######## level_2_predictor ########
==> level_2_predictor/drive_strength.png <==
Bar = 20 um.
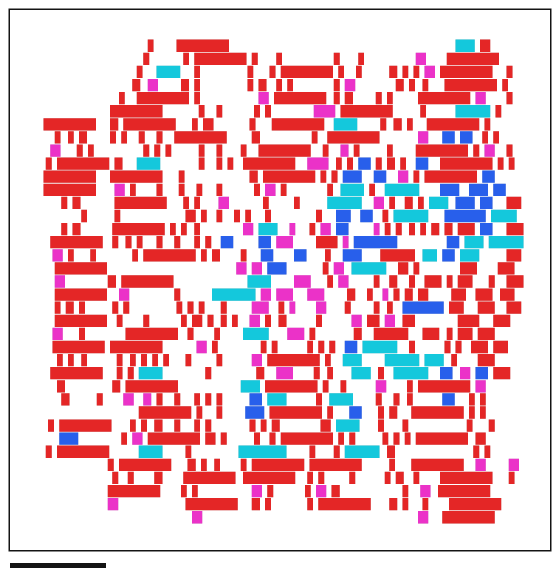

`src/rtl/level_2_predictor.sv`:
```
// Two-level GHR-correlated branch predictor: PHT of 2-bit counters indexed by {PC low bits, GHR}.
// Optional statistics counters are enabled with `define LEVEL2_PRED_STATS_EN.
module level_2_predictor #(
   parameter int PC_W       = 5,
   parameter int GHR_W      = 2,
   parameter int PC_IDX_W   = 3,
   parameter int INSTR_STEP = 4
) (
   input  logic              clk,
   input  logic              rst,
   input  logic              valid,
   input  logic [PC_W-1:0]   PC,
   input  logic [PC_W-1:0]   effective_address,
   output logic              prediction,
   output logic              actual_taken,
   output logic              mispredict,
   output logic [GHR_W-1:0]  ghr
`ifdef LEVEL2_PRED_STATS_EN
   ,
   output logic [15:0]       branch_count,
   output logic [15:0]       mispredict_count
`endif
);

   localparam int IDX_W = PC_IDX_W + GHR_W;
   localparam int DEPTH = 1 << IDX_W;

   logic [1:0]       r_pht [DEPTH];
   logic [GHR_W-1:0] r_ghr;
   logic             r_prediction;
   logic             r_actual_taken;
   logic             r_mispredict;

   logic [PC_W-1:0]  w_fall_through;
   logic             w_taken;
   logic [IDX_W-1:0] w_idx;
   logic [1:0]       w_ctr;
   logic [1:0]       w_ctr_next;
   logic             w_pred;

   // The fall-through add wraps at PC_W bits, so a branch at the top of memory falls through to 0.
   assign w_fall_through = PC + PC_W'(INSTR_STEP);
   assign w_taken        = (effective_address != w_fall_through);
   assign w_idx          = {PC[PC_IDX_W-1:0], r_ghr};
   assign w_ctr          = r_pht[w_idx];
   assign w_pred         = w_ctr[1];

   // NOTE: every always_comb output gets a default first so no path leaves it unassigned (no latch).
   always_comb begin
      w_ctr_next = w_ctr;
      if (w_taken && (w_ctr != 2'b11))
         w_ctr_next = w_ctr + 2'b01;
      else if (!w_taken && (w_ctr != 2'b00))
         w_ctr_next = w_ctr - 2'b01;
   end

   // NOTE: sequential state uses non-blocking assignments so every update sees pre-edge values.
   always_ff @(posedge clk) begin
      if (rst) begin
         // NOTE: the PHT is reset explicitly because predictions depend on the weakly-NT start state.
         for (int i = 0; i < DEPTH; i++)
            r_pht[i] <= 2'b01;
         r_ghr          <= '0;
         r_prediction   <= 1'b0;
         r_actual_taken <= 1'b0;
         r_mispredict   <= 1'b0;
      end else if (valid) begin
         r_pht[w_idx]   <= w_ctr_next;
         r_ghr          <= {r_ghr[GHR_W-2:0], w_taken};
         r_prediction   <= w_pred;
         r_actual_taken <= w_taken;
         r_mispredict   <= w_pred ^ w_taken;
      end
   end

   assign prediction   = r_prediction;
   assign actual_taken = r_actual_taken;
   assign mispredict   = r_mispredict;
   assign ghr          = r_ghr;

`ifdef LEVEL2_PRED_STATS_EN
   logic [15:0] r_branch_count;
   logic [15:0] r_mispredict_count;

   always_ff @(posedge clk) begin
      if (rst) begin
         r_branch_count     <= '0;
         r_mispredict_count <= '0;
      end else if (valid) begin
         r_branch_count <= r_branch_count + 16'd1;
         if (w_pred ^ w_taken)
            r_mispredict_count <= r_mispredict_count + 16'd1;
      end
   end

   assign branch_count     = r_branch_count;
   assign mispredict_count = r_mispredict_count;
`endif

endmodule

```
`config.mk`:
```
export PLATFORM = sky130hd
export DESIGN_NAME = level_2_predictor
export DESIGN_NICKNAME = d
export VERILOG_FILES = /design/src/rtl/level_2_predictor.sv
export SDC_FILE = /design/constraint.sdc
export NUM_CORES = 1
export LEC_CHECK = 0
export ABC_AREA = 1
export CELL_PAD_IN_SITES_DETAIL_PLACEMENT = 1
export CELL_PAD_IN_SITES_GLOBAL_PLACEMENT = 2
export CORE_MARGIN = 5
export CORE_UTILIZATION = 36
export DETAILED_ROUTE_END_ITERATION = 7
export GPL_TIMING_DRIVEN = 0
export PLACE_DENSITY_LB_ADDON = 0.1
export SLEW_MARGIN = 15
export SYNTH_ARGS = -nofsm -noshare
export SYNTH_HDL_FRONTEND = slang
export SYNTH_SLANG_ARGS = --single-unit
```
`constraint.sdc`:
```
create_clock -name clk -period 2.7 [get_ports clk]
set_input_delay 0.405 -clock clk [delete_from_list [all_inputs] [get_ports clk]]
set_output_delay 0.405 -clock clk [all_outputs]
set_load 0.02 [all_outputs]
```
######## max7219_frame_feeder ########
<file path="src/rtl/max7219_frame_feeder.sv">
`default_nettype none
// ============================================================================
// Module      : max7219_frame_feeder
// Description : Shadow digit store for a MAX7219. After reset it emits the chip
//               init words, then only the digits that changed, as (addr,data)
//               words on a valid/ready handshake. Optional periodic re-init is
//               enabled by defining MAX7219_REFRESH_EN.
// Revision    : 1.0 - initial release
// ============================================================================
module max7219_frame_feeder #(
    parameter int          DIGITS         = 8,
    parameter logic [3:0]  INTENSITY      = 4'hF,
    parameter logic [7:0]  DECODE         = 8'hFF,
    parameter logic [23:0] REFRESH_CYCLES = 24'd5000000
) (
    input  logic       clk,
    input  logic       reset,
    input  logic       wr_en,
    input  logic [2:0] wr_digit,
    input  logic [7:0] wr_data,
    output logic       word_valid,
    output logic [7:0] word_addr,
    output logic [7:0] word_data,
    input  logic       word_ready,
    output logic       init_done,
    output logic       busy
);

    typedef enum logic [1:0] {
        ST_INIT = 2'd0,
        ST_SCAN = 2'd1,
        ST_SEND = 2'd2
    } state_t;

    localparam logic [2:0] c_LAST_PTR  = 3'(DIGITS - 1);
    localparam logic [2:0] c_LAST_INIT = 3'd4;
    localparam logic [7:0] c_DIRTY_ALL = 8'((16'd1 << DIGITS) - 16'd1);

    state_t     r_state;
    logic [2:0] r_init_idx;
    logic [2:0] r_ptr;
    logic [7:0] r_dirty;
    logic [7:0] r_shadow [8];

    logic       w_wr_hit;
    logic [2:0] w_ptr_next;
    logic [7:0] w_dirty_set;
    logic [7:0] w_dirty_clr;
    logic       w_refresh_take;
    logic       w_latch;

    function automatic logic [15:0] init_word(input logic [2:0] idx);
        logic [15:0] w;
        case (idx)
            3'd0:    w = {8'h0F, 8'h00};
            3'd1:    w = {8'h0C, 8'h01};
            3'd2:    w = {8'h0B, 8'(DIGITS - 1)};
            3'd3:    w = {8'h0A, 4'h0, INTENSITY};
            default: w = {8'h09, DECODE};
        endcase
        return w;
    endfunction

    assign w_wr_hit    = wr_en && (32'(wr_digit) < 32'(DIGITS));
    assign w_ptr_next  = (r_ptr == c_LAST_PTR) ? 3'd0 : r_ptr + 3'd1;
    assign w_latch     = (r_state == ST_SCAN) && !w_refresh_take && r_dirty[r_ptr];
    assign w_dirty_set = w_wr_hit ? (8'd1 << wr_digit) : 8'd0;
    // The dirty bit is dropped when the digit is latched for sending; any write
    // arriving from then until (and including) the transfer edge re-marks it,
    // so the newer value always goes out on a later pass.
    assign w_dirty_clr = w_latch ? (8'd1 << r_ptr) : 8'd0;

    assign busy = (r_state != ST_SCAN) | (|r_dirty) | word_valid;

`ifdef MAX7219_REFRESH_EN
    logic [23:0] r_refresh_cnt;
    logic        r_refresh_pend;
    logic        w_refresh_pulse;

    assign w_refresh_pulse = (r_refresh_cnt == REFRESH_CYCLES - 24'd1);
    assign w_refresh_take  = r_refresh_pend && (r_state == ST_SCAN);

    always_ff @(posedge clk or posedge reset) begin
        if (reset) begin
            r_refresh_cnt  <= 24'd0;
            r_refresh_pend <= 1'b0;
        end else begin
            r_refresh_cnt <= w_refresh_pulse ? 24'd0 : r_refresh_cnt + 24'd1;
            if (w_refresh_take)
                r_refresh_pend <= 1'b0;
            else if (w_refresh_pulse && (r_state != ST_INIT))
                r_refresh_pend <= 1'b1;
        end
    end
`else
    logic w_unused_refresh;
    assign w_unused_refresh = ^REFRESH_CYCLES;
    assign w_refresh_take   = 1'b0;
`endif

    always_ff @(posedge clk or posedge reset) begin
        if (reset) begin
            for (int i = 0; i < 8; i++)
                r_shadow[i] <= 8'd0;
        end else if (w_wr_hit) begin
            r_shadow[wr_digit] <= wr_data;
        end
    end

    always_ff @(posedge clk or posedge reset) begin
        if (reset) begin
            r_state    <= ST_INIT;
            r_init_idx <= 3'd0;
            r_ptr      <= 3'd0;
            r_dirty    <= c_DIRTY_ALL;
            word_valid <= 1'b0;
            word_addr  <= 8'd0;
            word_data  <= 8'd0;
            init_done  <= 1'b0;
        end else begin
            r_dirty <= w_refresh_take ? c_DIRTY_ALL
                                      : ((r_dirty & ~w_dirty_clr) | w_dirty_set);
            case (r_state)
                ST_INIT: begin
                    if (!word_valid) begin
                        {word_addr, word_data} <= init_word(r_init_idx);
                        word_valid             <= 1'b1;
                    end else if (word_ready) begin
                        if (r_init_idx == c_LAST_INIT) begin
                            word_valid <= 1'b0;
                            init_done  <= 1'b1;
                            r_init_idx <= 3'd0;
                            r_state    <= ST_SCAN;
                        end else begin
                            {word_addr, word_data} <= init_word(r_init_idx + 3'd1);
                            r_init_idx             <= r_init_idx + 3'd1;
                        end
                    end
                end
                ST_SCAN: begin
                    if (w_refresh_take) begin
                        r_init_idx <= 3'd0;
                        r_state    <= ST_INIT;
                    end else if (r_dirty[r_ptr]) begin
                        word_addr  <= {5'd0, r_ptr} + 8'd1;
                        word_data  <= r_shadow[r_ptr];
                        word_valid <= 1'b1;
                        r_state    <= ST_SEND;
                    end else begin
                        r_ptr <= w_ptr_next;
                    end
                end
                ST_SEND: begin
                    if (word_ready) begin
                        word_valid <= 1'b0;
                        r_ptr      <= w_ptr_next;
                        r_state    <= ST_SCAN;
                    end
                end
                default: begin
                    word_valid <= 1'b0;
                    r_state    <= ST_INIT;
                end
            endcase
        end
    end

endmodule
`default_nettype wire
</file>
<file path="config.mk">
export PLATFORM = sky130hd
export DESIGN_NAME = max7219_frame_feeder
export DESIGN_NICKNAME = d
export VERILOG_FILES = /design/src/rtl/max7219_frame_feeder.sv
export SDC_FILE = /design/constraint.sdc
export NUM_CORES = 1
export LEC_CHECK = 0
export CORE_ASPECT_RATIO = 0.75
export CORE_UTILIZATION = 50
export CTS_BUF_LIST = sky130_fd_sc_hd__clkbuf_8
export CTS_CLUSTER_DIAMETER = 40
export DETAILED_ROUTE_END_ITERATION = 12
export GPL_TIMING_DRIVEN = 0
export PLACE_DENSITY = 0.83
export RECOVER_POWER = 25
export SYNTH_ARGS = -nofsm -noshare
export SYNTH_HDL_FRONTEND = slang
export SYNTH_SLANG_ARGS = --single-unit
</file>
<file path="constraint.sdc">
create_clock -name clk -period 3.2 [get_ports clk]
set_input_delay 0.64 -clock clk [delete_from_list [all_inputs] [get_ports clk]]
set_output_delay 0.64 -clock clk [all_outputs]
set_load 0.02 [all_outputs]
</file>
######## sym_stream_tx_flat ########
==> config.mk <==
export PLATFORM = sky130hd
export DESIGN_NAME = sym_stream_tx_flat
export DESIGN_NICKNAME = d
export VERILOG_FILES = /design/src/rtl/sym_pkg.sv /design/src/rtl/sym_stream_tx_if.sv /design/src/rtl/sym_tx_shifter.sv /design/src/rtl/sym_stream_tx.sv /design/src/flat_wrapper.sv
export SDC_FILE = /design/constraint.sdc
export NUM_CORES = 1
export LEC_CHECK = 0
export CORE_MARGIN = 3
export CORE_UTILIZATION = 30
export DETAILED_ROUTE_END_ITERATION = 8
export GPL_TIMING_DRIVEN = 0
export SYNTH_ARGS = -nofsm -noshare
export SYNTH_HDL_FRONTEND = slang
export SYNTH_HIERARCHICAL = 1
export SYNTH_SLANG_ARGS = --single-unit
export TNS_END_PERCENT = 1
==> constraint.sdc <==
create_clock -name clk -period 2 [get_ports clk]
set_input_delay 0.2 -clock clk [delete_from_list [all_inputs] [get_ports clk]]
set_output_delay 0.2 -clock clk [all_outputs]
set_load 0.05 [all_outputs]
==> src/rtl/sym_pkg.sv <==
// Shared types and constants for the 2-bit symbol stream transmitter.
package sym_pkg;

  typedef enum logic [2:0] {IDLE, PRE, DATA, STALL, CHK, GAP} state_t;

  localparam logic [1:0] SYM_IDLE = 2'b00;
  localparam logic [1:0] SYM_PRE  = 2'b11;

  function automatic int syms_per_word(input int word_w);
    return word_w / 2;
  endfunction

endpackage

==> src/rtl/sym_stream_tx_if.sv <==
// Word-in / symbol-out bundle between an upstream word source and sym_stream_tx.
interface sym_stream_tx_if #(parameter int WORD_W = 8);
  logic              s_valid;
  logic [WORD_W-1:0] s_data;
  logic              s_last;
  logic              s_ready;
  logic [1:0]        sym_out;
  logic              sym_valid;

  modport master (output s_valid, s_data, s_last, input  s_ready, sym_out, sym_valid);
  modport slave  (input  s_valid, s_data, s_last, output s_ready, sym_out, sym_valid);
endinterface

==> src/rtl/sym_tx_shifter.sv <==
// Word register, symbol index, last flag and running XOR checksum.
// cur_sym is always the low pair of the shifted word.
module sym_tx_shifter import sym_pkg::*; #(
  parameter int WORD_W = 8
) (
  input  logic              clk,
  input  logic              rst,
  input  logic              load,
  input  logic              clr,
  input  logic              adv,
  input  logic [WORD_W-1:0] data,
  input  logic              last_in,
  output logic [1:0]        cur_sym,
  output logic              last_sym_of_word,
  output logic              last_flag,
  output logic [1:0]        checksum
);
  localparam int NSYM  = syms_per_word(WORD_W);
  localparam int IDX_W = (NSYM > 1) ? $clog2(NSYM) : 1;
  localparam logic [IDX_W-1:0] IDX_LAST = IDX_W'(NSYM - 1);

  logic [WORD_W-1:0] sreg;
  logic [IDX_W-1:0]  idx;

  assign cur_sym          = sreg[1:0];
  assign last_sym_of_word = (idx == IDX_LAST);

  always_ff @(posedge clk or posedge rst) begin
    if (rst) begin
      sreg      <= '0;
      idx       <= '0;
      last_flag <= 1'b0;
      checksum  <= '0;
    end else begin
      // A load on the final symbol wins over the shift, giving a bubble-free next word
      if (load) begin
        sreg      <= data;
        idx       <= '0;
        last_flag <= last_in;
      end else if (adv) begin
        sreg <= sreg >> 2;
        idx  <= last_sym_of_word ? '0 : idx + 1'b1;
      end
      if (clr)
        checksum <= '0;
      else if (adv)
        checksum <= checksum ^ cur_sym;
    end
  end

endmodule

==> src/rtl/sym_stream_tx.sv <==
// Frames words into 2-bit symbols: preamble, data (LSB pair first), XOR checksum, gap.
// Symbol outputs are registered, so they lag the FSM state by one cycle.
module sym_stream_tx import sym_pkg::*; #(
  parameter int         WORD_W   = 8,
  parameter int         PRE_LEN  = 2,
  parameter logic [1:0] PRE_SYM  = SYM_PRE,
  parameter logic [1:0] IDLE_SYM = SYM_IDLE,
  parameter int         GAP_LEN  = 1,
  parameter int         CNT_W    = 16
) (
  input  logic             clk,
  input  logic             rst,
  sym_stream_tx_if.slave   bus,
  output logic             busy,
  output logic [CNT_W-1:0] frame_cnt
);
  localparam int CMAX = (PRE_LEN > GAP_LEN) ? PRE_LEN : GAP_LEN;
  localparam int CW   = $clog2(CMAX + 1);
  localparam logic [CW-1:0] PRE_LAST = CW'(PRE_LEN - 1);
  localparam logic [CW-1:0] GAP_LAST = CW'(GAP_LEN - 1);

  state_t        state, state_d;
  logic [CW-1:0] cnt, cnt_d;
  logic [1:0]    sym_q, sym_d;
  logic          vld_q, vld_d;
  logic          cnt_inc;
  logic          ready, xfer, adv;
  logic [1:0]    cur_sym, checksum;
  logic          last_sym, last_flag;

  // Ready depends only on state and shifter position, never on s_valid
  assign ready = (state == IDLE) || (state == STALL) ||
                 ((state == DATA) && last_sym && !last_flag);
  assign xfer  = bus.s_valid && ready;
  assign adv   = (state == DATA);
  assign busy  = (state != IDLE);

  assign bus.s_ready   = ready;
  assign bus.sym_out   = sym_q;
  assign bus.sym_valid = vld_q;

  sym_tx_shifter #(.WORD_W(WORD_W)) u_shift (
    .clk              (clk),
    .rst              (rst),
    .load             (xfer),
    .clr              (xfer && (state == IDLE)),
    .adv              (adv),
    .data             (bus.s_data),
    .last_in          (bus.s_last),
    .cur_sym          (cur_sym),
    .last_sym_of_word (last_sym),
    .last_flag        (last_flag),
    .checksum         (checksum)
  );

  always_ff @(posedge clk or posedge rst) begin
    if (rst) begin
      state     <= IDLE;
      cnt       <= '0;
      sym_q     <= IDLE_SYM;
      vld_q     <= 1'b0;
      frame_cnt <= '0;
    end else begin
      state <= state_d;
      cnt   <= cnt_d;
      sym_q <= sym_d;
      vld_q <= vld_d;
      if (cnt_inc)
        frame_cnt <= frame_cnt + 1'b1;
    end
  end

  always_comb begin
    state_d = state;
    cnt_d   = cnt;
    sym_d   = IDLE_SYM;
    vld_d   = 1'b0;
    cnt_inc = 1'b0;
    case (state)
      IDLE: begin
        if (xfer) begin
          state_d = PRE;
          cnt_d   = '0;
        end
      end
      PRE: begin
        sym_d = PRE_SYM;
        vld_d = 1'b1;
        if (cnt == PRE_LAST) begin
          state_d = DATA;
          cnt_d   = '0;
        end else begin
          cnt_d = cnt + 1'b1;
        end
      end
      DATA: begin
        sym_d = cur_sym;
        vld_d = 1'b1;
        if (last_sym) begin
          if (last_flag)
            state_d = CHK;
          else if (!xfer)
            state_d = STALL;
        end
      end
      STALL: begin
        if (xfer)
          state_d = DATA;
      end
      CHK: begin
        // checksum already includes the final data symbol folded in on the last DATA edge
        sym_d   = checksum;
        vld_d   = 1'b1;
        cnt_inc = 1'b1;
        state_d = GAP;
        cnt_d   = '0;
      end
      GAP: begin
        if (cnt == GAP_LAST) begin
          state_d = IDLE;
          cnt_d   = '0;
        end else begin
          cnt_d = cnt + 1'b1;
        end
      end
      default: state_d = IDLE;
    endcase
  end

endmodule

==> src/flat_wrapper.sv <==
// flat-port wrapper written by rule: the top's interface ports become plain ports
module sym_stream_tx_flat import sym_pkg::*;
#(
  parameter int         WORD_W   = 8,
  parameter int         PRE_LEN  = 2,
  parameter logic [1:0] PRE_SYM  = SYM_PRE,
  parameter logic [1:0] IDLE_SYM = SYM_IDLE,
  parameter int         GAP_LEN  = 1,
  parameter int         CNT_W    = 16
)
  (clk, rst, busy, frame_cnt, bus_s_valid, bus_s_data, bus_s_last, bus_s_ready, bus_sym_out, bus_sym_valid);
  sym_stream_tx_if #(.WORD_W(WORD_W)) bus_i ();
  input  logic clk;
  input  logic rst;
  output logic busy;
  output logic [CNT_W-1:0] frame_cnt;
  input wire logic [$bits(bus_i.s_valid)-1:0] bus_s_valid;
  input wire logic [$bits(bus_i.s_data)-1:0] bus_s_data;
  input wire logic [$bits(bus_i.s_last)-1:0] bus_s_last;
  output wire logic [$bits(bus_i.s_ready)-1:0] bus_s_ready;
  output wire logic [$bits(bus_i.sym_out)-1:0] bus_sym_out;
  output wire logic [$bits(bus_i.sym_valid)-1:0] bus_sym_valid;
  assign bus_i.s_valid = bus_s_valid;
  assign bus_i.s_data = bus_s_data;
  assign bus_i.s_last = bus_s_last;
  assign bus_s_ready = bus_i.s_ready;
  assign bus_sym_out = bus_i.sym_out;
  assign bus_sym_valid = bus_i.sym_valid;
  sym_stream_tx #(.WORD_W(WORD_W), .PRE_LEN(PRE_LEN), .PRE_SYM(PRE_SYM), .IDLE_SYM(IDLE_SYM), .GAP_LEN(GAP_LEN), .CNT_W(CNT_W)) u_core (.clk(clk), .rst(rst), .bus(bus_i), .busy(busy), .frame_cnt(frame_cnt));
endmodule
######## seq_det_arbiter ########
## src/rtl/seq_det_arbiter.sv

```systemverilog
// Shares one serial "sequence detector" among NREQ requesters: grant, clear, shift frame MSB-first, count Z hits.
// Define SEQ_DET_ARB_FIXED_PRIO_EN for fixed lowest-index priority instead of round-robin.
module seq_det_arbiter #(
   parameter int NREQ  = 4,
   parameter int WIDTH = 8
) (
   input  logic                         Clk,
   input  logic                         Clr,
   input  logic [NREQ-1:0]              req,
   input  logic [NREQ*WIDTH-1:0]        data,
   output logic [NREQ-1:0]              gnt,
   output logic                         det_clr,
   output logic                         det_x,
   input  logic                         det_z,
   output logic [$clog2(WIDTH+1)-1:0]   hit_cnt,
   output logic                         done,
   output logic [$clog2(NREQ)-1:0]      done_id
);

   localparam int CW = $clog2(WIDTH+1);
   localparam int IW = $clog2(NREQ);

   typedef enum logic [2:0] {IDLE, CLEAR, SHIFT, DRAIN, DONE} state_e;

   state_e              state_q, state_d;
   logic [NREQ-1:0]     gnt_q, gnt_d;
   logic                det_clr_q, det_clr_d;
   logic                det_x_q, det_x_d;
   logic                done_q, done_d;
   logic [CW-1:0]       hit_cnt_q, hit_cnt_d;
   logic [IW-1:0]       done_id_q, done_id_d;
   logic [WIDTH-1:0]    sr_q, sr_d;
   logic [CW-1:0]       bit_cnt_q, bit_cnt_d;
   logic [IW-1:0]       id_q, id_d;
`ifndef SEQ_DET_ARB_FIXED_PRIO_EN
   logic [IW-1:0]       last_id_q, last_id_d;
`endif

   logic                pick_found;
   logic [IW-1:0]       pick_id;

   // Scan from lowest to highest precedence so the last hit left standing wins.
   always_comb begin
      pick_found = |req;
      pick_id    = '0;
`ifdef SEQ_DET_ARB_FIXED_PRIO_EN
      for (int k = NREQ-1; k >= 0; k--) begin
         if (req[k]) pick_id = IW'(k);
      end
`else
      for (int k = NREQ; k >= 1; k--) begin
         if (req[(int'(last_id_q) + k) % NREQ]) pick_id = IW'((int'(last_id_q) + k) % NREQ);
      end
`endif
   end

   always_comb begin
      // NOTE: every _d gets a default before the case so no path can infer a latch.
      state_d   = state_q;
      gnt_d     = gnt_q;
      det_clr_d = 1'b0;
      det_x_d   = 1'b0;
      done_d    = 1'b0;
      hit_cnt_d = hit_cnt_q;
      done_id_d = done_id_q;
      sr_d      = sr_q;
      bit_cnt_d = bit_cnt_q;
      id_d      = id_q;
`ifndef SEQ_DET_ARB_FIXED_PRIO_EN
      last_id_d = last_id_q;
`endif
      unique case (state_q)
         IDLE: begin
            if (pick_found) begin
               gnt_d     = NREQ'(1) << pick_id;
               sr_d      = data[pick_id*WIDTH +: WIDTH];
               id_d      = pick_id;
               det_clr_d = 1'b1;
               state_d   = CLEAR;
            end
         end
         CLEAR: begin
            hit_cnt_d = '0;
            bit_cnt_d = '0;
            det_x_d   = sr_q[WIDTH-1];
            sr_d      = {sr_q[WIDTH-2:0], 1'b0};
            state_d   = SHIFT;
         end
         SHIFT: begin
            // det_z lags det_x by one cycle, so the first SHIFT cycle has nothing to sample yet.
            if (bit_cnt_q != '0 && det_z) hit_cnt_d = hit_cnt_q + CW'(1);
            bit_cnt_d = bit_cnt_q + CW'(1);
            if (bit_cnt_q == CW'(WIDTH-1)) begin
               state_d = DRAIN;
            end else begin
               det_x_d = sr_q[WIDTH-1];
               sr_d    = {sr_q[WIDTH-2:0], 1'b0};
            end
         end
         DRAIN: begin
            if (det_z) hit_cnt_d = hit_cnt_q + CW'(1);
            done_d    = 1'b1;
            done_id_d = id_q;
            gnt_d     = '0;
            state_d   = DONE;
         end
         DONE: begin
`ifndef SEQ_DET_ARB_FIXED_PRIO_EN
            last_id_d = id_q;
`endif
            state_d = IDLE;
         end
         default: state_d = IDLE;
      endcase
   end

   // NOTE: sequential state uses non-blocking assignments only, so every flop sees pre-edge values.
   always_ff @(posedge Clk or negedge Clr) begin
      if (!Clr) begin
         state_q   <= IDLE;
         gnt_q     <= '0;
         det_clr_q <= 1'b0;
         det_x_q   <= 1'b0;
         done_q    <= 1'b0;
         hit_cnt_q <= '0;
         done_id_q <= '0;
         sr_q      <= '0;
         bit_cnt_q <= '0;
         id_q      <= '0;
`ifndef SEQ_DET_ARB_FIXED_PRIO_EN
         last_id_q <= IW'(NREQ-1);
`endif
      end else begin
         state_q   <= state_d;
         gnt_q     <= gnt_d;
         det_clr_q <= det_clr_d;
         det_x_q   <= det_x_d;
         done_q    <= done_d;
         hit_cnt_q <= hit_cnt_d;
         done_id_q <= done_id_d;
         sr_q      <= sr_d;
         bit_cnt_q <= bit_cnt_d;
         id_q      <= id_d;
`ifndef SEQ_DET_ARB_FIXED_PRIO_EN
         last_id_q <= last_id_d;
`endif
      end
   end

   assign gnt     = gnt_q;
   assign det_clr = det_clr_q;
   assign det_x   = det_x_q;
   assign done    = done_q;
   assign hit_cnt = hit_cnt_q;
   assign done_id = done_id_q;

endmodule

```

## config.mk

```make
export PLATFORM = sky130hd
export DESIGN_NAME = seq_det_arbiter
export DESIGN_NICKNAME = d
export VERILOG_FILES = /design/src/rtl/seq_det_arbiter.sv
export SDC_FILE = /design/constraint.sdc
export NUM_CORES = 1
export LEC_CHECK = 0
export CAP_MARGIN = 30
export CORE_ASPECT_RATIO = 0.75
export CORE_MARGIN = 2
export CORE_UTILIZATION = 50
export CTS_BUF_LIST = sky130_fd_sc_hd__clkbuf_8
export DETAILED_ROUTE_END_ITERATION = 12
export GPL_TIMING_DRIVEN = 0
export MAX_ROUTING_LAYER = met4
export PLACE_DENSITY = 0.82
export SYNTH_ARGS = -nofsm -noshare
export SYNTH_HDL_FRONTEND = slang
export SYNTH_SLANG_ARGS = --single-unit
```

## constraint.sdc

```tcl
create_clock -name Clk -period 2.3 [get_ports Clk]
set_clock_uncertainty 0.15 [all_clocks]
set_input_delay 0.69 -clock Clk [delete_from_list [all_inputs] [get_ports Clk]]
set_output_delay 0.69 -clock Clk [all_outputs]
set_load 0.03 [all_outputs]
```

==> max7219_frame_feeder/final_clocks.png <==
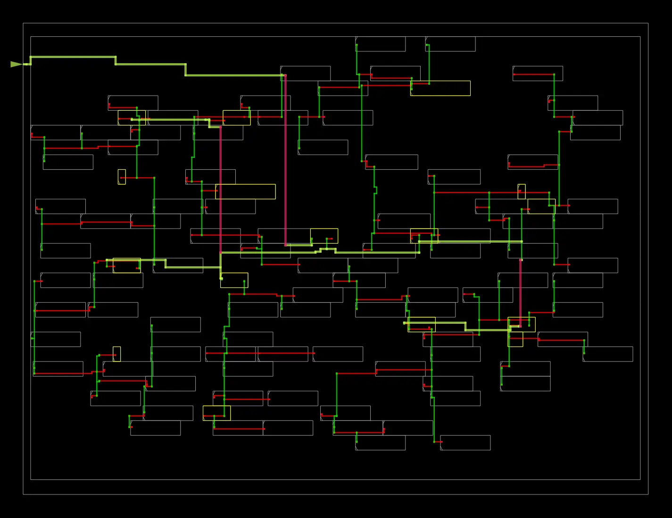
flip-flops: 94
total CTS buffers: 9
Clock net power: 0.000848 W

==> max7219_frame_feeder/clock_map.png <==
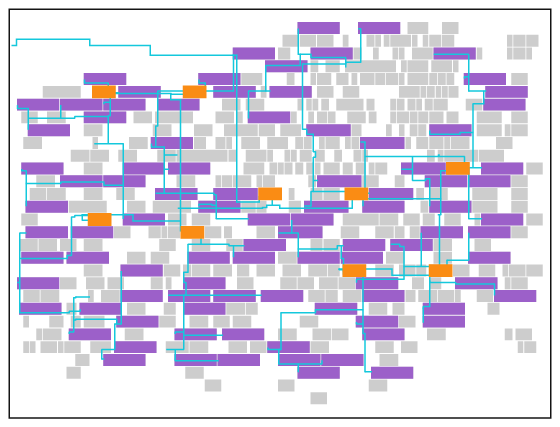
legend:
  clock wires:
    color: cyan
    length: 1080 um
  cells driving clock nets:
    color: orange
    count: 9
  flip-flops:
    color: purple
    count: 94
routed clock nets: 10

==> job_summary.md, max7219_frame_feeder <==
## PnR job results

| Metric | Value |
|---|---|
| Post-CTS Resized | `0` |
| Dpl hpwl | `7160 um` |
| Yosys adder share | `0.0339` |
| Switching Share | `0.374` |
| Logic area | `2230 um^2` |
| FF+latch count, synth | `94` |
| GR Util met1 | `0.316` |
| Sequential share of power | `0.353` |
| Seq area share | `0.434` |
| Slowest stage delay, CP | `0.58 ns` |
| Vias in the first global route | `3139` |
| Leak | `around 2.4 nW` |
| Final Skew | `0.00905 ns` |
| Placed cell area | `roughly 5200 um^2` |
| Final tally of max-slew violations | `0` |
| Fraction of layout cells with a size suffix above 1 | `0.290` |
| Final instance area | `5440 um^2` |
| IO Count | `34` |
| Nets | `451` |
| Main synth FF type | `dfrtp_1` |
| Status | `completed` |
max7219_frame_feeder: path summary, 6_finish.rpt:
path                                endpoint  slack, ns  cells past startpoint
worst max-delay path                    busy       0.29                      4
max in group asynchronous       r_shadow[19]       0.72                      3
worst min register to register     init_done       0.48                      1
worst max register to register  word_data[0]       0.92                      9
min in group asynchronous       r_shadow[23]       0.96                      2
worst min-delay path               init_done       0.48                      1
max7219_frame_feeder: cell usage after synthesis, types with 2 or more instances:
library cell,instances,area (um^2)
nor2b_1,2,12.5
nand3_1,7,35.0
buf_2,3,15.0
buf_4,6,45.0
inv_1,13,48.8
a22oi_1,13,97.6
a21oi_1,6,30.0
mux2_2,69,777
mux2_4,5,75.1
nor4_1,2,12.5
ha_1,13,163
buf_6,4,45.0
nor3_2,2,20.0
a21o_1,5,37.5
nand4b_1,4,35.0
nor3b_2,2,25.0
dfrtp_1,86,2150
o21ai_0,11,55.1
and2_1,2,12.5
mux4_2,4,90.1
nand2_1,26,97.6
clkbuf_1,9,33.8
dfstp_2,8,210
nand4_1,3,18.8
nor3_1,7,35.0
nor2_1,8,30.0
mux2i_1,34,340
nand2b_1,2,12.5
o31ai_1,4,30.0
a31oi_1,5,31.3
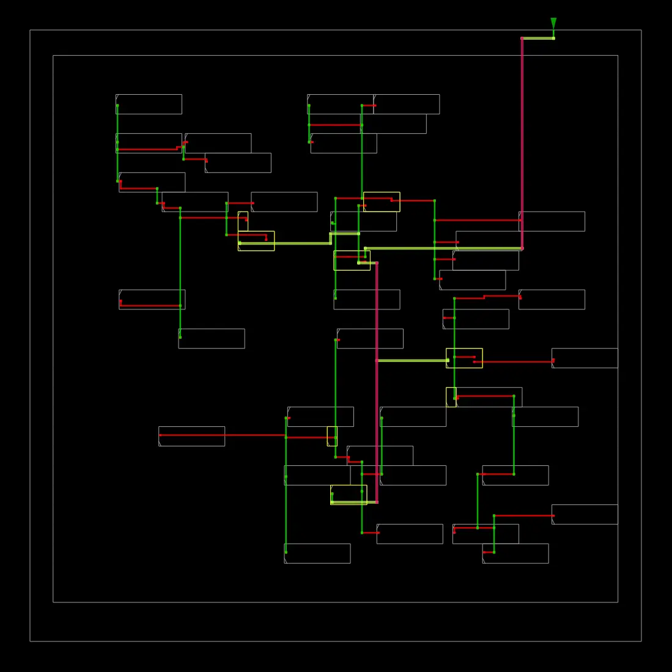
(sym_stream_tx_flat/final_clocks.png)
Final Skew: 0.00406 ns
total CTS buffers: 5

==> sym_stream_tx_flat/drive_strength.png <==
Bar = 20 um.
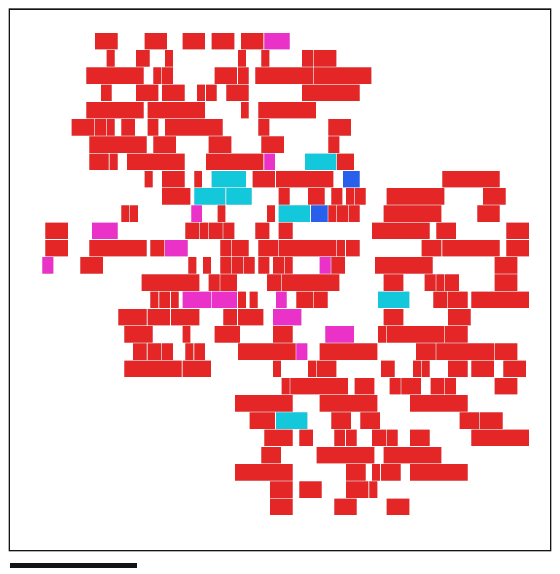
legend:
  drive 2:
    color: magenta
    cells: 13
  drive 6 and up:
    color: cyan
    cells: 7
  drive 3 to 4:
    color: blue
    cells: 2
  drive 1 or less:
    color: red
    cells: 199

==> job_summary.md, sym_stream_tx_flat <==
## PnR job results

| Metric | Value |
|---|---|
| Status | `completed` |
| Final instance area | `2380 um^2` |
| Final global-route overflow total | `0` |
| CP top delay family | `buffers and inverters` |
| Logic family by area | `simple AND/OR/NAND/NOR gates` |
| Postcts setup bufs | `0` |
| Vias in the first global route | `1393` |
| FF+latch count, synth | `37` |
| Fraction of layout cells with a size suffix above 1 | `0.0995` |
| Worst EP required | `roughly 1.8 ns` |
| AO/OA Area Share | `0.0985` |
| # port buffers | `32` |
| Max Clock Freq | `530 MHz` |
| Nets | `238` |
| CTS sink cnt | `37` |
| Worst setup startpoint | `u_core/state[1]` |
| Sequential share of power | `0.345` |
| FFs w/ async S/R, synth | `1.00` |
| Final tally of max-slew violations | `0` |
| Top cell category | `sequential cells` |
| Core area | `5990 um^2` |
| Clk pwr share | `0.148` |
| Via Count | `about 1.4k` |
| Slew HR | `0.346` |
| Routed Antenna Nets | `0` |
| Cycle use final | `0.944` |
| Tool Warnings | `30` |
| Critical Path AT | `1.69 ns` |
| Basic Gates by Area | `0.174` |
| Global placement routability congestion | `0.754` |
| Count leader, synth | `dfrtp_1` |
| Clock buffers | `8` |
| Slowest stage delay, CP | `0.43 ns` |
| IO Count | `33` |
| Switching Share | `0.422` |
| Final Hold Fails | `0` |
| Slowest CP cell | `or3_1` |
| Reg-to-Reg Start | `u_core/state[2]` |
| Vias/cell | `4.83` |
| DR WL/cell | `12.5 um` |
| Leak | `1.05 nW` |
| Main synth FF type | `dfrtp_1` |
sym_stream_tx_flat: power by group through the flow:
stage | Combinational [W] | Clock (W) | Sequential [W]
floorplan | 0.00111 | 0 | 0.00131
global placement | 0.00168 | 0 | 0.00115
detailed placement | 0.00171 | 0 | 0.00116
CTS | 0.00171 | 0.000516 | 0.00115
global route | 0.00187 | 0.000545 | 0.00118
finish | 0.00169 | 0.000494 | 0.00115
sym_stream_tx_flat: sequential cells by signal (all words and copies together), names as in the netlist:
signal                    flops
u_core/u_shift/idx            2
u_core/u_shift/sreg           8
u_core/u_shift/last_flag      1
u_core/frame_cnt             16
u_core/bus.sym_out            2
u_core/cnt                    2
u_core/state                  3
u_core/bus.sym_valid          1
u_core/u_shift/checksum       2
sym_stream_tx_flat: through the flow:
step,utilization,setup TNS [ns]
after floorplan,-,0
after global placement,0.384,-0.131
after detailed placement,0.384,-0.132
after CTS,0.397,-0.0106
after global routing,0.398,0
final,0.398,0
sym_stream_tx_flat: routing by layer:
metal | vias up | share of wire | GRT usage
met3 | 5 | 0.048 | 0.0252
li1 | 706 | - | -
met5 | - | 0 | 0
met1 | 691 | 0.48 | 0.154
met2 | 27 | 0.45 | 0.164
met4 | 0 | 0.017 | 0.0432
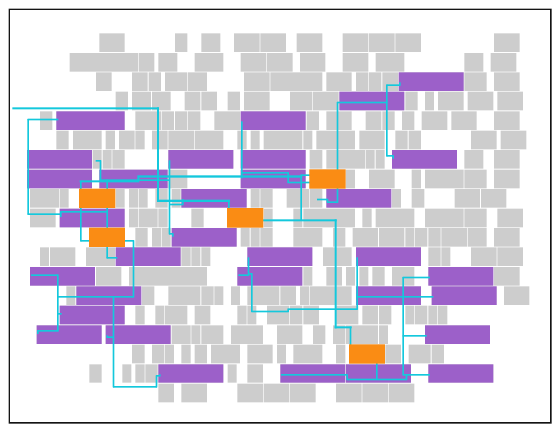
(seq_det_arbiter/clock_map.png)
legend:
  cells driving clock nets:
    color: orange
    count: 5
  flip-flops:
    color: purple
    count: 32
  clock wires:
    color: cyan
    length: 401 um
routed clock nets: 6

==> seq_det_arbiter/cell_classes.png <==
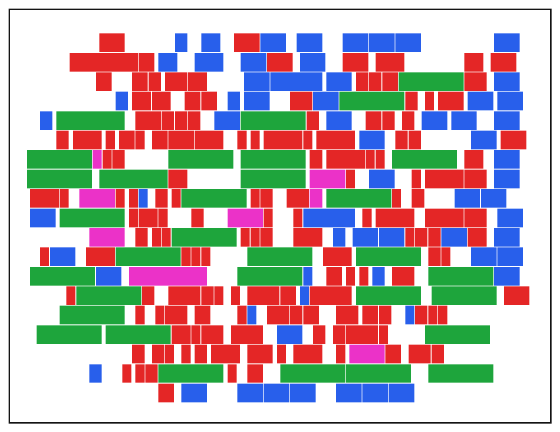
legend:
  all other logic:
    color: red
    cells: 157
    share_of_their_area: 41%
  clock drivers and dummy loads:
    color: magenta
    cells: 8
    share_of_their_area: 4.2%
  flip-flops:
    color: green
    cells: 32
    share_of_their_area: 32%
  other buffers and delay cells:
    color: blue
    cells: 63
    share_of_their_area: 23%

==> job_summary.md, seq_det_arbiter <==
## PnR job results

| Metric | Value |
|---|---|
| Critical Path AT | `around 1.4 ns` |
| DR WL/cell | `14.9 um` |
| Standard-cell rows | `19` |
| Worst-margin pin slew | `0.702 ns` |
| Logic family by area | `AND-OR/OR-AND gates` |
| Vias/cell | `between 5 and 6` |
| Die W | `75.5 um` |
| Critical path, cell by cell | `clkdlybuf4s50_1` |
| Dpl hpwl | `3310 um` |
| Library cells used by synthesis | `47` |
| Yosys adder share | `0.0196` |
| Reg-to-Reg Start | `last_id_q[1]` |
| Status | `completed` |
| MUX share of area | `0.0770` |
| Sequential share of power | `0.270` |
| Met2 WL | `around 2100 um` |
| Post-route core utilization | `0.711` |
| Switching Share | `0.431` |
| Nets | `301` |
| Metal3 WL | `approximately 350 um` |
| CTS Buffer Depth | `2` |
| Vias in the first global route | `1601` |
| Top Layout Cells | `clkdlybuf4s50_1 (46), nand2_1 (37), dfrtp_1 (30)` |
| Post-Place Setup Slack | `-0.599 ns` |
| Met2 usage | `0.343` |
| RSZ-0062 raised after global routing | `false` |
| Chip area | `4350 um^2` |
| Share of total power in combinational logic | `0.589` |
| DRC violations left | `0` |
| Clk pwr share | `0.141` |
| Drt pass-1 iters | `5` |
| CP top delay family | `buffers and inverters` |
| XOR/XNOR Area Share | `0.0137` |
| Clk pin slew, worst setup/hold paths | `~0.07 ns` |
| R2r worst-path depth | `7` |
| Worst EP required | `about 1.5 ns` |
| GRT busiest layer | `met2` |
| Switch Pwr | `0.00159 W` |
| AO/OA Area Share | `0.216` |
| Initial antenna violation count | `0` |
| CTS tree | `built` |
| Cycle use final | `0.971` |
| Int Pwr | `0.00210 W` |
==> seq_det_arbiter: Yosys cell counts (5+ instances only) <==
library cell | n | area (um^2)
nand3_1 | 7 | 35.0
inv_1 | 7 | 26.3
mux2i_1 | 8 | 80.1
nor2_1 | 7 | 26.3
o21ai_1 | 7 | 35.0
o21ai_0 | 11 | 55.1
clkbuf_1 | 6 | 22.5
a21oi_1 | 8 | 40.0
dfrtp_1 | 30 | 751
nand2_1 | 37 | 139
buf_2 | 5 | 25.0
mux2_2 | 5 | 56.3
==> seq_det_arbiter: area by class of cell <==
cell class	instances	share of cell area
plain buffers	13	0.0317
clock buffers	5	0.0265
inverters	8	0.0115
repair buffers	50	0.191
flip-flops and latches	32	0.309
multi-input cells	149	0.390
clock inverters	3	0.0149
well taps	52	0.0250
==> seq_det_arbiter: power groups by stage <==
stage | registers (W) | logic [W] | clock network (W)
2_1_floorplan | 0.00112 | 0.00141 | 0
3_3_place_gp | 0.000980 | 0.00209 | 0
3_5_place_dp | 0.000988 | 0.00213 | 0
4_1_cts | 0.000978 | 0.00219 | 0.000526
5_1_grt | 0.00103 | 0.00241 | 0.000556
6_report | 0.000996 | 0.00217 | 0.000521
==> level_2_predictor/registers.png <==
Bar = 20 um. Other sequential cells in the stronger gray, the rest of the logic in the fainter gray.
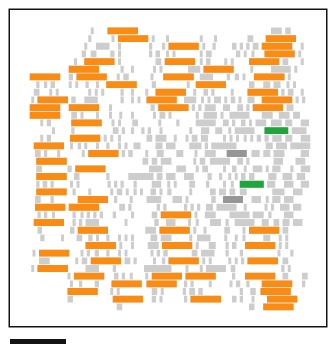
legend:
  `r_pht`:
    color: orange
    sequential_cells: 64
    where: widely spread
  `ghr`:
    color: green
    sequential_cells: 2

About level_2_predictor/drive_strength.png:
legend:
  drive 1 or less:
    color: red
    cells: 398
  drive 2:
    color: magenta
    cells: 60
  drive 6 and up:
    color: cyan
    cells: 34
  drive 3 to 4:
    color: blue
    cells: 35

==> job_summary.md, level_2_predictor <==
## PnR job results

| Metric | Value |
|---|---|
| Postcts setup bufs | `19` |
| Critical path class | `register to register` |
| Global placement routability congestion | `0.775` |
| Reg-to-Reg Start | `ghr[0]` |
| Initial antenna violation count | `0` |
| Die W | `112 um` |
| Register share after synthesis | `0.533` |
| Top cells by count | `nand2_1 (174), edfxtp_1 (64), nor2_1 (61)` |
| Standard-cell rows | `37` |
| Total CTS buffers | `9` |
| Slew HR | `0.478` |
| Final tally of max-slew violations | `0` |
| Die span in y | `~110 um` |
| Count leader, synth | `nand2_1` |
| Int Pwr | `0.00190 W` |
| Min-Delay Endpoint | `prediction` |
| Top Layout Cells | `nand2_1 (156), edfxtp_1 (64), inv_1 (50)` |
| Deepest level of the CTS H-tree | `3` |
| Critical path, cell by cell | `buf_12 -> nor2_4 -> buf_6 -> nand2_2 -> nand4_1 -> nand2_1 -> nand2_1 -> nor2_2 -> nand2_2 -> inv_2 -> ha_4 -> inv_2 -> nand4_1 -> nand2_2 -> nand2_1 -> nand2_2 -> nand2_4 -> buf_12 -> clkbuf_16 -> nor2_2` |
| Fin cells | `between 600 and 700` |
| Share of total power in combinational logic | `0.325` |
| Final Skew | `0.00941 ns` |
| Final global-route overflow total | `0` |
| Status | `completed` |
| DR WL/cell | `~19 um` |
| Critical Path Fanout Max | `5` |
| Leak | `1.86 nW` |
| CTS sink cnt | `68` |
| First-pass GRT wire length | `around 19000 um` |
| P&R area growth vs syn | `29.9%` |
| Tot GR Track Use | `0.201` |
| Worst setup startpoint | `ghr[0]` |
level_2_predictor: metrics by stage:
step | instance area (um^2) | hold slack, ns
global route | 4880 | 0.560
finish | 4880 | 0.508
CTS | 4630 | 0.498
global placement | 4100 | 0.467
floorplan | 3760 | 0.496
detailed placement | 4100 | 0.481
level_2_predictor: registers in the layout, summed over array words and instances, names as in the netlist:
register	flops
r_pht	64
ghr	2
mispredict	1
prediction	1
level_2_predictor: kinds of logic (layout without fill, tap and decap cells):
group | after synthesis | in the layout | synth area share
and+or+nand+nor | 306 | 306 | 0.340
buffers and inverters | 76 | 137 | 0.0913
DFF | 68 | 68 | 0.533
AOI/OAI and AO/OA | 7 | 7 | 0.0120
xor gates and xnor gates | 6 | 6 | 0.0140
adders and majority gates | 3 | 3 | 0.00999
level_2_predictor: area by class of cell:
class / instances / area, um^2 / share of cell area
well taps: 136 / 170 / 0.0349
clock buffers: 9 / 124 / 0.0254
plain buffers: 16 / 198 / 0.0405
repair buffers: 48 / 505 / 0.104
clock inverters: 5 / 21.3 / 0.00436
multi-input cells: 322 / 1610 / 0.330
inverters: 59 / 241 / 0.0495
flip-flops and latches: 68 / 2010 / 0.412

######## lenet_layer_sequencer ########
==> lenet_layer_sequencer/registers.png <==
Bar = 100 um. Other sequential cells in the stronger gray, the rest of the logic in the fainter gray.
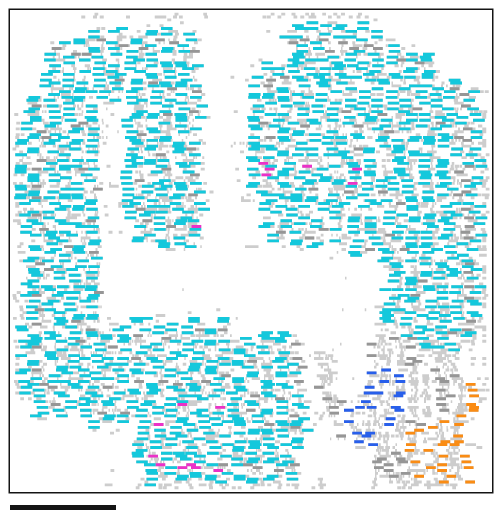

$ cat src/rtl/lenet_layer_sequencer.sv
// Table-driven layer sequencer for the CNN accelerator.
// Walks host-programmed layer descriptors through load/start/wait.
module lenet_layer_sequencer #(
  parameter int MAX_LAYERS = 8,
  parameter int ADDR_W = 32,
  parameter int DIM_W = 32,
  parameter int CH_W = 16,
  parameter int TO_W = 24,
  localparam int IDX_W = $clog2(MAX_LAYERS),
  localparam int DESC_W = 2*ADDR_W + CH_W + 2*DIM_W + 14
) (
  input  logic              clk_i,
  input  logic              rst_async_n_i,
  input  logic              desc_we_i,
  input  logic [IDX_W-1:0]  desc_idx_i,
  input  logic [DESC_W-1:0] desc_wdata_i,
  input  logic [IDX_W:0]    num_layers_i,
  input  logic [TO_W-1:0]   timeout_i,
  input  logic              host_start_i,
  input  logic              host_abort_i,
  output logic              host_busy_o,
  output logic              host_done_o,
  output logic              host_err_o,
  output logic [1:0]        err_code_o,
  output logic [IDX_W-1:0]  cur_layer_o,
  output logic [31:0]       run_cycles_o,
  output logic              req_load_weight_o,
  output logic [3:0]        layer_id_o,
  input  logic              weight_loaded_i,
  output logic [DIM_W-1:0]  cfg_img_w_o,
  output logic [DIM_W-1:0]  cfg_img_h_o,
  output logic [3:0]        cfg_kernel_r_o,
  output logic              cfg_do_bias_o,
  output logic              cfg_do_relu_o,
  output logic              cfg_do_pool_o,
  output logic              cfg_do_quant_o,
  output logic [4:0]        cfg_quant_shift_o,
  output logic [CH_W-1:0]   cfg_num_input_channels_o,
  output logic [ADDR_W-1:0] cfg_read_base_o,
  output logic [ADDR_W-1:0] cfg_write_base_o,
  output logic              core_start_o,
  input  logic              core_done_i
);

  localparam logic [2:0] S_IDLE = 3'd0;
  localparam logic [2:0] S_LOAD = 3'd1;
  localparam logic [2:0] S_RUN  = 3'd2;
  localparam logic [2:0] S_WAIT = 3'd3;
  localparam logic [2:0] S_NEXT = 3'd4;
  localparam logic [2:0] S_DONE = 3'd5;
  localparam logic [2:0] S_ERR  = 3'd6;

  localparam int O_W  = 14;
  localparam int O_H  = O_W + DIM_W;
  localparam int O_CH = O_H + DIM_W;
  localparam int O_RB = O_CH + CH_W;
  localparam int O_WB = O_RB + ADDR_W;

  logic [DESC_W-1:0] table_q [MAX_LAYERS];
  logic [DESC_W-1:0] ld_desc;
  logic [2:0]        state, nxt;
  logic [IDX_W-1:0]  idx, ld_idx;
  logic [IDX_W:0]    nl_q;
  logic [TO_W-1:0]   to_q, wd;
  logic [1:0]        err_q, nerr;
  logic [31:0]       cyc_q;
  logic              skip_q, ld, busy, to_hit, last, wd_en, go;

  assign busy   = (state == S_LOAD) || (state == S_RUN) ||
                  (state == S_WAIT) || (state == S_NEXT);
  assign wd_en  = (state == S_LOAD) || (state == S_RUN) ||
                  (state == S_WAIT);
  assign to_hit = (to_q != '0) && (wd == to_q - 1'b1);
  assign last   = ({1'b0, idx} == nl_q - 1'b1);
  assign go     = (state == S_IDLE) && (nxt == S_LOAD);
  assign ld_desc = table_q[ld_idx];

  // Descriptor table: host writes accepted only while not busy
  always_ff @(posedge clk_i) begin
    if (desc_we_i && !busy)
      table_q[desc_idx_i] <= desc_wdata_i;
  end

  // Next-state decode; abort outranks timeout, timeout outranks progress
  always_comb begin
    nxt    = state;
    nerr   = err_q;
    ld     = 1'b0;
    ld_idx = idx;
    case (state)
      S_IDLE: begin
        if (host_start_i) begin
          if (num_layers_i == '0) begin
            nxt = S_DONE;
          end else if (num_layers_i > (IDX_W+1)'(MAX_LAYERS)) begin
            nxt  = S_ERR;
            nerr = 2'd3;
          end else begin
            nxt    = S_LOAD;
            nerr   = 2'd0;
            ld     = 1'b1;
            ld_idx = '0;
          end
        end
      end
      S_LOAD, S_RUN, S_WAIT: begin
        if (host_abort_i) begin
          nxt  = S_ERR;
          nerr = 2'd2;
        end else if (to_hit) begin
          nxt  = S_ERR;
          nerr = 2'd1;
        end else if (state == S_LOAD) begin
          if (skip_q || weight_loaded_i) nxt = S_RUN;
        end else if (state == S_RUN) begin
          nxt = S_WAIT;
        end else if (core_done_i) begin
          nxt = S_NEXT;
        end
      end
      S_NEXT: begin
        if (host_abort_i) begin
          nxt  = S_ERR;
          nerr = 2'd2;
        end else if (last) begin
          nxt = S_DONE;
        end else begin
          nxt    = S_LOAD;
          ld     = 1'b1;
          ld_idx = idx + 1'b1;
        end
      end
      S_DONE, S_ERR: begin
        if (!host_start_i) nxt = S_IDLE;
      end
      default: nxt = S_IDLE;
    endcase
  end

  // State, run bookkeeping and per-layer config capture on LOAD entry
  always_ff @(posedge clk_i or negedge rst_async_n_i) begin
    if (!rst_async_n_i) begin
      state                    <= S_IDLE;
      err_q                    <= '0;
      idx                      <= '0;
      nl_q                     <= '0;
      to_q                     <= '0;
      wd                       <= '0;
      cyc_q                    <= '0;
      skip_q                   <= 1'b0;
      cfg_do_bias_o            <= 1'b0;
      cfg_do_relu_o            <= 1'b0;
      cfg_do_pool_o            <= 1'b0;
      cfg_do_quant_o           <= 1'b0;
      cfg_kernel_r_o           <= '0;
      cfg_quant_shift_o        <= '0;
      cfg_img_w_o              <= '0;
      cfg_img_h_o              <= '0;
      cfg_num_input_channels_o <= '0;
      cfg_read_base_o          <= '0;
      cfg_write_base_o         <= '0;
    end else begin
      state <= nxt;
      err_q <= nerr;
      if (go) begin
        nl_q  <= num_layers_i;
        to_q  <= timeout_i;
        cyc_q <= '0;
      end else if (busy && cyc_q != '1) begin
        cyc_q <= cyc_q + 1'b1;
      end
      if (ld) begin
        idx                      <= ld_idx;
        wd                       <= '0;
        skip_q                   <= ld_desc[0];
        cfg_do_bias_o            <= ld_desc[1];
        cfg_do_relu_o            <= ld_desc[2];
        cfg_do_pool_o            <= ld_desc[3];
        cfg_do_quant_o           <= ld_desc[4];
        cfg_kernel_r_o           <= ld_desc[8:5];
        cfg_quant_shift_o        <= ld_desc[13:9];
        cfg_img_w_o              <= ld_desc[O_W +: DIM_W];
        cfg_img_h_o              <= ld_desc[O_H +: DIM_W];
        cfg_num_input_channels_o <= ld_desc[O_CH +: CH_W];
        cfg_read_base_o          <= ld_desc[O_RB +: ADDR_W];
        cfg_write_base_o         <= ld_desc[O_WB +: ADDR_W];
      end else if (wd_en) begin
        wd <= wd + 1'b1;
      end
    end
  end

  assign host_busy_o       = busy;
  assign host_done_o       = (state == S_DONE);
  assign host_err_o        = (state == S_ERR);
  assign err_code_o        = err_q;
  assign cur_layer_o       = idx;
  assign run_cycles_o      = cyc_q;
  assign req_load_weight_o = (state == S_LOAD) && !skip_q;
  assign layer_id_o        = req_load_weight_o ? 4'(idx) + 4'd1 : 4'd0;
  assign core_start_o      = (state == S_RUN);

endmodule

$ cat config.mk
export PLATFORM = sky130hd
export DESIGN_NAME = lenet_layer_sequencer
export DESIGN_NICKNAME = d
export VERILOG_FILES = /design/src/rtl/lenet_layer_sequencer.sv
export SDC_FILE = /design/constraint.sdc
export NUM_CORES = 1
export LEC_CHECK = 0
export ABC_AREA = 0
export CAP_MARGIN = 20
export CORE_MARGIN = 2
export CORE_UTILIZATION = 29
export DETAILED_ROUTE_END_ITERATION = 8
export GPL_TIMING_DRIVEN = 0
export PLACE_DENSITY = 0.47
export SYNTH_ARGS = -nofsm -noshare
export SYNTH_HDL_FRONTEND = slang
export SYNTH_SLANG_ARGS = --single-unit
export TNS_END_PERCENT = 20
$ cat constraint.sdc
create_clock -name clk_i -period 15.59 [get_ports clk_i]
set_clock_uncertainty 0.2 [all_clocks]
set_input_delay 3.118 -clock clk_i [delete_from_list [all_inputs] [get_ports clk_i]]
set_output_delay 3.118 -clock clk_i [all_outputs]
set_load 0.03 [all_outputs]
######## veda_regfile ########
<file path="src/rtl/veda_regfile.sv">
// veda_regfile: general-purpose scratch store for the VEDA memory subsystem.
// A DEPTH x DATA_W array with one byte-enabled write port and one read port.
// The read port either echoes the write data (scribble, i_mode=0) or returns
// the stored word (interpret, i_mode=1). Reads go through a two-stage
// registered pipeline with write-first bypass. A sequential soft-clear engine
// zeroes the array one entry per cycle without needing a reset.
//
// Ports:
//   clk, reset    clock (rising edge) / async active-high reset
//   i_wr_en       write request        i_wr_addr / i_wr_data / i_wr_be
//   i_rd_en       read request         i_rd_addr, i_mode (0 echo, 1 storage)
//   i_clr_req     start soft clear
//   o_rd_data     registered read result (holds when o_rd_valid=0)
//   o_rd_valid    one-cycle strobe: o_rd_data is new this cycle
//   o_busy        soft clear in progress; requests are discarded
//   o_drop        one-cycle pulse: a request was discarded while busy
module veda_regfile #(
  parameter int ADDR_W = 5,
  parameter int DATA_W = 32
) (
  input  logic                  clk,
  input  logic                  reset,
  input  logic                  i_wr_en,
  input  logic [ADDR_W-1:0]     i_wr_addr,
  input  logic [DATA_W-1:0]     i_wr_data,
  input  logic [DATA_W/8-1:0]   i_wr_be,
  input  logic                  i_rd_en,
  input  logic [ADDR_W-1:0]     i_rd_addr,
  input  logic                  i_mode,
  input  logic                  i_clr_req,
  output logic [DATA_W-1:0]     o_rd_data,
  output logic                  o_rd_valid,
  output logic                  o_busy,
  output logic                  o_drop
);
  localparam int BE_W  = DATA_W / 8;
  localparam int DEPTH = 1 << ADDR_W;

  typedef enum logic {IDLE, CLEAR} state_t;

  state_t              r_state, w_state_nxt;
  logic [ADDR_W-1:0]   r_ptr;
  logic [DATA_W-1:0]   r_mem [DEPTH];
  logic [DATA_W-1:0]   r_s1_data;
  logic [2:1]          r_vld_pipe;
  logic [DATA_W-1:0]   r_rd_data;
  logic                r_drop;

  logic                w_busy, w_wr_acc, w_rd_acc, w_byp_hit;
  logic [DATA_W-1:0]   w_wr_old, w_wr_merged, w_rd_old, w_rd_byp, w_s1_nxt;

  assign w_busy    = (r_state == CLEAR);
  assign w_wr_acc  = i_wr_en & ~w_busy;
  assign w_rd_acc  = i_rd_en & ~w_busy;
  assign w_byp_hit = w_wr_acc & (i_wr_addr == i_rd_addr);
  assign w_wr_old  = r_mem[i_wr_addr];
  assign w_rd_old  = r_mem[i_rd_addr];

  // Per-lane merge for the write port and for the write-first read bypass.
  always_comb begin
    w_wr_merged = w_wr_old;
    w_rd_byp    = w_rd_old;
    for (int i = 0; i < BE_W; i++) begin
      if (i_wr_be[i]) w_wr_merged[8*i +: 8] = i_wr_data[8*i +: 8];
      if (i_wr_be[i] && w_byp_hit) w_rd_byp[8*i +: 8] = i_wr_data[8*i +: 8];
    end
  end

  // Scribble echoes the full write word regardless of byte enables.
  assign w_s1_nxt = i_mode ? w_rd_byp : i_wr_data;

  // Storage: clear engine and write port never overlap since writes are
  // only accepted outside CLEAR.
  always_ff @(posedge clk or posedge reset) begin
    if (reset) begin
      for (int i = 0; i < DEPTH; i++) r_mem[i] <= '0;
    end else if (w_busy) begin
      r_mem[r_ptr] <= '0;
    end else if (w_wr_acc) begin
      r_mem[i_wr_addr] <= w_wr_merged;
    end
  end

  // Read pipeline: stage 1 captures, stage 2 presents with the valid strobe.
  always_ff @(posedge clk or posedge reset) begin
    if (reset) begin
      r_vld_pipe <= '0;
      r_s1_data  <= '0;
      r_rd_data  <= '0;
      r_drop     <= 1'b0;
    end else begin
      r_vld_pipe <= {r_vld_pipe[1], w_rd_acc};
      if (w_rd_acc)      r_s1_data <= w_s1_nxt;
      if (r_vld_pipe[1]) r_rd_data <= r_s1_data;
      r_drop <= w_busy & (i_wr_en | i_rd_en);
    end
  end

  // Clear FSM: state register and pointer.
  always_ff @(posedge clk or posedge reset) begin
    if (reset) begin
      r_state <= IDLE;
      r_ptr   <= '0;
    end else begin
      r_state <= w_state_nxt;
      if (!w_busy && i_clr_req) r_ptr <= '0;
      else if (w_busy)          r_ptr <= r_ptr + ADDR_W'(1); // wraps to 0 on exit
    end
  end

  always_comb begin
    w_state_nxt = r_state;
    case (r_state)
      IDLE:    if (i_clr_req) w_state_nxt = CLEAR;
      CLEAR:   if (r_ptr == {ADDR_W{1'b1}}) w_state_nxt = IDLE;
      default: w_state_nxt = IDLE;
    endcase
  end

  assign o_rd_data  = r_rd_data;
  assign o_rd_valid = r_vld_pipe[2];
  assign o_busy     = w_busy;
  assign o_drop     = r_drop;
endmodule
</file>
<file path="config.mk">
export PLATFORM = sky130hd
export DESIGN_NAME = veda_regfile
export DESIGN_NICKNAME = d
export VERILOG_FILES = /design/src/rtl/veda_regfile.sv
export SDC_FILE = /design/constraint.sdc
export NUM_CORES = 2
export LEC_CHECK = 0
export CORE_ASPECT_RATIO = 1.75
export CORE_MARGIN = 3
export CORE_UTILIZATION = 35
export CTS_BUF_LIST = sky130_fd_sc_hd__clkbuf_2 sky130_fd_sc_hd__clkbuf_4 sky130_fd_sc_hd__clkbuf_8
export DETAILED_ROUTE_END_ITERATION = 12
export GPL_TIMING_DRIVEN = 1
export PLACE_DENSITY = 0.61
export SLEW_MARGIN = 20
export SYNTH_ARGS = -nofsm -noshare
export SYNTH_HDL_FRONTEND = slang
export SYNTH_SLANG_ARGS = --single-unit
</file>
<file path="constraint.sdc">
create_clock -name clk -period 83 [get_ports clk]
set_clock_uncertainty 0.15 [all_clocks]
set_input_delay 16.6 -clock clk [delete_from_list [all_inputs] [get_ports clk]]
set_output_delay 16.6 -clock clk [all_outputs]
set_load 0.02 [all_outputs]
</file>
######## io_input_cond ########
**src/rtl/io_input_cond.sv**
```systemverilog
// Input conditioning for the memory-mapped switch/button inputs: two-flop synchronizers,
// tick-sampled debounce, button press pulses and write-1-to-clear sticky press flags.
module io_input_cond #(
    parameter int SW_WIDTH       = 32,
    parameter int BTN_WIDTH      = 4,
    parameter int TICK_DIV       = 500000,
    parameter int STABLE_SAMPLES = 4,
    parameter int BTN_ACTIVE_LOW = 1
) (
    input  logic                 i_clk,
    input  logic                 i_rst,
    input  logic [SW_WIDTH-1:0]  i_sw_raw,
    input  logic [BTN_WIDTH-1:0] i_btn_raw,
    input  logic [BTN_WIDTH-1:0] i_btn_clr,
    output logic [SW_WIDTH-1:0]  o_io_sw,
    output logic [BTN_WIDTH-1:0] o_io_btn,
    output logic [BTN_WIDTH-1:0] o_btn_pulse,
    output logic [BTN_WIDTH-1:0] o_btn_press
);

    localparam int CH = SW_WIDTH + BTN_WIDTH;
    localparam int CW = (TICK_DIV > 1) ? $clog2(TICK_DIV) : 1;

    logic [CW-1:0]             r_cnt;
    logic                      w_tick;
    logic [SW_WIDTH-1:0]       r_sw_s1, r_sw_s2;
    logic [BTN_WIDTH-1:0]      r_btn_s1, r_btn_s2;
    logic [BTN_WIDTH-1:0]      w_btn_sync;
    logic [CH-1:0]             w_sync;
    logic [STABLE_SAMPLES-1:0] r_hist     [CH];
    logic [STABLE_SAMPLES-1:0] w_hist_nxt [CH];
    logic [CH-1:0]             r_lvl;
    logic [CH-1:0]             w_lvl_nxt;
    logic [BTN_WIDTH-1:0]      w_btn_rise;
    logic [BTN_WIDTH-1:0]      r_pulse;
    logic [BTN_WIDTH-1:0]      r_press;

    assign w_tick = (r_cnt == CW'(TICK_DIV - 1));

    always_ff @(posedge i_clk or posedge i_rst) begin
        if (i_rst) begin
            r_cnt <= '0;
        end else if (w_tick) begin
            r_cnt <= '0;
        end else begin
            r_cnt <= r_cnt + CW'(1);
        end
    end

    always_ff @(posedge i_clk or posedge i_rst) begin
        if (i_rst) begin
            r_sw_s1  <= '0;
            r_sw_s2  <= '0;
            r_btn_s1 <= '0;
            r_btn_s2 <= '0;
        end else begin
            r_sw_s1  <= i_sw_raw;
            r_sw_s2  <= r_sw_s1;
            r_btn_s1 <= i_btn_raw;
            r_btn_s2 <= r_btn_s1;
        end
    end

    // Buttons are carried internally as 1 = pressed regardless of pin polarity.
    assign w_btn_sync = (BTN_ACTIVE_LOW != 0) ? ~r_btn_s2 : r_btn_s2;
    assign w_sync     = {w_btn_sync, r_sw_s2};

    always_comb begin
        w_lvl_nxt = r_lvl;
        for (int ch = 0; ch < CH; ch++) begin
            w_hist_nxt[ch] = {r_hist[ch][STABLE_SAMPLES-2:0], w_sync[ch]};
            if (&w_hist_nxt[ch]) begin
                w_lvl_nxt[ch] = 1'b1;
            end else if (~|w_hist_nxt[ch]) begin
                w_lvl_nxt[ch] = 1'b0;
            end
        end
    end

    assign w_btn_rise = w_lvl_nxt[CH-1:SW_WIDTH] & ~r_lvl[CH-1:SW_WIDTH];

    always_ff @(posedge i_clk or posedge i_rst) begin
        if (i_rst) begin
            for (int ch = 0; ch < CH; ch++) begin
                r_hist[ch] <= '0;
            end
            r_lvl   <= '0;
            r_pulse <= '0;
        end else if (w_tick) begin
            for (int ch = 0; ch < CH; ch++) begin
                r_hist[ch] <= w_hist_nxt[ch];
            end
            r_lvl   <= w_lvl_nxt;
            r_pulse <= w_btn_rise;
        end else begin
            r_pulse <= '0;
        end
    end

    // A pulse sets the flag on the edge that ends the pulse cycle; set beats a same-cycle clear.
    always_ff @(posedge i_clk or posedge i_rst) begin
        if (i_rst) begin
            r_press <= '0;
        end else begin
            r_press <= (r_press & ~i_btn_clr) | r_pulse;
        end
    end

    assign o_io_sw     = r_lvl[SW_WIDTH-1:0];
    assign o_io_btn    = r_lvl[CH-1:SW_WIDTH];
    assign o_btn_pulse = r_pulse;
    assign o_btn_press = r_press;

endmodule
```
**config.mk**
```make
export PLATFORM = sky130hd
export DESIGN_NAME = io_input_cond
export DESIGN_NICKNAME = d
export VERILOG_FILES = /design/src/rtl/io_input_cond.sv
export SDC_FILE = /design/constraint.sdc
export NUM_CORES = 1
export LEC_CHECK = 0
export CAP_MARGIN = 30
export CORE_MARGIN = 2
export CORE_UTILIZATION = 55
export DETAILED_ROUTE_END_ITERATION = 6
export GPL_TIMING_DRIVEN = 0
export MAX_ROUTING_LAYER = met4
export PLACE_DENSITY_LB_ADDON = 0.05
export RECOVER_POWER = 50
export SLEW_MARGIN = 20
export SYNTH_ARGS = -nofsm -noshare
export SYNTH_HDL_FRONTEND = slang
export SYNTH_SLANG_ARGS = --single-unit
```
**constraint.sdc**
```tcl
create_clock -name i_clk -period 11.8 [get_ports i_clk]
set_input_delay 1.77 -clock i_clk [delete_from_list [all_inputs] [get_ports i_clk]]
set_output_delay 1.77 -clock i_clk [all_outputs]
set_load 0.005 [all_outputs]
```
######## run_monitor ########
<file path="src/rtl/run_monitor_pkg.sv">
`default_nettype none
// ============================================================================
// Module   : run_monitor_pkg
// Purpose  : Shared types and constants for the run_monitor block: the run
//            controller state encoding, default sequencing constants and a
//            helper giving the width of one trace entry.
// Ports    : none (package)
// Revision : 1.0 - initial release
// ============================================================================
package run_monitor_pkg;

    // Run controller states.
    typedef enum logic [1:0] {
        IDLE  = 2'd0,
        RESET = 2'd1,
        RUN   = 2'd2,
        DONE  = 2'd3
    } state_e;

    // Default sequencing constants.
    localparam int unsigned c_DEF_RST_CYCLES    = 4;
    localparam int unsigned c_DEF_STABLE_CYCLES = 8;
    localparam int unsigned c_DEF_TIMEOUT       = 10000;

    // One trace entry holds the change mask followed by one channel value.
    function automatic int unsigned trace_entry_w(input int unsigned nch,
                                                  input int unsigned data_w);
        return nch + data_w;
    endfunction

endpackage : run_monitor_pkg
`default_nettype wire

</file>
<file path="src/rtl/run_monitor_trace_buf.sv">
`default_nettype none
// ============================================================================
// Module   : run_monitor_trace_buf
// Purpose  : Linear trace log of {change mask, value} entries. The write
//            pointer is the entry count; once full, further writes are
//            dropped (no wrap). Read is combinational and returns zero for
//            indices at or beyond the current count.
// Ports    : clk, rst        - clock / synchronous active-high reset
//            clr_i           - synchronous clear of the log
//            wr_en_i         - write request (ignored when full)
//            wr_mask_i/_data_i - entry contents
//            full_o, count_o - log status
//            rd_idx_i        - read address
//            rd_mask_o/_data_o - entry at rd_idx_i (zero if not stored)
// Revision : 1.0 - initial release
// ============================================================================
module run_monitor_trace_buf
    import run_monitor_pkg::*;
#(
    parameter int unsigned NCH    = 2,
    parameter int unsigned DATA_W = 32,
    parameter int unsigned DEPTH  = 16
) (
    input  logic                      clk,
    input  logic                      rst,
    input  logic                      clr_i,
    input  logic                      wr_en_i,
    input  logic [NCH-1:0]            wr_mask_i,
    input  logic [DATA_W-1:0]         wr_data_i,
    output logic                      full_o,
    output logic [$clog2(DEPTH):0]    count_o,
    input  logic [$clog2(DEPTH)-1:0]  rd_idx_i,
    output logic [NCH-1:0]            rd_mask_o,
    output logic [DATA_W-1:0]         rd_data_o
);

    localparam int unsigned c_IDX_W = $clog2(DEPTH);
    localparam int unsigned c_CNT_W = c_IDX_W + 1;
    localparam int unsigned c_ENT_W = trace_entry_w(NCH, DATA_W);
    localparam logic [c_CNT_W-1:0] c_FULL = c_CNT_W'(DEPTH);

    logic [c_ENT_W-1:0] mem_q [DEPTH];
    logic [c_CNT_W-1:0] count_q;
    logic               w_full;
    logic               w_do_wr;

    assign w_full  = (count_q == c_FULL);
    assign w_do_wr = wr_en_i && !w_full;
    assign full_o  = w_full;
    assign count_o = count_q;

    // Storage is not reset; the count alone decides what is visible.
    always_ff @(posedge clk) begin
        if (w_do_wr) begin
            mem_q[count_q[c_IDX_W-1:0]] <= {wr_mask_i, wr_data_i};
        end
    end

    always_ff @(posedge clk) begin
        if (rst || clr_i) begin
            count_q <= '0;
        end else if (w_do_wr) begin
            count_q <= count_q + 1'b1;
        end
    end

    always_comb begin
        rd_mask_o = '0;
        rd_data_o = '0;
        if ({1'b0, rd_idx_i} < count_q) begin
            {rd_mask_o, rd_data_o} = mem_q[rd_idx_i];
        end
    end

endmodule : run_monitor_trace_buf
`default_nettype wire

</file>
<file path="src/rtl/run_monitor.sv">
`default_nettype none
// ============================================================================
// Module   : run_monitor
// Purpose  : Run controller / observer for a processor under test. Holds the
//            processor in reset for RST_CYCLES, then counts run cycles, logs
//            every change on the NCH observed channels, and declares halt
//            once channel 0 has been unchanged for STABLE_CYCLES cycles (or
//            times out after TIMEOUT run cycles).
// Ports    : clk, rst          - clock / synchronous active-high reset
//            start, expect_val - launch a run, expected final ch0 value
//            obs               - packed observed channels
//            dut_rst           - reset driven to the processor
//            busy, done, pass, timed_out, overflow - run status
//            cycle_cnt         - run cycles elapsed
//            trace_count       - trace entries stored
//            rd_idx, rd_mask, rd_data - combinational trace read port
// Revision : 1.0 - initial release
// ============================================================================
module run_monitor
    import run_monitor_pkg::*;
#(
    parameter int unsigned DATA_W        = 32,
    parameter int unsigned NCH           = 2,
    parameter int unsigned TRACE_DEPTH   = 16,
    parameter int unsigned RST_CYCLES    = c_DEF_RST_CYCLES,
    parameter int unsigned STABLE_CYCLES = c_DEF_STABLE_CYCLES,
    parameter int unsigned TIMEOUT       = c_DEF_TIMEOUT
) (
    input  logic                            clk,
    input  logic                            rst,
    input  logic                            start,
    input  logic [DATA_W-1:0]               expect_val,
    input  logic [NCH*DATA_W-1:0]           obs,
    output logic                            dut_rst,
    output logic                            busy,
    output logic                            done,
    output logic                            pass,
    output logic                            timed_out,
    output logic                            overflow,
    output logic [31:0]                     cycle_cnt,
    output logic [$clog2(TRACE_DEPTH):0]    trace_count,
    input  logic [$clog2(TRACE_DEPTH)-1:0]  rd_idx,
    output logic [NCH-1:0]                  rd_mask,
    output logic [DATA_W-1:0]               rd_data
);

    localparam int unsigned c_RST_W = $clog2(RST_CYCLES + 1);
    localparam int unsigned c_STB_W = $clog2(STABLE_CYCLES + 1);
    localparam logic [c_RST_W-1:0] c_RST_LAST     = c_RST_W'(RST_CYCLES - 1);
    localparam logic [c_STB_W-1:0] c_STABLE_LAST  = c_STB_W'(STABLE_CYCLES - 1);
    localparam logic [31:0]        c_TIMEOUT_LAST = 32'(TIMEOUT - 1);

    state_e                 state_q;
    logic                   dut_rst_q;
    logic                   busy_q;
    logic                   done_q;
    logic                   pass_q;
    logic                   timed_out_q;
    logic                   overflow_q;
    logic [31:0]            cycle_cnt_q;
    logic [31:0]            cycle_cnt_d;
    logic [c_STB_W-1:0]     stable_q;
    logic [c_STB_W-1:0]     stable_d;
    logic [c_RST_W-1:0]     rst_cnt_q;
    logic [NCH*DATA_W-1:0]  prev_q;
    logic [DATA_W-1:0]      expect_q;

    logic [NCH-1:0]         w_mask;
    logic [DATA_W-1:0]      w_first_val;
    logic [DATA_W-1:0]      w_ch0;
    logic                   w_in_run;
    logic                   w_start_ok;
    logic                   w_halt;
    logic                   w_tmo;
    logic                   w_wr_en;
    logic                   w_full;

    // Per-channel change detector against the previous cycle's sample.
    for (genvar k = 0; k < NCH; k++) begin : g_mask
        assign w_mask[k] = (obs[k*DATA_W +: DATA_W] != prev_q[k*DATA_W +: DATA_W]);
    end

    // Lowest-index changed channel supplies the logged value.
    always_comb begin
        w_first_val = '0;
        for (int k = NCH - 1; k >= 0; k--) begin
            if (w_mask[k]) begin
                w_first_val = obs[k*DATA_W +: DATA_W];
            end
        end
    end

    assign w_ch0      = obs[DATA_W-1:0];
    assign w_in_run   = (state_q == RUN);
    assign w_start_ok = start && ((state_q == IDLE) || (state_q == DONE));

    // This cycle is the STABLE_CYCLES-th unchanged ch0 cycle in a row.
    assign w_halt  = w_in_run && !w_mask[0] && (stable_q == c_STABLE_LAST);
    // Halt takes priority over a coincident timeout.
    assign w_tmo   = w_in_run && (cycle_cnt_q == c_TIMEOUT_LAST) && !w_halt;
    // The halting edge logs nothing.
    assign w_wr_en = w_in_run && (|w_mask) && !w_halt;

    assign cycle_cnt_d = (cycle_cnt_q == 32'hFFFF_FFFF) ? cycle_cnt_q : cycle_cnt_q + 32'd1;
    assign stable_d    = w_mask[0] ? '0 : stable_q + 1'b1;

    always_ff @(posedge clk) begin
        if (rst) begin
            state_q     <= IDLE;
            dut_rst_q   <= 1'b1;
            busy_q      <= 1'b0;
            done_q      <= 1'b0;
            pass_q      <= 1'b0;
            timed_out_q <= 1'b0;
            overflow_q  <= 1'b0;
            cycle_cnt_q <= '0;
            stable_q    <= '0;
            rst_cnt_q   <= '0;
            prev_q      <= '0;
            expect_q    <= '0;
        end else begin
            case (state_q)
                IDLE, DONE: begin
                    if (w_start_ok) begin
                        state_q     <= RESET;
                        dut_rst_q   <= 1'b1;
                        busy_q      <= 1'b1;
                        done_q      <= 1'b0;
                        pass_q      <= 1'b0;
                        timed_out_q <= 1'b0;
                        overflow_q  <= 1'b0;
                        cycle_cnt_q <= '0;
                        stable_q    <= '0;
                        rst_cnt_q   <= '0;
                        expect_q    <= expect_val;
                    end
                end
                RESET: begin
                    prev_q <= obs;
                    if (rst_cnt_q == c_RST_LAST) begin
                        state_q   <= RUN;
                        dut_rst_q <= 1'b0;
                    end else begin
                        rst_cnt_q <= rst_cnt_q + 1'b1;
                    end
                end
                RUN: begin
                    prev_q      <= obs;
                    cycle_cnt_q <= cycle_cnt_d;
                    stable_q    <= stable_d;
                    if (w_wr_en && w_full) begin
                        overflow_q <= 1'b1;
                    end
                    if (w_halt) begin
                        state_q     <= DONE;
                        busy_q      <= 1'b0;
                        done_q      <= 1'b1;
                        pass_q      <= (w_ch0 == expect_q);
                        timed_out_q <= 1'b0;
                    end else if (w_tmo) begin
                        state_q     <= DONE;
                        busy_q      <= 1'b0;
                        done_q      <= 1'b1;
                        pass_q      <= 1'b0;
                        timed_out_q <= 1'b1;
                    end
                end
                default: begin
                    state_q <= IDLE;
                end
            endcase
        end
    end

    run_monitor_trace_buf #(
        .NCH    (NCH),
        .DATA_W (DATA_W),
        .DEPTH  (TRACE_DEPTH)
    ) u_trace_buf (
        .clk       (clk),
        .rst       (rst),
        .clr_i     (w_start_ok),
        .wr_en_i   (w_wr_en),
        .wr_mask_i (w_mask),
        .wr_data_i (w_first_val),
        .full_o    (w_full),
        .count_o   (trace_count),
        .rd_idx_i  (rd_idx),
        .rd_mask_o (rd_mask),
        .rd_data_o (rd_data)
    );

    assign dut_rst   = dut_rst_q;
    assign busy      = busy_q;
    assign done      = done_q;
    assign pass      = pass_q;
    assign timed_out = timed_out_q;
    assign overflow  = overflow_q;
    assign cycle_cnt = cycle_cnt_q;

endmodule : run_monitor
`default_nettype wire

</file>
<file path="config.mk">
export PLATFORM = sky130hd
export DESIGN_NAME = run_monitor
export DESIGN_NICKNAME = d
export VERILOG_FILES = /design/src/rtl/run_monitor_pkg.sv /design/src/rtl/run_monitor_trace_buf.sv /design/src/rtl/run_monitor.sv
export SDC_FILE = /design/constraint.sdc
export NUM_CORES = 1
export LEC_CHECK = 0
export CAP_MARGIN = 10
export CORE_MARGIN = 3
export CORE_UTILIZATION = 50
export CTS_CLUSTER_DIAMETER = 150
export DETAILED_ROUTE_END_ITERATION = 7
export PLACE_DENSITY = 0.78
export SYNTH_ARGS = -nofsm -noshare
export SYNTH_HDL_FRONTEND = slang
export SYNTH_SLANG_ARGS = --single-unit
</file>
<file path="constraint.sdc">
create_clock -name clk -period 2.57 [get_ports clk]
set_input_delay 0.514 -clock clk [delete_from_list [all_inputs] [get_ports clk]]
set_output_delay 0.514 -clock clk [all_outputs]
set_load 0.02 [all_outputs]
</file>
==> lenet_layer_sequencer/cell_classes.png <==
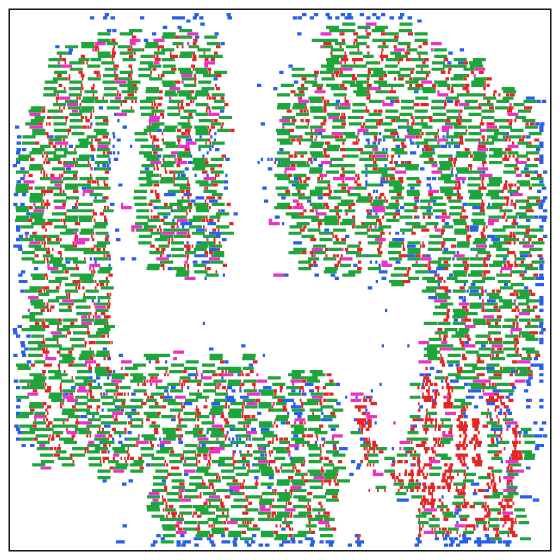
legend:
  clock drivers and dummy loads:
    color: magenta
    cells: 320
    share_of_their_area: 7.9%
  flip-flops:
    color: green
    cells: 1514
    share_of_their_area: 63%
  other buffers and delay cells:
    color: blue
    cells: 755
    share_of_their_area: 9.3%
  all other logic:
    color: red
    cells: 2467
    share_of_their_area: 20%

## Picture notes: lenet_layer_sequencer/registers.png
legend:
  `cfg_num_input_channels_o`:
    color: magenta
    sequential_cells: 16
  `wd`:
    color: blue
    sequential_cells: 24
    where: bottom right
  `table_q`:
    color: cyan
    sequential_cells: 1264
    where: widely spread
  `run_cycles_o`:
    color: orange
    sequential_cells: 32
    where: bottom right
not colored: 178

==> job_summary.md, lenet_layer_sequencer <==
## PnR job results

| Metric | Value |
|---|---|
| Vias/cell | `around 4.8` |
| Int Pwr | `0.00860 W` |
| Post-route core utilization | `0.363` |
| MUX share of area | `0.0418` |
| Yosys top cell by area | `edfxtp_1` |
| Drt total wl | `191000 um` |
| Postcts setup bufs | `0` |
| CTS sink cnt | `~1.5k` |
| CTS Buffer Depth | `3` |
| Status | `completed` |
| Count leader, synth | `edfxtp_1` |
| Logic family by area | `simple AND/OR/NAND/NOR gates` |
| Sequential share of power | `0.383` |
| Die span in y | `457 um` |
| Slowest CP cell | `clkdlybuf4s50_1` |
| Yosys adder share | `0.00105` |
| R2r worst-path depth | `12` |
| Standard-cell rows | `166` |
| FFs w/ async S/R, synth | `0.165` |
| Worst Hold Launch | `cfg_write_base_o[12]` |
| Min-Delay Endpoint | `cfg_write_base_o[12]` |
| Worst-margin pin slew | `about 1.1 ns` |
| Final tally of max-slew violations | `0` |
| Met2 usage | `0.307` |
## lenet_layer_sequencer: placed cells by master, fill, tap and decap left out, types with 24 or more instances in the layout
cell type / count
buf_2: 28
o22ai_1: 66
buf_6: 37
nor3_1: 25
clkbuf_8: 26
xnor2_1: 53
clkdlybuf4s50_1: 396
inv_1: 86
o21ai_1: 89
and3_1: 80
nor2_1: 70
a21boi_0: 65
xor2_1: 24
mux2i_1: 94
dfrtp_1: 250
a311o_1: 92
buf_12: 39
o21ai_0: 92
clkinv_2: 29
edfxtp_1: 1264
mux2_2: 133
clkbuf_16: 173
nand2_1: 838
nand3_1: 268
a22oi_1: 132
clkbuf_1: 261
a21oi_1: 102
## lenet_layer_sequencer: layout make-up
class                   instances  share of cell area
well taps                    2688              0.0454
inverters                      87             0.00441
repair buffers                493              0.0752
plain buffers                 262              0.0140
multi-input cells            2380               0.188
clock inverters                70             0.00950
clock buffers                 250              0.0659
flip-flops and latches       1514               0.597
diodes                          6            0.000203
## lenet_layer_sequencer: worst max-delay path, delay by kind of cell (launching register included)
| family | cells | cell delay (ns) |
|---|---|---|
| buffers and inverters | 4 | 2.72 |
| and+or+nand+nor | 2 | 0.41 |
| DFF | 1 | 0.45 |
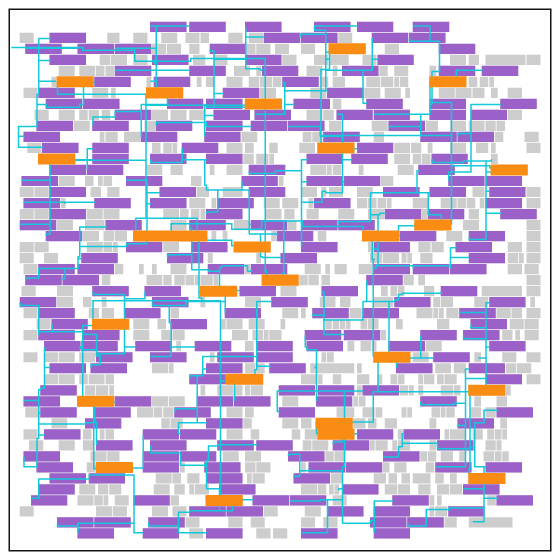
(io_input_cond/clock_map.png)
legend:
  cells driving clock nets:
    color: orange
    count: 25
  clock wires:
    color: cyan
    length: 2650 um
  flip-flops:
    color: purple
    count: 243
flops lie: widely spread

==> job_summary.md, io_input_cond <==
## PnR job results

| Metric | Value |
|---|---|
| Yosys top cell area share | `0.661` |
| Reg-to-reg slack, setup | `8.63 ns` |
| Placed cell area | `a little over 10000 um^2` |
| Synthesized chip area reported by yosys | `9200 um^2` |
| Die span in y | `133 um` |
| Dpl hpwl | `11500 um` |
| Met2 usage | `0.353` |
| Max-cap violations | `1` |
| Deepest level of the CTS H-tree | `1` |
| Library cells used by synthesis | `38` |
| Final tally of max-slew violations | `65` |
| Cycle use final | `0.358` |
| Max Clock Freq | `~240 MHz` |
| Status | `finished with violations` |
| Fin cells | `~1000` |
| Mapped Area | `between 9000 and 10000 um^2` |
| Worst setup startpoint | `i_rst` |
| Mapped Cells | `648` |
| First-pass GRT wire length | `just under 30000 um` |
| Yosys Instances | `between 600 and 700` |
| CTS Buffer Depth | `3` |
| Floorplan Nets | `a little under 700` |
| RR Endpoint | `r_hist[46]` |
| Crit path depth | `4` |
| Fraction of layout cells with a size suffix above 1 | `0.0825` |
| Chip area | `17800 um^2` |
| Sequential power | `0.000852 W` |
| Critical path class | `primary input to async pin` |
| Failing checks | `max-capacitance violations, max-slew violations` |
io_input_cond: cell usage in the layout (no fill, tap or decap), drive strengths merged, types with 5 or more instances in the layout:
| cell | synthesis | final |
|---|---|---|
| o32ai | 32 | 32 |
| inv | 7 | 7 |
| dfrtp | 243 | 243 |
| clkdlybuf4s50 | 0 | 44 |
| dlygate4sd3 | 0 | 41 |
| nand3 | 9 | 9 |
| nor2 | 44 | 44 |
| and3 | 34 | 34 |
| mux2 | 103 | 103 |
| o21ai | 10 | 10 |
| or4 | 35 | 35 |
| xor2 | 6 | 6 |
| nand2 | 11 | 11 |
| a31oi | 32 | 32 |
| nor3 | 5 | 5 |
| xnor2 | 7 | 7 |
| clkbuf | 15 | 61 |
io_input_cond: synthesized netlist by cell type (all sizes together):
master	count
dfrtp	243
mux2	103
nor2	44
or4	35
and3	34
a31oi	32
o32ai	32
clkbuf	15
buf	13
nand2	11
o21ai	10
nand3	9
inv	7
xnor2	7
xor2	6
nor3	5
a21o	4
a21oi	4
nand3b	4
o31ai	4
and3b	3
and4	3
nand4	3
o22a	3
o31a	3
or3	3
and2	2
a2bb2oi	1
and4bb	1
ha	1
nand4bb	1
nor3b	1
nor4	1
==> veda_regfile/cell_classes.png <==
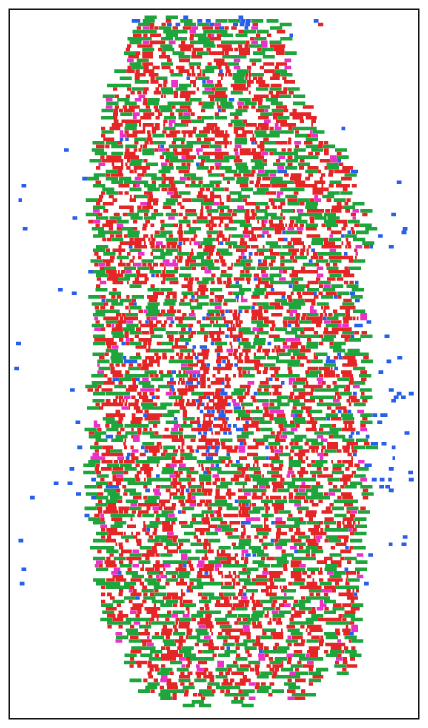
legend:
  flip-flops:
    color: green
    cells: 1097
    share_of_their_area: 45%
  all other logic:
    color: red
    cells: 2578
    share_of_their_area: 45%
  clock drivers and dummy loads:
    color: magenta
    cells: 277
    share_of_their_area: 5.7%
  other buffers and delay cells:
    color: blue
    cells: 264
    share_of_their_area: 3.8%

==> veda_regfile/registers.png <==
Bar = 100 um. Other sequential cells in the stronger gray, the rest of the logic in the fainter gray.
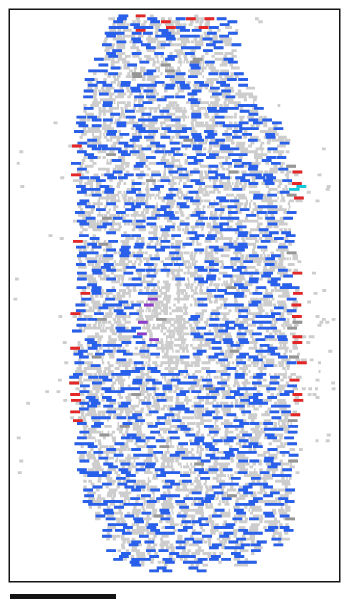
legend:
  `r_ptr`:
    color: purple
    sequential_cells: 5
    where: middle
  `o_rd_data`:
    color: red
    sequential_cells: 32
    where: widely spread
  `r_mem`:
    color: blue
    sequential_cells: 1024
  `r_vld_pipe`:
    color: cyan
    sequential_cells: 2

==> job_summary.md, veda_regfile <==
## PnR job results

| Metric | Value |
|---|---|
| CP startpoint kind | `primary input` |
| CTS tree | `built` |
| Hold-fix buffers, CTS | `0` |
| MUX share of area | `0.217` |
| Main synth FF type | `dfrtp_1` |
| AO/OA Area Share | `0.219` |
| Postcts setup bufs | `0` |
| XOR/XNOR Area Share | `0.00109` |
| P per Cell Area | `22.9 nW/um^2` |
| Register share after synthesis | `0.486` |
| Final tally of max-slew violations | `0` |
| Worst-margin pin slew | `1.31 ns` |
| Inst Count DP | `5995` |
| CP top delay family | `buffers and inverters` |
| Dpl hpwl | `149000 um` |
| Basic Gates by Area | `0.0304` |
| Leak | `27.4 nW` |
| Yosys Instances | `roughly 4.2k` |
| IO Count | `87` |
| Critical Path Sink Type | `async pin` |
| Critical Path End | `r_mem[887]` |
| Routed Antenna Nets | `0` |
| Max VDD drop | `0.0114 mV` |
| Tot GR Track Use | `0.313` |
| Total power | `0.00145 W` |
| Post-synth EDFFs | `0` |
| Max Clock Freq | `48.3 MHz` |
| RSZ-0062 raised after global routing | `false` |
| Reg-to-reg slack, setup | `78.56 ns` |
| Fraction of layout cells with a size suffix above 1 | `0.248` |
| Floorplan Nets | `4247` |
| Crit path time final | `20.70 ns` |
| Status | `completed` |
| Slowest stage delay, CP | `roughly 0.90 ns` |
| Core Util at FP | `0.353` |
| Max-cap violations | `0` |
| Standard-cell rows | `~190` |
| Final Setup Violations | `0` |
| Top Layout Cells | `dfrtp_1 (1095), a22o_1 (995), mux4_2 (417)` |
| Drt total wl | `265000 um` |
| Global placement routability congestion | `0.909` |
| Yosys top cell by area | `dfrtp_1` |
| Critical path, cell by cell | `clkdlybuf4s50_1 -> inv_8 -> buf_4 -> buf_4 -> buf_4 -> buf_4` |
veda_regfile: report_power, final:
part	internal (W)	switching [W]	total, W
sequential	0.000587	0.0000504	0.000637
clock	0.000262	0.000231	0.000493
combinational	0.000113	0.000202	0.000315
total	0.000961	0.000484	0.00145
veda_regfile: registers in the layout, summed over array words and instances (netlist names):
signal / flops
o_busy: 1
o_drop: 1
o_rd_data: 32
r_mem: 1024
r_ptr: 5
r_s1_data: 32
r_vld_pipe: 2
veda_regfile: layout make-up:
class,instances,area share
Antenna cell,15,0.000594
Clock buffer,248,0.0501
Clock inverter,29,0.00493
Inverter,30,0.00198
Multi-Input combinational cell,2548,0.431
Sequential cell,1097,0.434
Tap cell,2058,0.0407
Timing Repair Buffer,264,0.0365
veda_regfile: metrics by stage:
stage          hold WS (ns)   util
2_1_floorplan         0.202      -
3_3_place_gp          0.338  0.373
3_5_place_dp          0.346  0.373
4_1_cts               0.361  0.395
5_1_grt               0.379  0.395
6_report              0.358  0.395
veda_regfile: per-layer routing:
layer  vias up  global-route usage  wire [um]
li1      16800                   -          -
met1     24300               0.364      86300
met2      4250               0.465     115000
met3      1445              0.0912      32600
met4         8               0.286      30300
met5         -             0.00233        100
==> run_monitor/cell_classes.png <==
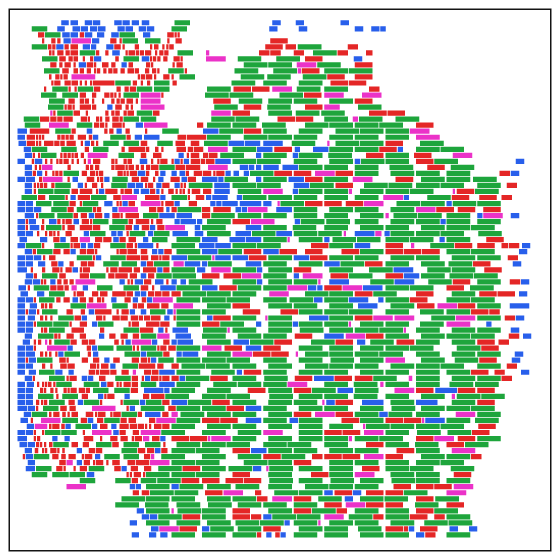
legend:
  clock drivers and dummy loads:
    color: magenta
    cells: 125
    share_of_their_area: 6.5%
  all other logic:
    color: red
    cells: 898
    share_of_their_area: 26%
  other buffers and delay cells:
    color: blue
    cells: 417
    share_of_their_area: 13%
  flip-flops:
    color: green
    cells: 692
    share_of_their_area: 54%

==> job_summary.md, run_monitor <==
## PnR job results

| Metric | Value |
|---|---|
| Status | `finished with violations` |
| Failing checks | `negative setup slack` |
| Logic share of the area | `0.250` |
| Setup ws final | `-0.399 ns` |
| Die W | `~240 um` |
| Logic family by area | `multiplexers` |
| AO/OA Area Share | `0.0278` |
| Largest net degree at the start of global routing | `82` |
| Tool Warnings | `33` |
| Clk Latency, worst-skew pair | `around 0.63 ns` |
| Global placement routability congestion | `0.881` |
| Max-cap violations | `0` |
| Root Driver | `clkbuf_16` |
| Flip-flops | `a little under 700` |
| Crit path time final | `2.97 ns` |
| Deepest level of the CTS H-tree | `3` |
| Critical Path End | `rd_data[26]` |
| Final Setup Violations | `65` |
| Top cell category | `sequential cells` |
| Inst Count DP | `2725` |
| Starting DRT DRC Count | `2200` |
| FFs w/ async S/R, synth | `0` |
| Slowest stage delay, CP | `0.56 ns` |
| Mapped Area | `28300 um^2` |
| Postcts setup bufs | `3` |
| Hold-fix buffers, CTS | `0` |
| Register share after synthesis | `0.683` |
| Total power | `0.0296 W` |
| Max VDD drop | `around 1.1 mV` |
| Floorplan Nets | `1791` |
| Worst-margin pin slew | `1.15 ns` |
| Worst Hold Depth | `2` |
| Initial antenna violation count | `4` |
| Library cells used by synthesis | `51` |
| Fraction of layout cells with a size suffix above 1 | `0.309` |
| Reg-to-Reg Start | `prev_q[5]` |
| Post-Place Setup Slack | `-0.854 ns` |
| Logic area | `9120 um^2` |
| Commonest non-fill, non-tap cell in the layout | `edfxtp_1` |
| Slew HR | `0.231` |
| Share of total power in combinational logic | `0.193` |
| Switch Pwr | `0.00815 W` |
| Non-clk invs | `15` |
| Cycle use final | `1.16` |
[run_monitor: synthesized netlist by cell type (all sizes together) (5+ instances only)]
cell type and number:
edfxtp 544, mux4 170, dfxtp 148, nor2 120, xor2 98, nand2 93, mux2i 69, a21oi 44
buf 43, clkbuf 42, nor2b 36, a22o 32, nor4 31, nand4 29, xnor2 26, and3 20
nand3 19, inv 15, o21ai 15, ha 14, nor3 11, nand2b 8, and4 7, a21o 5
[run_monitor: worst reg2reg max path, cell delays in order (launching register included)]
cell	delay [ns]
dfxtp_1	0.38
xor2_2	0.26
nor4_4	0.08
buf_4	0.14
nand4_1	0.13
buf_4	0.16
buf_6	0.11
o21ai_4	0.09
a21boi_4	0.30
and3_4	0.40
clkbuf_16	0.24
[run_monitor: power groups by stage]
stage          clock (W)  sequential, W  combinational, W
2_1_floorplan          0         0.0135           0.00328
3_3_place_gp           0         0.0136           0.00503
3_5_place_dp           0         0.0136           0.00515
4_1_cts           0.0104         0.0134           0.00538
5_1_grt           0.0109         0.0135           0.00605
6_report          0.0104         0.0135           0.00570
[run_monitor: per-layer routing]
metal,global-route usage,wire (um)
met5,0,13
met4,0.0881,3690
met2,0.439,42700
met3,0.0516,8360
met1,0.341,30400

==> notes/layouts.md <==
Pictures saved along the way, in no particular order.

Clock wiring as the flow saved it.
picture 1
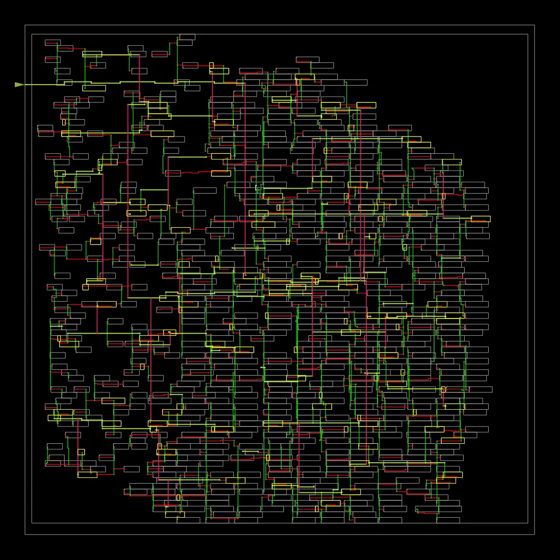
picture 2
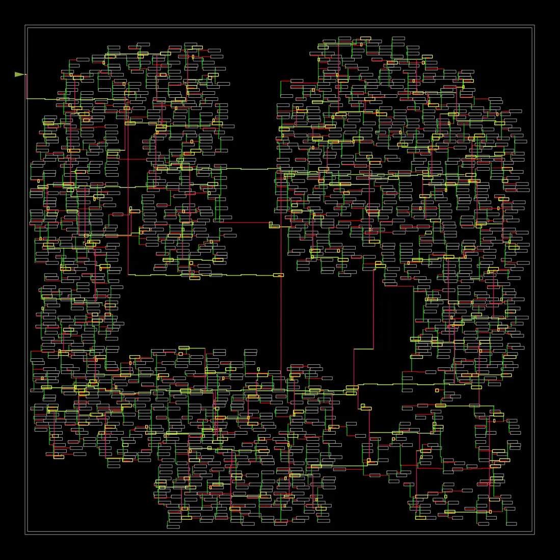
picture 3
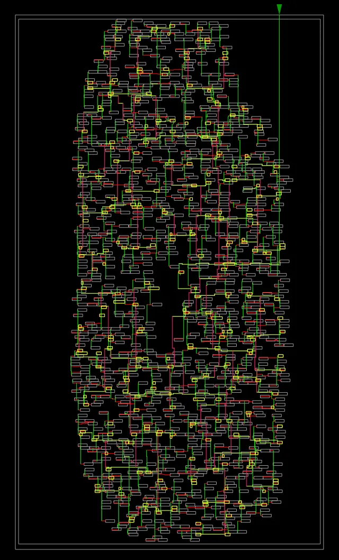
picture 4
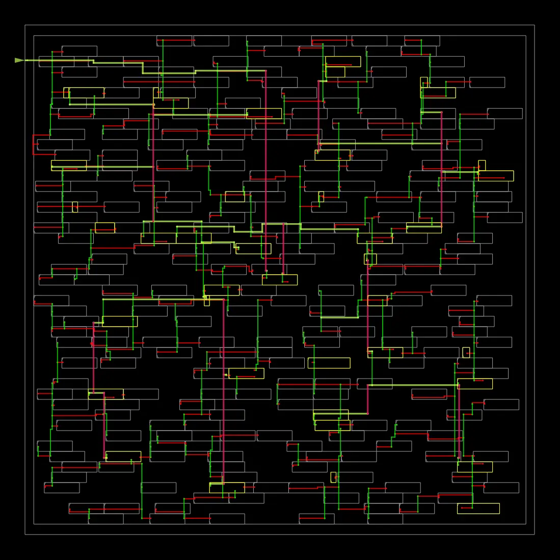
- fewest clock buffers: picture 4
- most sequential cells: picture 2
- picture 3 = veda_regfile
- picture 4 = io_input_cond
- picture 2 = lenet_layer_sequencer
- picture 1 = run_monitor


######## controlador_memoria_datos_flat ########
File: config.mk
export PLATFORM = sky130hd
export DESIGN_NAME = controlador_memoria_datos_flat
export DESIGN_NICKNAME = d
export VERILOG_FILES = /design/src/rtl/controlador_memoria_datos_pkg.sv /design/src/rtl/controlador_memoria_datos_if.sv /design/src/rtl/controlador_memoria_datos_extensor_carga.sv /design/src/rtl/controlador_memoria_datos.sv /design/src/flat_wrapper.sv
export SDC_FILE = /design/constraint.sdc
export NUM_CORES = 1
export LEC_CHECK = 0
export CORE_ASPECT_RATIO = 1.5
export CORE_MARGIN = 2
export CORE_UTILIZATION = 51
export CTS_BUF_LIST = sky130_fd_sc_hd__clkbuf_2 sky130_fd_sc_hd__clkbuf_4 sky130_fd_sc_hd__clkbuf_8
export DETAILED_ROUTE_END_ITERATION = 8
export PLACE_DENSITY = 0.82
export SYNTH_ARGS = -nofsm -noshare
export SYNTH_HDL_FRONTEND = slang
export SYNTH_SLANG_ARGS = --single-unit
File: constraint.sdc
create_clock -name clk_i -period 3.5 [get_ports clk_i]
set_input_delay 0.7 -clock clk_i [delete_from_list [all_inputs] [get_ports clk_i]]
set_output_delay 0.7 -clock clk_i [all_outputs]
set_load 0.005 [all_outputs]
File: src/rtl/controlador_memoria_datos_pkg.sv
// rtl/controlador_memoria_datos_pkg.sv - access-size encodings and FSM states for the data-memory controller
package controlador_memoria_datos_pkg;

  localparam logic [1:0] TAM_BYTE      = 2'b00;
  localparam logic [1:0] TAM_MEDIA     = 2'b01;
  localparam logic [1:0] TAM_PALABRA   = 2'b10;
  localparam logic [1:0] TAM_RESERVADO = 2'b11;

  typedef enum logic [2:0] {
    INACTIVO  = 3'd0,
    LEER      = 3'd1,
    MODIFICAR = 3'd2,
    ESCRIBIR  = 3'd3,
    RESPUESTA = 3'd4
  } estado_t;

endpackage

File: src/rtl/controlador_memoria_datos_if.sv
// rtl/controlador_memoria_datos_if.sv - MEM-stage request/response bus between pipeline and controller
interface controlador_memoria_datos_if;

  logic        req_valid;
  logic        req_ready;
  logic        req_we;
  logic [1:0]  req_tam;
  logic        req_sinsigno;
  logic [31:0] req_dir;
  logic [31:0] req_dato;
  logic        resp_valid;
  logic [31:0] resp_dato;
  logic        resp_err;

  modport master (
    output req_valid, req_we, req_tam, req_sinsigno, req_dir, req_dato,
    input  req_ready, resp_valid, resp_dato, resp_err
  );

  modport slave (
    input  req_valid, req_we, req_tam, req_sinsigno, req_dir, req_dato,
    output req_ready, resp_valid, resp_dato, resp_err
  );

endinterface

File: src/rtl/controlador_memoria_datos_extensor_carga.sv
// rtl/controlador_memoria_datos_extensor_carga.sv - load lane select with sign/zero extension
module controlador_memoria_datos_extensor_carga
  import controlador_memoria_datos_pkg::*;
(
  input  logic [31:0] palabra_i,
  input  logic [1:0]  dir_i,
  input  logic [1:0]  tam_i,
  input  logic        sinsigno_i,
  output logic [31:0] dato_o
);

  logic [7:0]  byte_sel;
  logic [15:0] media_sel;

  always_comb begin
    byte_sel  = palabra_i[{dir_i, 3'b000} +: 8];
    media_sel = palabra_i[{dir_i[1], 4'b0000} +: 16];
    case (tam_i)
      TAM_BYTE:  dato_o = {{24{byte_sel[7] & ~sinsigno_i}}, byte_sel};
      TAM_MEDIA: dato_o = {{16{media_sel[15] & ~sinsigno_i}}, media_sel};
      default:   dato_o = palabra_i;
    endcase
  end

endmodule

File: src/rtl/controlador_memoria_datos.sv
// rtl/controlador_memoria_datos.sv - MEM-stage initiator for the word-organised data RAM
// Sub-word stores are done as read-modify-write since the RAM only writes whole words.
module controlador_memoria_datos
  import controlador_memoria_datos_pkg::*;
#(
  parameter int ANCHO_DIR   = 10,
  parameter int ANCHO_DATOS = 32
) (
  input  logic                   clk_i,
  input  logic                   rst_i,
  controlador_memoria_datos_if.slave bus,
  output logic                   mem_read_o,
  output logic                   mem_write_o,
  output logic [ANCHO_DIR-1:0]   mem_dir_o,
  output logic [ANCHO_DATOS-1:0] mem_din_o,
  input  logic [ANCHO_DATOS-1:0] mem_dout_i
);

  estado_t              estado_q;
  logic                 we_q;
  logic [1:0]           tam_q;
  logic                 sinsigno_q;
  logic [1:0]           byte_q;
  logic [31:0]          dato_q;
  logic [31:0]          palabra_q;
  logic                 ready_q;
  logic                 resp_valid_q;
  logic                 resp_err_q;
  logic [31:0]          resp_dato_q;
  logic                 mem_read_q;
  logic                 mem_write_q;
  logic [ANCHO_DIR-1:0] mem_dir_q;
  logic [31:0]          mem_din_q;

  logic                 error_d;
  logic [31:0]          merge_d;
  logic [31:0]          carga_d;

  always_comb begin
    error_d = (bus.req_tam == TAM_RESERVADO)
            || ((bus.req_tam == TAM_MEDIA) && bus.req_dir[0])
            || ((bus.req_tam == TAM_PALABRA) && (bus.req_dir[1:0] != 2'b00))
            || (|bus.req_dir[31:ANCHO_DIR+2]);
  end

  // Only the addressed lane(s) are replaced; the rest keep the word just read.
  always_comb begin
    merge_d = palabra_q;
    case (tam_q)
      TAM_BYTE:  merge_d[{byte_q, 3'b000} +: 8]     = dato_q[7:0];
      TAM_MEDIA: merge_d[{byte_q[1], 4'b0000} +: 16] = dato_q[15:0];
      default:   merge_d = dato_q;
    endcase
  end

  controlador_memoria_datos_extensor_carga u_extensor (
    .palabra_i  (mem_dout_i),
    .dir_i      (byte_q),
    .tam_i      (tam_q),
    .sinsigno_i (sinsigno_q),
    .dato_o     (carga_d)
  );

  always_ff @(posedge clk_i) begin
    if (rst_i) begin
      estado_q     <= INACTIVO;
      we_q         <= 1'b0;
      tam_q        <= TAM_BYTE;
      sinsigno_q   <= 1'b0;
      byte_q       <= 2'b00;
      dato_q       <= '0;
      palabra_q    <= '0;
      ready_q      <= 1'b1;
      resp_valid_q <= 1'b0;
      resp_err_q   <= 1'b0;
      resp_dato_q  <= '0;
      mem_read_q   <= 1'b0;
      mem_write_q  <= 1'b0;
      mem_dir_q    <= '0;
      mem_din_q    <= '0;
    end else begin
      resp_valid_q <= 1'b0;
      resp_err_q   <= 1'b0;
      mem_read_q   <= 1'b0;
      mem_write_q  <= 1'b0;
      case (estado_q)
        INACTIVO: begin
          if (bus.req_valid) begin
            ready_q     <= 1'b0;
            we_q        <= bus.req_we;
            tam_q       <= bus.req_tam;
            sinsigno_q  <= bus.req_sinsigno;
            byte_q      <= bus.req_dir[1:0];
            dato_q      <= bus.req_dato;
            mem_dir_q   <= bus.req_dir[ANCHO_DIR+1:2];
            resp_dato_q <= '0;
            if (error_d) begin
              estado_q     <= RESPUESTA;
              resp_valid_q <= 1'b1;
              resp_err_q   <= 1'b1;
            end else if (bus.req_we && (bus.req_tam == TAM_PALABRA)) begin
              estado_q    <= ESCRIBIR;
              mem_write_q <= 1'b1;
              mem_din_q   <= bus.req_dato;
            end else begin
              estado_q   <= LEER;
              mem_read_q <= 1'b1;
            end
          end
        end
        LEER: begin
          // The RAM latched dout on the negedge inside this cycle.
          palabra_q <= mem_dout_i;
          if (we_q) begin
            estado_q <= MODIFICAR;
          end else begin
            estado_q     <= RESPUESTA;
            resp_valid_q <= 1'b1;
            resp_dato_q  <= carga_d;
          end
        end
        MODIFICAR: begin
          estado_q    <= ESCRIBIR;
          mem_write_q <= 1'b1;
          mem_din_q   <= merge_d;
        end
        ESCRIBIR: begin
          estado_q     <= RESPUESTA;
          resp_valid_q <= 1'b1;
        end
        RESPUESTA: begin
          estado_q    <= INACTIVO;
          ready_q     <= 1'b1;
          resp_dato_q <= '0;
        end
        default: begin
          estado_q <= INACTIVO;
          ready_q  <= 1'b1;
        end
      endcase
    end
  end

  assign bus.req_ready  = ready_q;
  assign bus.resp_valid = resp_valid_q;
  assign bus.resp_err   = resp_err_q;
  assign bus.resp_dato  = resp_dato_q;
  assign mem_read_o     = mem_read_q;
  assign mem_write_o    = mem_write_q;
  assign mem_dir_o      = mem_dir_q;
  assign mem_din_o      = mem_din_q;

endmodule

File: src/flat_wrapper.sv
// flat-port wrapper written by rule: the top's interface ports become plain ports
module controlador_memoria_datos_flat import controlador_memoria_datos_pkg::*;
#(
  parameter int ANCHO_DIR   = 10,
  parameter int ANCHO_DATOS = 32
)
  (clk_i, rst_i, mem_read_o, mem_write_o, mem_dir_o, mem_din_o, mem_dout_i, bus_req_valid, bus_req_we, bus_req_tam, bus_req_sinsigno, bus_req_dir, bus_req_dato, bus_req_ready, bus_resp_valid, bus_resp_dato, bus_resp_err);
  controlador_memoria_datos_if bus_i ();
  input  logic clk_i;
  input  logic rst_i;
  output logic mem_read_o;
  output logic mem_write_o;
  output logic [ANCHO_DIR-1:0] mem_dir_o;
  output logic [ANCHO_DATOS-1:0] mem_din_o;
  input  logic [ANCHO_DATOS-1:0] mem_dout_i;
  input wire logic [$bits(bus_i.req_valid)-1:0] bus_req_valid;
  input wire logic [$bits(bus_i.req_we)-1:0] bus_req_we;
  input wire logic [$bits(bus_i.req_tam)-1:0] bus_req_tam;
  input wire logic [$bits(bus_i.req_sinsigno)-1:0] bus_req_sinsigno;
  input wire logic [$bits(bus_i.req_dir)-1:0] bus_req_dir;
  input wire logic [$bits(bus_i.req_dato)-1:0] bus_req_dato;
  output wire logic [$bits(bus_i.req_ready)-1:0] bus_req_ready;
  output wire logic [$bits(bus_i.resp_valid)-1:0] bus_resp_valid;
  output wire logic [$bits(bus_i.resp_dato)-1:0] bus_resp_dato;
  output wire logic [$bits(bus_i.resp_err)-1:0] bus_resp_err;
  assign bus_i.req_valid = bus_req_valid;
  assign bus_i.req_we = bus_req_we;
  assign bus_i.req_tam = bus_req_tam;
  assign bus_i.req_sinsigno = bus_req_sinsigno;
  assign bus_i.req_dir = bus_req_dir;
  assign bus_i.req_dato = bus_req_dato;
  assign bus_req_ready = bus_i.req_ready;
  assign bus_resp_valid = bus_i.resp_valid;
  assign bus_resp_dato = bus_i.resp_dato;
  assign bus_resp_err = bus_i.resp_err;
  controlador_memoria_datos #(.ANCHO_DIR(ANCHO_DIR), .ANCHO_DATOS(ANCHO_DATOS)) u_core (.clk_i(clk_i), .rst_i(rst_i), .bus(bus_i), .mem_read_o(mem_read_o), .mem_write_o(mem_write_o), .mem_dir_o(mem_dir_o), .mem_din_o(mem_din_o), .mem_dout_i(mem_dout_i));
endmodule
######## freq_meter ########
**config.mk**
```make
export PLATFORM = sky130hd
export DESIGN_NAME = freq_meter
export DESIGN_NICKNAME = d
export VERILOG_FILES = /design/src/rtl/freq_meter.sv
export SDC_FILE = /design/constraint.sdc
export NUM_CORES = 1
export LEC_CHECK = 0
export CORE_ASPECT_RATIO = 0.7
export CORE_MARGIN = 4
export CORE_UTILIZATION = 52
export DETAILED_ROUTE_END_ITERATION = 10
export PLACE_DENSITY_LB_ADDON = 0.08
export SLEW_MARGIN = 15
export SYNTH_ARGS = -nofsm -noshare
export SYNTH_HDL_FRONTEND = slang
export SYNTH_SLANG_ARGS = --single-unit
```
**constraint.sdc**
```tcl
create_clock -name clk -period 2 [get_ports clk]
set_input_delay 0.2 -clock clk [delete_from_list [all_inputs] [get_ports clk]]
set_output_delay 0.2 -clock clk [all_outputs]
set_load 0.02 [all_outputs]
```
**src/rtl/freq_meter.sv**
```systemverilog
// Measures period and high time of a slow periodic input in clk cycles, with lock and timeout flags.
// Optional FREQ_METER_SYNC_EN adds a two-flop input synchronizer ahead of edge detection.
module freq_meter #(
    parameter int unsigned CNT_W  = 16,
    parameter int unsigned LOCK_N = 4
) (
    input  logic             clk,
    input  logic             rst,
    input  logic             en,
    input  logic             sig_in,
    output logic [CNT_W-1:0] period,
    output logic [CNT_W-1:0] high_time,
    output logic             meas_valid,
    output logic             locked,
    output logic             timeout
);

    localparam int unsigned   MATCH_W  = 4;
    localparam logic [CNT_W-1:0]   CNT_MAX   = '1;
    localparam logic [CNT_W-1:0]   CNT_ONE   = CNT_W'(1);
    localparam logic [MATCH_W-1:0] MATCH_MAX = '1;
    localparam logic [MATCH_W-1:0] LOCK_THR  = MATCH_W'(LOCK_N);

    typedef enum logic [1:0] {
        ST_IDLE,
        ST_ARM,
        ST_MEASURE,
        ST_TIMEOUT
    } state_e;

    state_e             state_q, state_d;
    logic [CNT_W-1:0]   cnt_q, cnt_d;
    logic [CNT_W-1:0]   hcnt_q, hcnt_d;
    logic [MATCH_W-1:0] match_q, match_d;
    logic [CNT_W-1:0]   period_q, period_d;
    logic [CNT_W-1:0]   high_q, high_d;
    logic               valid_q, valid_d;
    logic               locked_q, locked_d;
    logic               timeout_q, timeout_d;
    logic               sig_d_q;
    logic               sig_s;
    logic               rise;
    logic [MATCH_W-1:0] match_inc;

`ifdef FREQ_METER_SYNC_EN
    logic sync1_q, sync2_q;

    always_ff @(posedge clk or negedge rst) begin
        if (!rst) begin
            sync1_q <= 1'b0;
            sync2_q <= 1'b0;
        end else begin
            sync1_q <= sig_in;
            sync2_q <= sync1_q;
        end
    end

    assign sig_s = sync2_q;
`else
    assign sig_s = sig_in;
`endif

    assign rise      = sig_s & ~sig_d_q;
    assign match_inc = (match_q == MATCH_MAX) ? MATCH_MAX : match_q + MATCH_W'(1);

    // Next-state and counter logic; en low overrides everything and clears the run state.
    always_comb begin
        state_d   = state_q;
        cnt_d     = cnt_q;
        hcnt_d    = hcnt_q;
        match_d   = match_q;
        period_d  = period_q;
        high_d    = high_q;
        valid_d   = 1'b0;
        locked_d  = locked_q;
        timeout_d = timeout_q;

        if (!en) begin
            state_d   = ST_IDLE;
            cnt_d     = '0;
            hcnt_d    = '0;
            match_d   = '0;
            locked_d  = 1'b0;
            timeout_d = 1'b0;
        end else begin
            case (state_q)
                ST_IDLE: begin
                    state_d   = ST_ARM;
                    cnt_d     = '0;
                    hcnt_d    = '0;
                    match_d   = '0;
                    locked_d  = 1'b0;
                    timeout_d = 1'b0;
                end
                ST_ARM: begin
                    if (rise) begin
                        cnt_d   = CNT_ONE;
                        hcnt_d  = CNT_ONE;
                        state_d = ST_MEASURE;
                    end else if (cnt_q == CNT_MAX) begin
                        timeout_d = 1'b1;
                        locked_d  = 1'b0;
                        match_d   = '0;
                        state_d   = ST_TIMEOUT;
                    end else begin
                        cnt_d = cnt_q + CNT_ONE;
                    end
                end
                ST_MEASURE: begin
                    if (rise) begin
                        period_d = cnt_q;
                        high_d   = hcnt_q;
                        valid_d  = 1'b1;
                        cnt_d    = CNT_ONE;
                        hcnt_d   = CNT_ONE;
                        match_d  = ((cnt_q == period_q) && (match_q != '0)) ? match_inc
                                                                            : MATCH_W'(1);
                        locked_d = (match_d >= LOCK_THR);
                    end else if (cnt_q == CNT_MAX) begin
                        timeout_d = 1'b1;
                        locked_d  = 1'b0;
                        match_d   = '0;
                        state_d   = ST_TIMEOUT;
                    end else begin
                        cnt_d  = cnt_q + CNT_ONE;
                        hcnt_d = hcnt_q + CNT_W'(sig_s);
                    end
                end
                ST_TIMEOUT: begin
                    if (rise) begin
                        timeout_d = 1'b0;
                        cnt_d     = CNT_ONE;
                        hcnt_d    = CNT_ONE;
                        state_d   = ST_MEASURE;
                    end
                end
                default: state_d = ST_IDLE;
            endcase
        end
    end

    always_ff @(posedge clk or negedge rst) begin
        if (!rst) begin
            state_q   <= ST_IDLE;
            cnt_q     <= '0;
            hcnt_q    <= '0;
            match_q   <= '0;
            period_q  <= '0;
            high_q    <= '0;
            valid_q   <= 1'b0;
            locked_q  <= 1'b0;
            timeout_q <= 1'b0;
            sig_d_q   <= 1'b0;
        end else begin
            state_q   <= state_d;
            cnt_q     <= cnt_d;
            hcnt_q    <= hcnt_d;
            match_q   <= match_d;
            period_q  <= period_d;
            high_q    <= high_d;
            valid_q   <= valid_d;
            locked_q  <= locked_d;
            timeout_q <= timeout_d;
            sig_d_q   <= sig_s;
        end
    end

    assign period     = period_q;
    assign high_time  = high_q;
    assign meas_valid = valid_q;
    assign locked     = locked_q;
    assign timeout    = timeout_q;

endmodule

```

## Gallery

Drive-strength map.
Bar = 20 um.
(a)
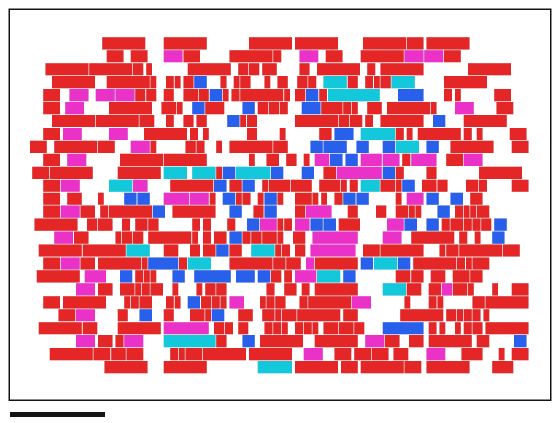
(b)
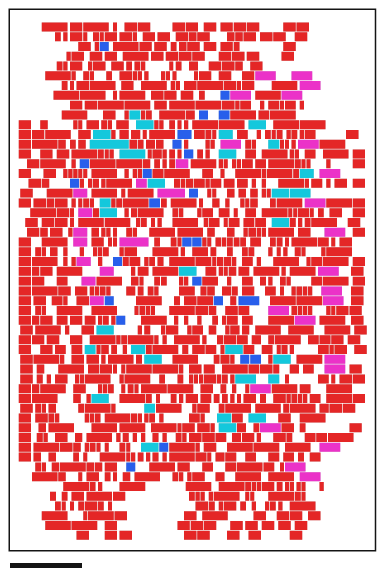
(b) comes from controlador_memoria_datos_flat.
(a) comes from freq_meter.
The one with the most cells is (b).
The one with the largest die is (b).

==> controlador_memoria_datos_flat/clock_map.png <==
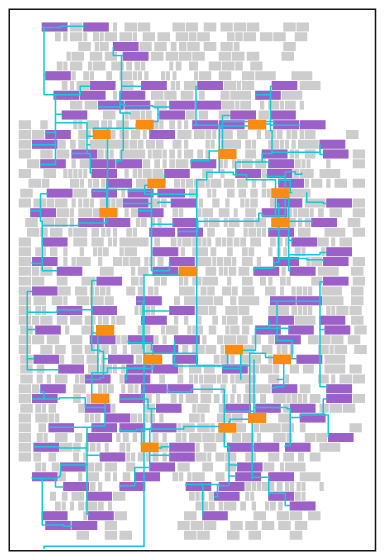
legend:
  flip-flops:
    color: purple
    count: 152
  clock wires:
    color: cyan
    length: 1760 um
  cells driving clock nets:
    color: orange
    count: 17
flops lie: widely spread

==> controlador_memoria_datos_flat/registers.png <==
Bar = 20 um. Other sequential cells in the stronger gray, the rest of the logic in the fainter gray.
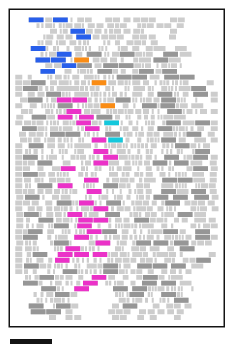
legend:
  `u_core.mem_dir_o`:
    color: blue
    sequential_cells: 10
    where: top left
  `u_core.estado_q`:
    color: orange
    sequential_cells: 3
  `u_core.palabra_q`:
    color: magenta
    sequential_cells: 32
  `u_core.byte_q`:
    color: cyan
    sequential_cells: 2

==> job_summary.md, controlador_memoria_datos_flat <==
## PnR job results

| Metric | Value |
|---|---|
| RR Endpoint | `u_core.mem_din_o[17]` |
| Mapped Cells | `888` |
| First-pass GRT wire length | `35400 um` |
| Avg Cell Area, Syn | `8.19 um^2` |
| Critical Path Fanout Max | `14` |
| GR Util met1 | `0.372` |
| FF+latch count, synth | `152` |
| Met2 usage | `0.482` |
| Routed Antenna Nets | `0` |
| Hold-fix buffers, CTS | `0` |
| Post-CTS Resized | `0` |
| Status | `completed` |
| Vias/cell | `5.97` |
| Root Driver | `clkbuf_8` |
| CTS sink cnt | `152` |
| Hold WC Path Type | `register to register` |
controlador_memoria_datos_flat: layout make-up:
class / instances / area, um^2 / area share
clock buffer: 17 / 234 / 0.0245
clock inverter: 15 / 178 / 0.0186
inverter: 11 / 41.3 / 0.00432
multi-input combinational: 645 / 3860 / 0.404
sequential: 152 / 3040 / 0.318
tap: 192 / 240 / 0.0251
timing repair buffer: 200 / 1960 / 0.205
controlador_memoria_datos_flat: state kept, by name, summed over array words and instances (netlist names), 2 cells and up:
signal / flops
u_core.dato_q: 32
u_core.estado_q: 3
u_core.tam_q: 2
u_core.mem_dir_o: 10
u_core.mem_din_o: 32
u_core.palabra_q: 32
u_core.byte_q: 2
u_core.bus.resp_dato: 32
controlador_memoria_datos_flat: kinds of logic (layout without fill, tap and decap cells):
kind of cell / count (synthesis) / in the layout / synth area share
AOI/OAI and AO/OA: 234 / 234 / 0.247
adders and majority gates: 5 / 5 / 0.00861
buffers and inverters: 91 / 243 / 0.0525
DFF: 152 / 152 / 0.419
muxes: 18 / 18 / 0.0279
and+or+nand+nor: 388 / 388 / 0.245
==> freq_meter/clock_map.png <==
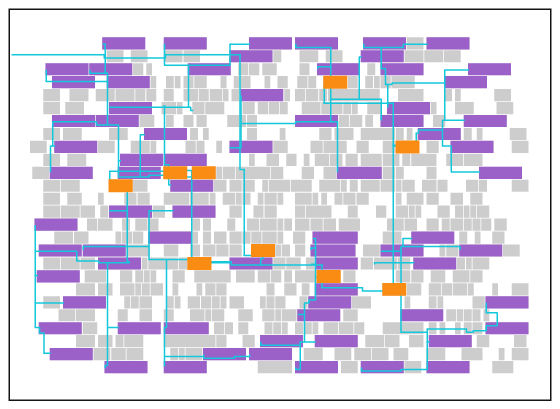
legend:
  clock wires:
    color: cyan
    length: 962 um
  cells driving clock nets:
    color: orange
    count: 9
  flip-flops:
    color: purple
    count: 74
routed clock nets: 10

==> job_summary.md, freq_meter <==
## PnR job results

| Metric | Value |
|---|---|
| Postcts setup bufs | `0` |
| Deepest level of the CTS H-tree | `3` |
| Logic share of the area | `0.397` |
| Slowest stage delay, CP | `0.39 ns` |
| CTS sink cnt | `74` |
| Die span in y | `81.8 um` |
| Post-synth EDFFs | `0` |
| Combinational power | `0.000355 W` |
| FFs w/ async S/R, synth | `1.00` |
| FF+latch count, synth | `74` |
| Placed cell area | `just under 5000 um^2` |
| Status | `completed` |
| Inst Count DP | `roughly 560` |
| Max Clock Freq | `521 MHz` |
| Register share after synthesis | `0.458` |
| Yosys adder share | `0.0309` |
| Via Count | `~3.4k` |
-- freq_meter: synth_stat cells (2+ instances only) --
cell type / instances / share of area
a21boi_0: 2 / 0.0037
o21ai_1: 2 / 0.0025
buf_2: 12 / 0.015
xnor2_1: 11 / 0.024
a31oi_1: 23 / 0.036
inv_1: 14 / 0.013
o21ai_0: 20 / 0.025
a21oi_1: 19 / 0.024
mux2_2: 28 / 0.078
nand2_1: 38 / 0.035
nor2_1: 18 / 0.017
o211ai_1: 8 / 0.015
buf_6: 2 / 0.0056
nand2b_1: 5 / 0.0077
ha_1: 10 / 0.031
a31o_2: 2 / 0.0043
nor3b_1: 3 / 0.0056
nand3b_1: 2 / 0.0037
nand3_1: 14 / 0.017
clkbuf_1: 12 / 0.011
o31ai_1: 6 / 0.011
nor3_1: 8 / 0.0099
nand4_1: 12 / 0.019
xor2_1: 5 / 0.011
or3_1: 3 / 0.0046
nor2b_1: 3 / 0.0046
a41oi_1: 10 / 0.022
and3_1: 7 / 0.011
clkbuf_2: 2 / 0.0025
dfrtp_1: 74 / 0.46
o311a_1: 2 / 0.0049


==> gallery <==
Placed cells, one color a class.
Plate I
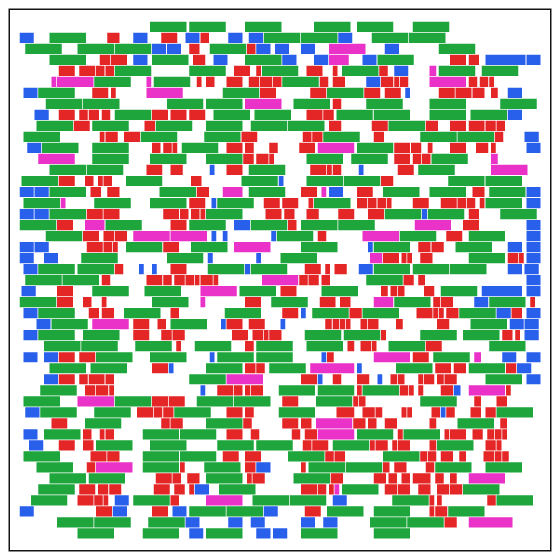
Plate II
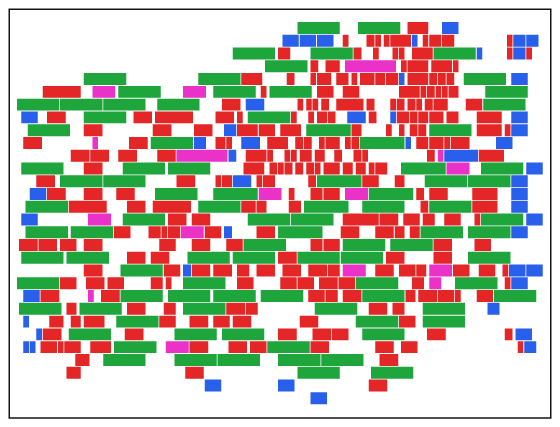
Plate III
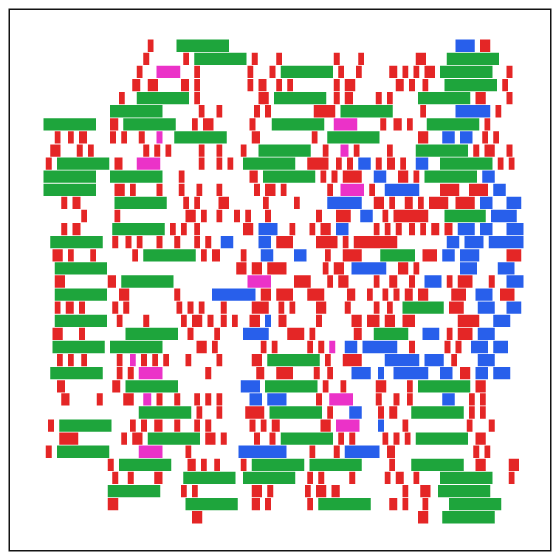
Plate IV
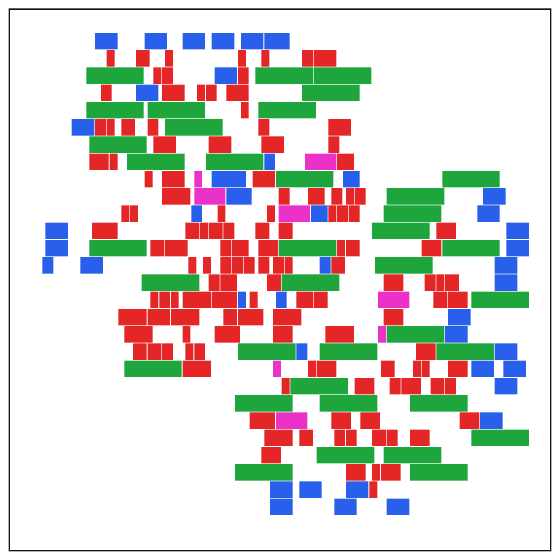
Plate V
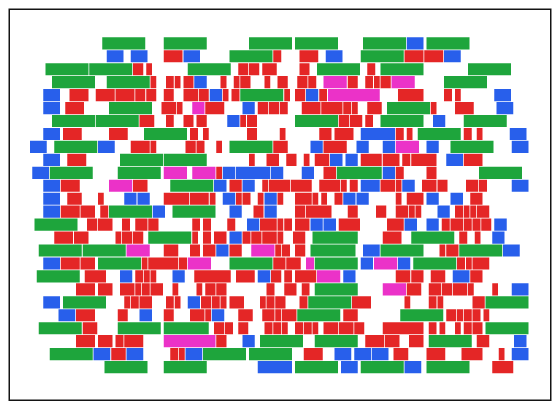
Plate VI
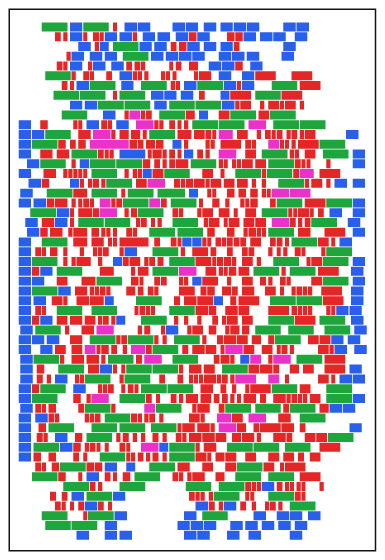
| from | picture |
|---|---|
| freq_meter | Plate V |
| level_2_predictor | Plate III |
| max7219_frame_feeder | Plate II |
| controlador_memoria_datos_flat | Plate VI |
| sym_stream_tx_flat | Plate IV |
| io_input_cond | Plate I |
The one with the fewest sequential cells is Plate IV.
The one with the fewest cells is Plate IV.

Key to Plate VI:
legend:
  flip-flops:
    color: green
    cells: 152
    share_of_their_area: 33%
  all other logic:
    color: red
    cells: 656
    share_of_their_area: 42%
  other buffers and delay cells:
    color: blue
    cells: 200
    share_of_their_area: 21%
  clock drivers and dummy loads:
    color: magenta
    cells: 32
    share_of_their_area: 4.4%


==> notes/layouts.md <==
Pictures saved along the way, in no particular order.

Clock wiring as the flow saved it.
image #1
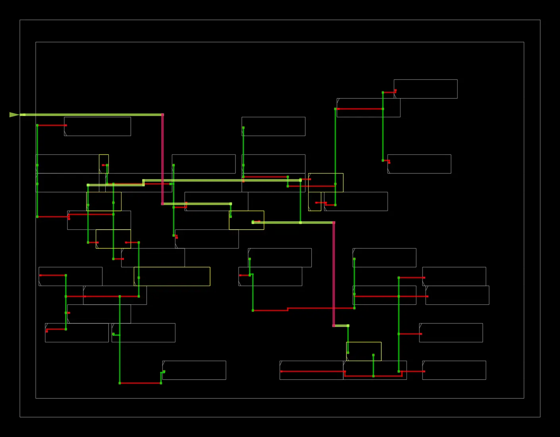
image #2
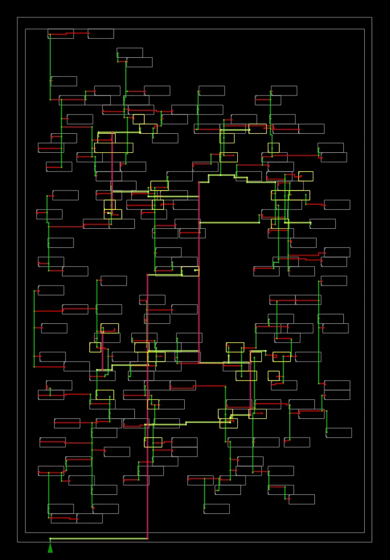
image #3
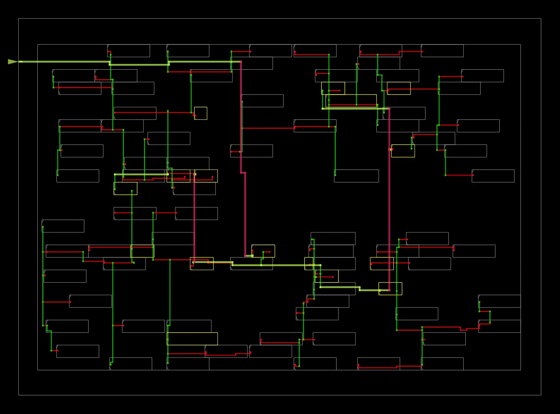
For controlador_memoria_datos_flat, see image #2.
For seq_det_arbiter, see image #1.
For freq_meter, see image #3.
Of these, fewest sequential cells: image #1
Of these, fewest clock buffers: image #1

Power and IR drop assume default switching activity.
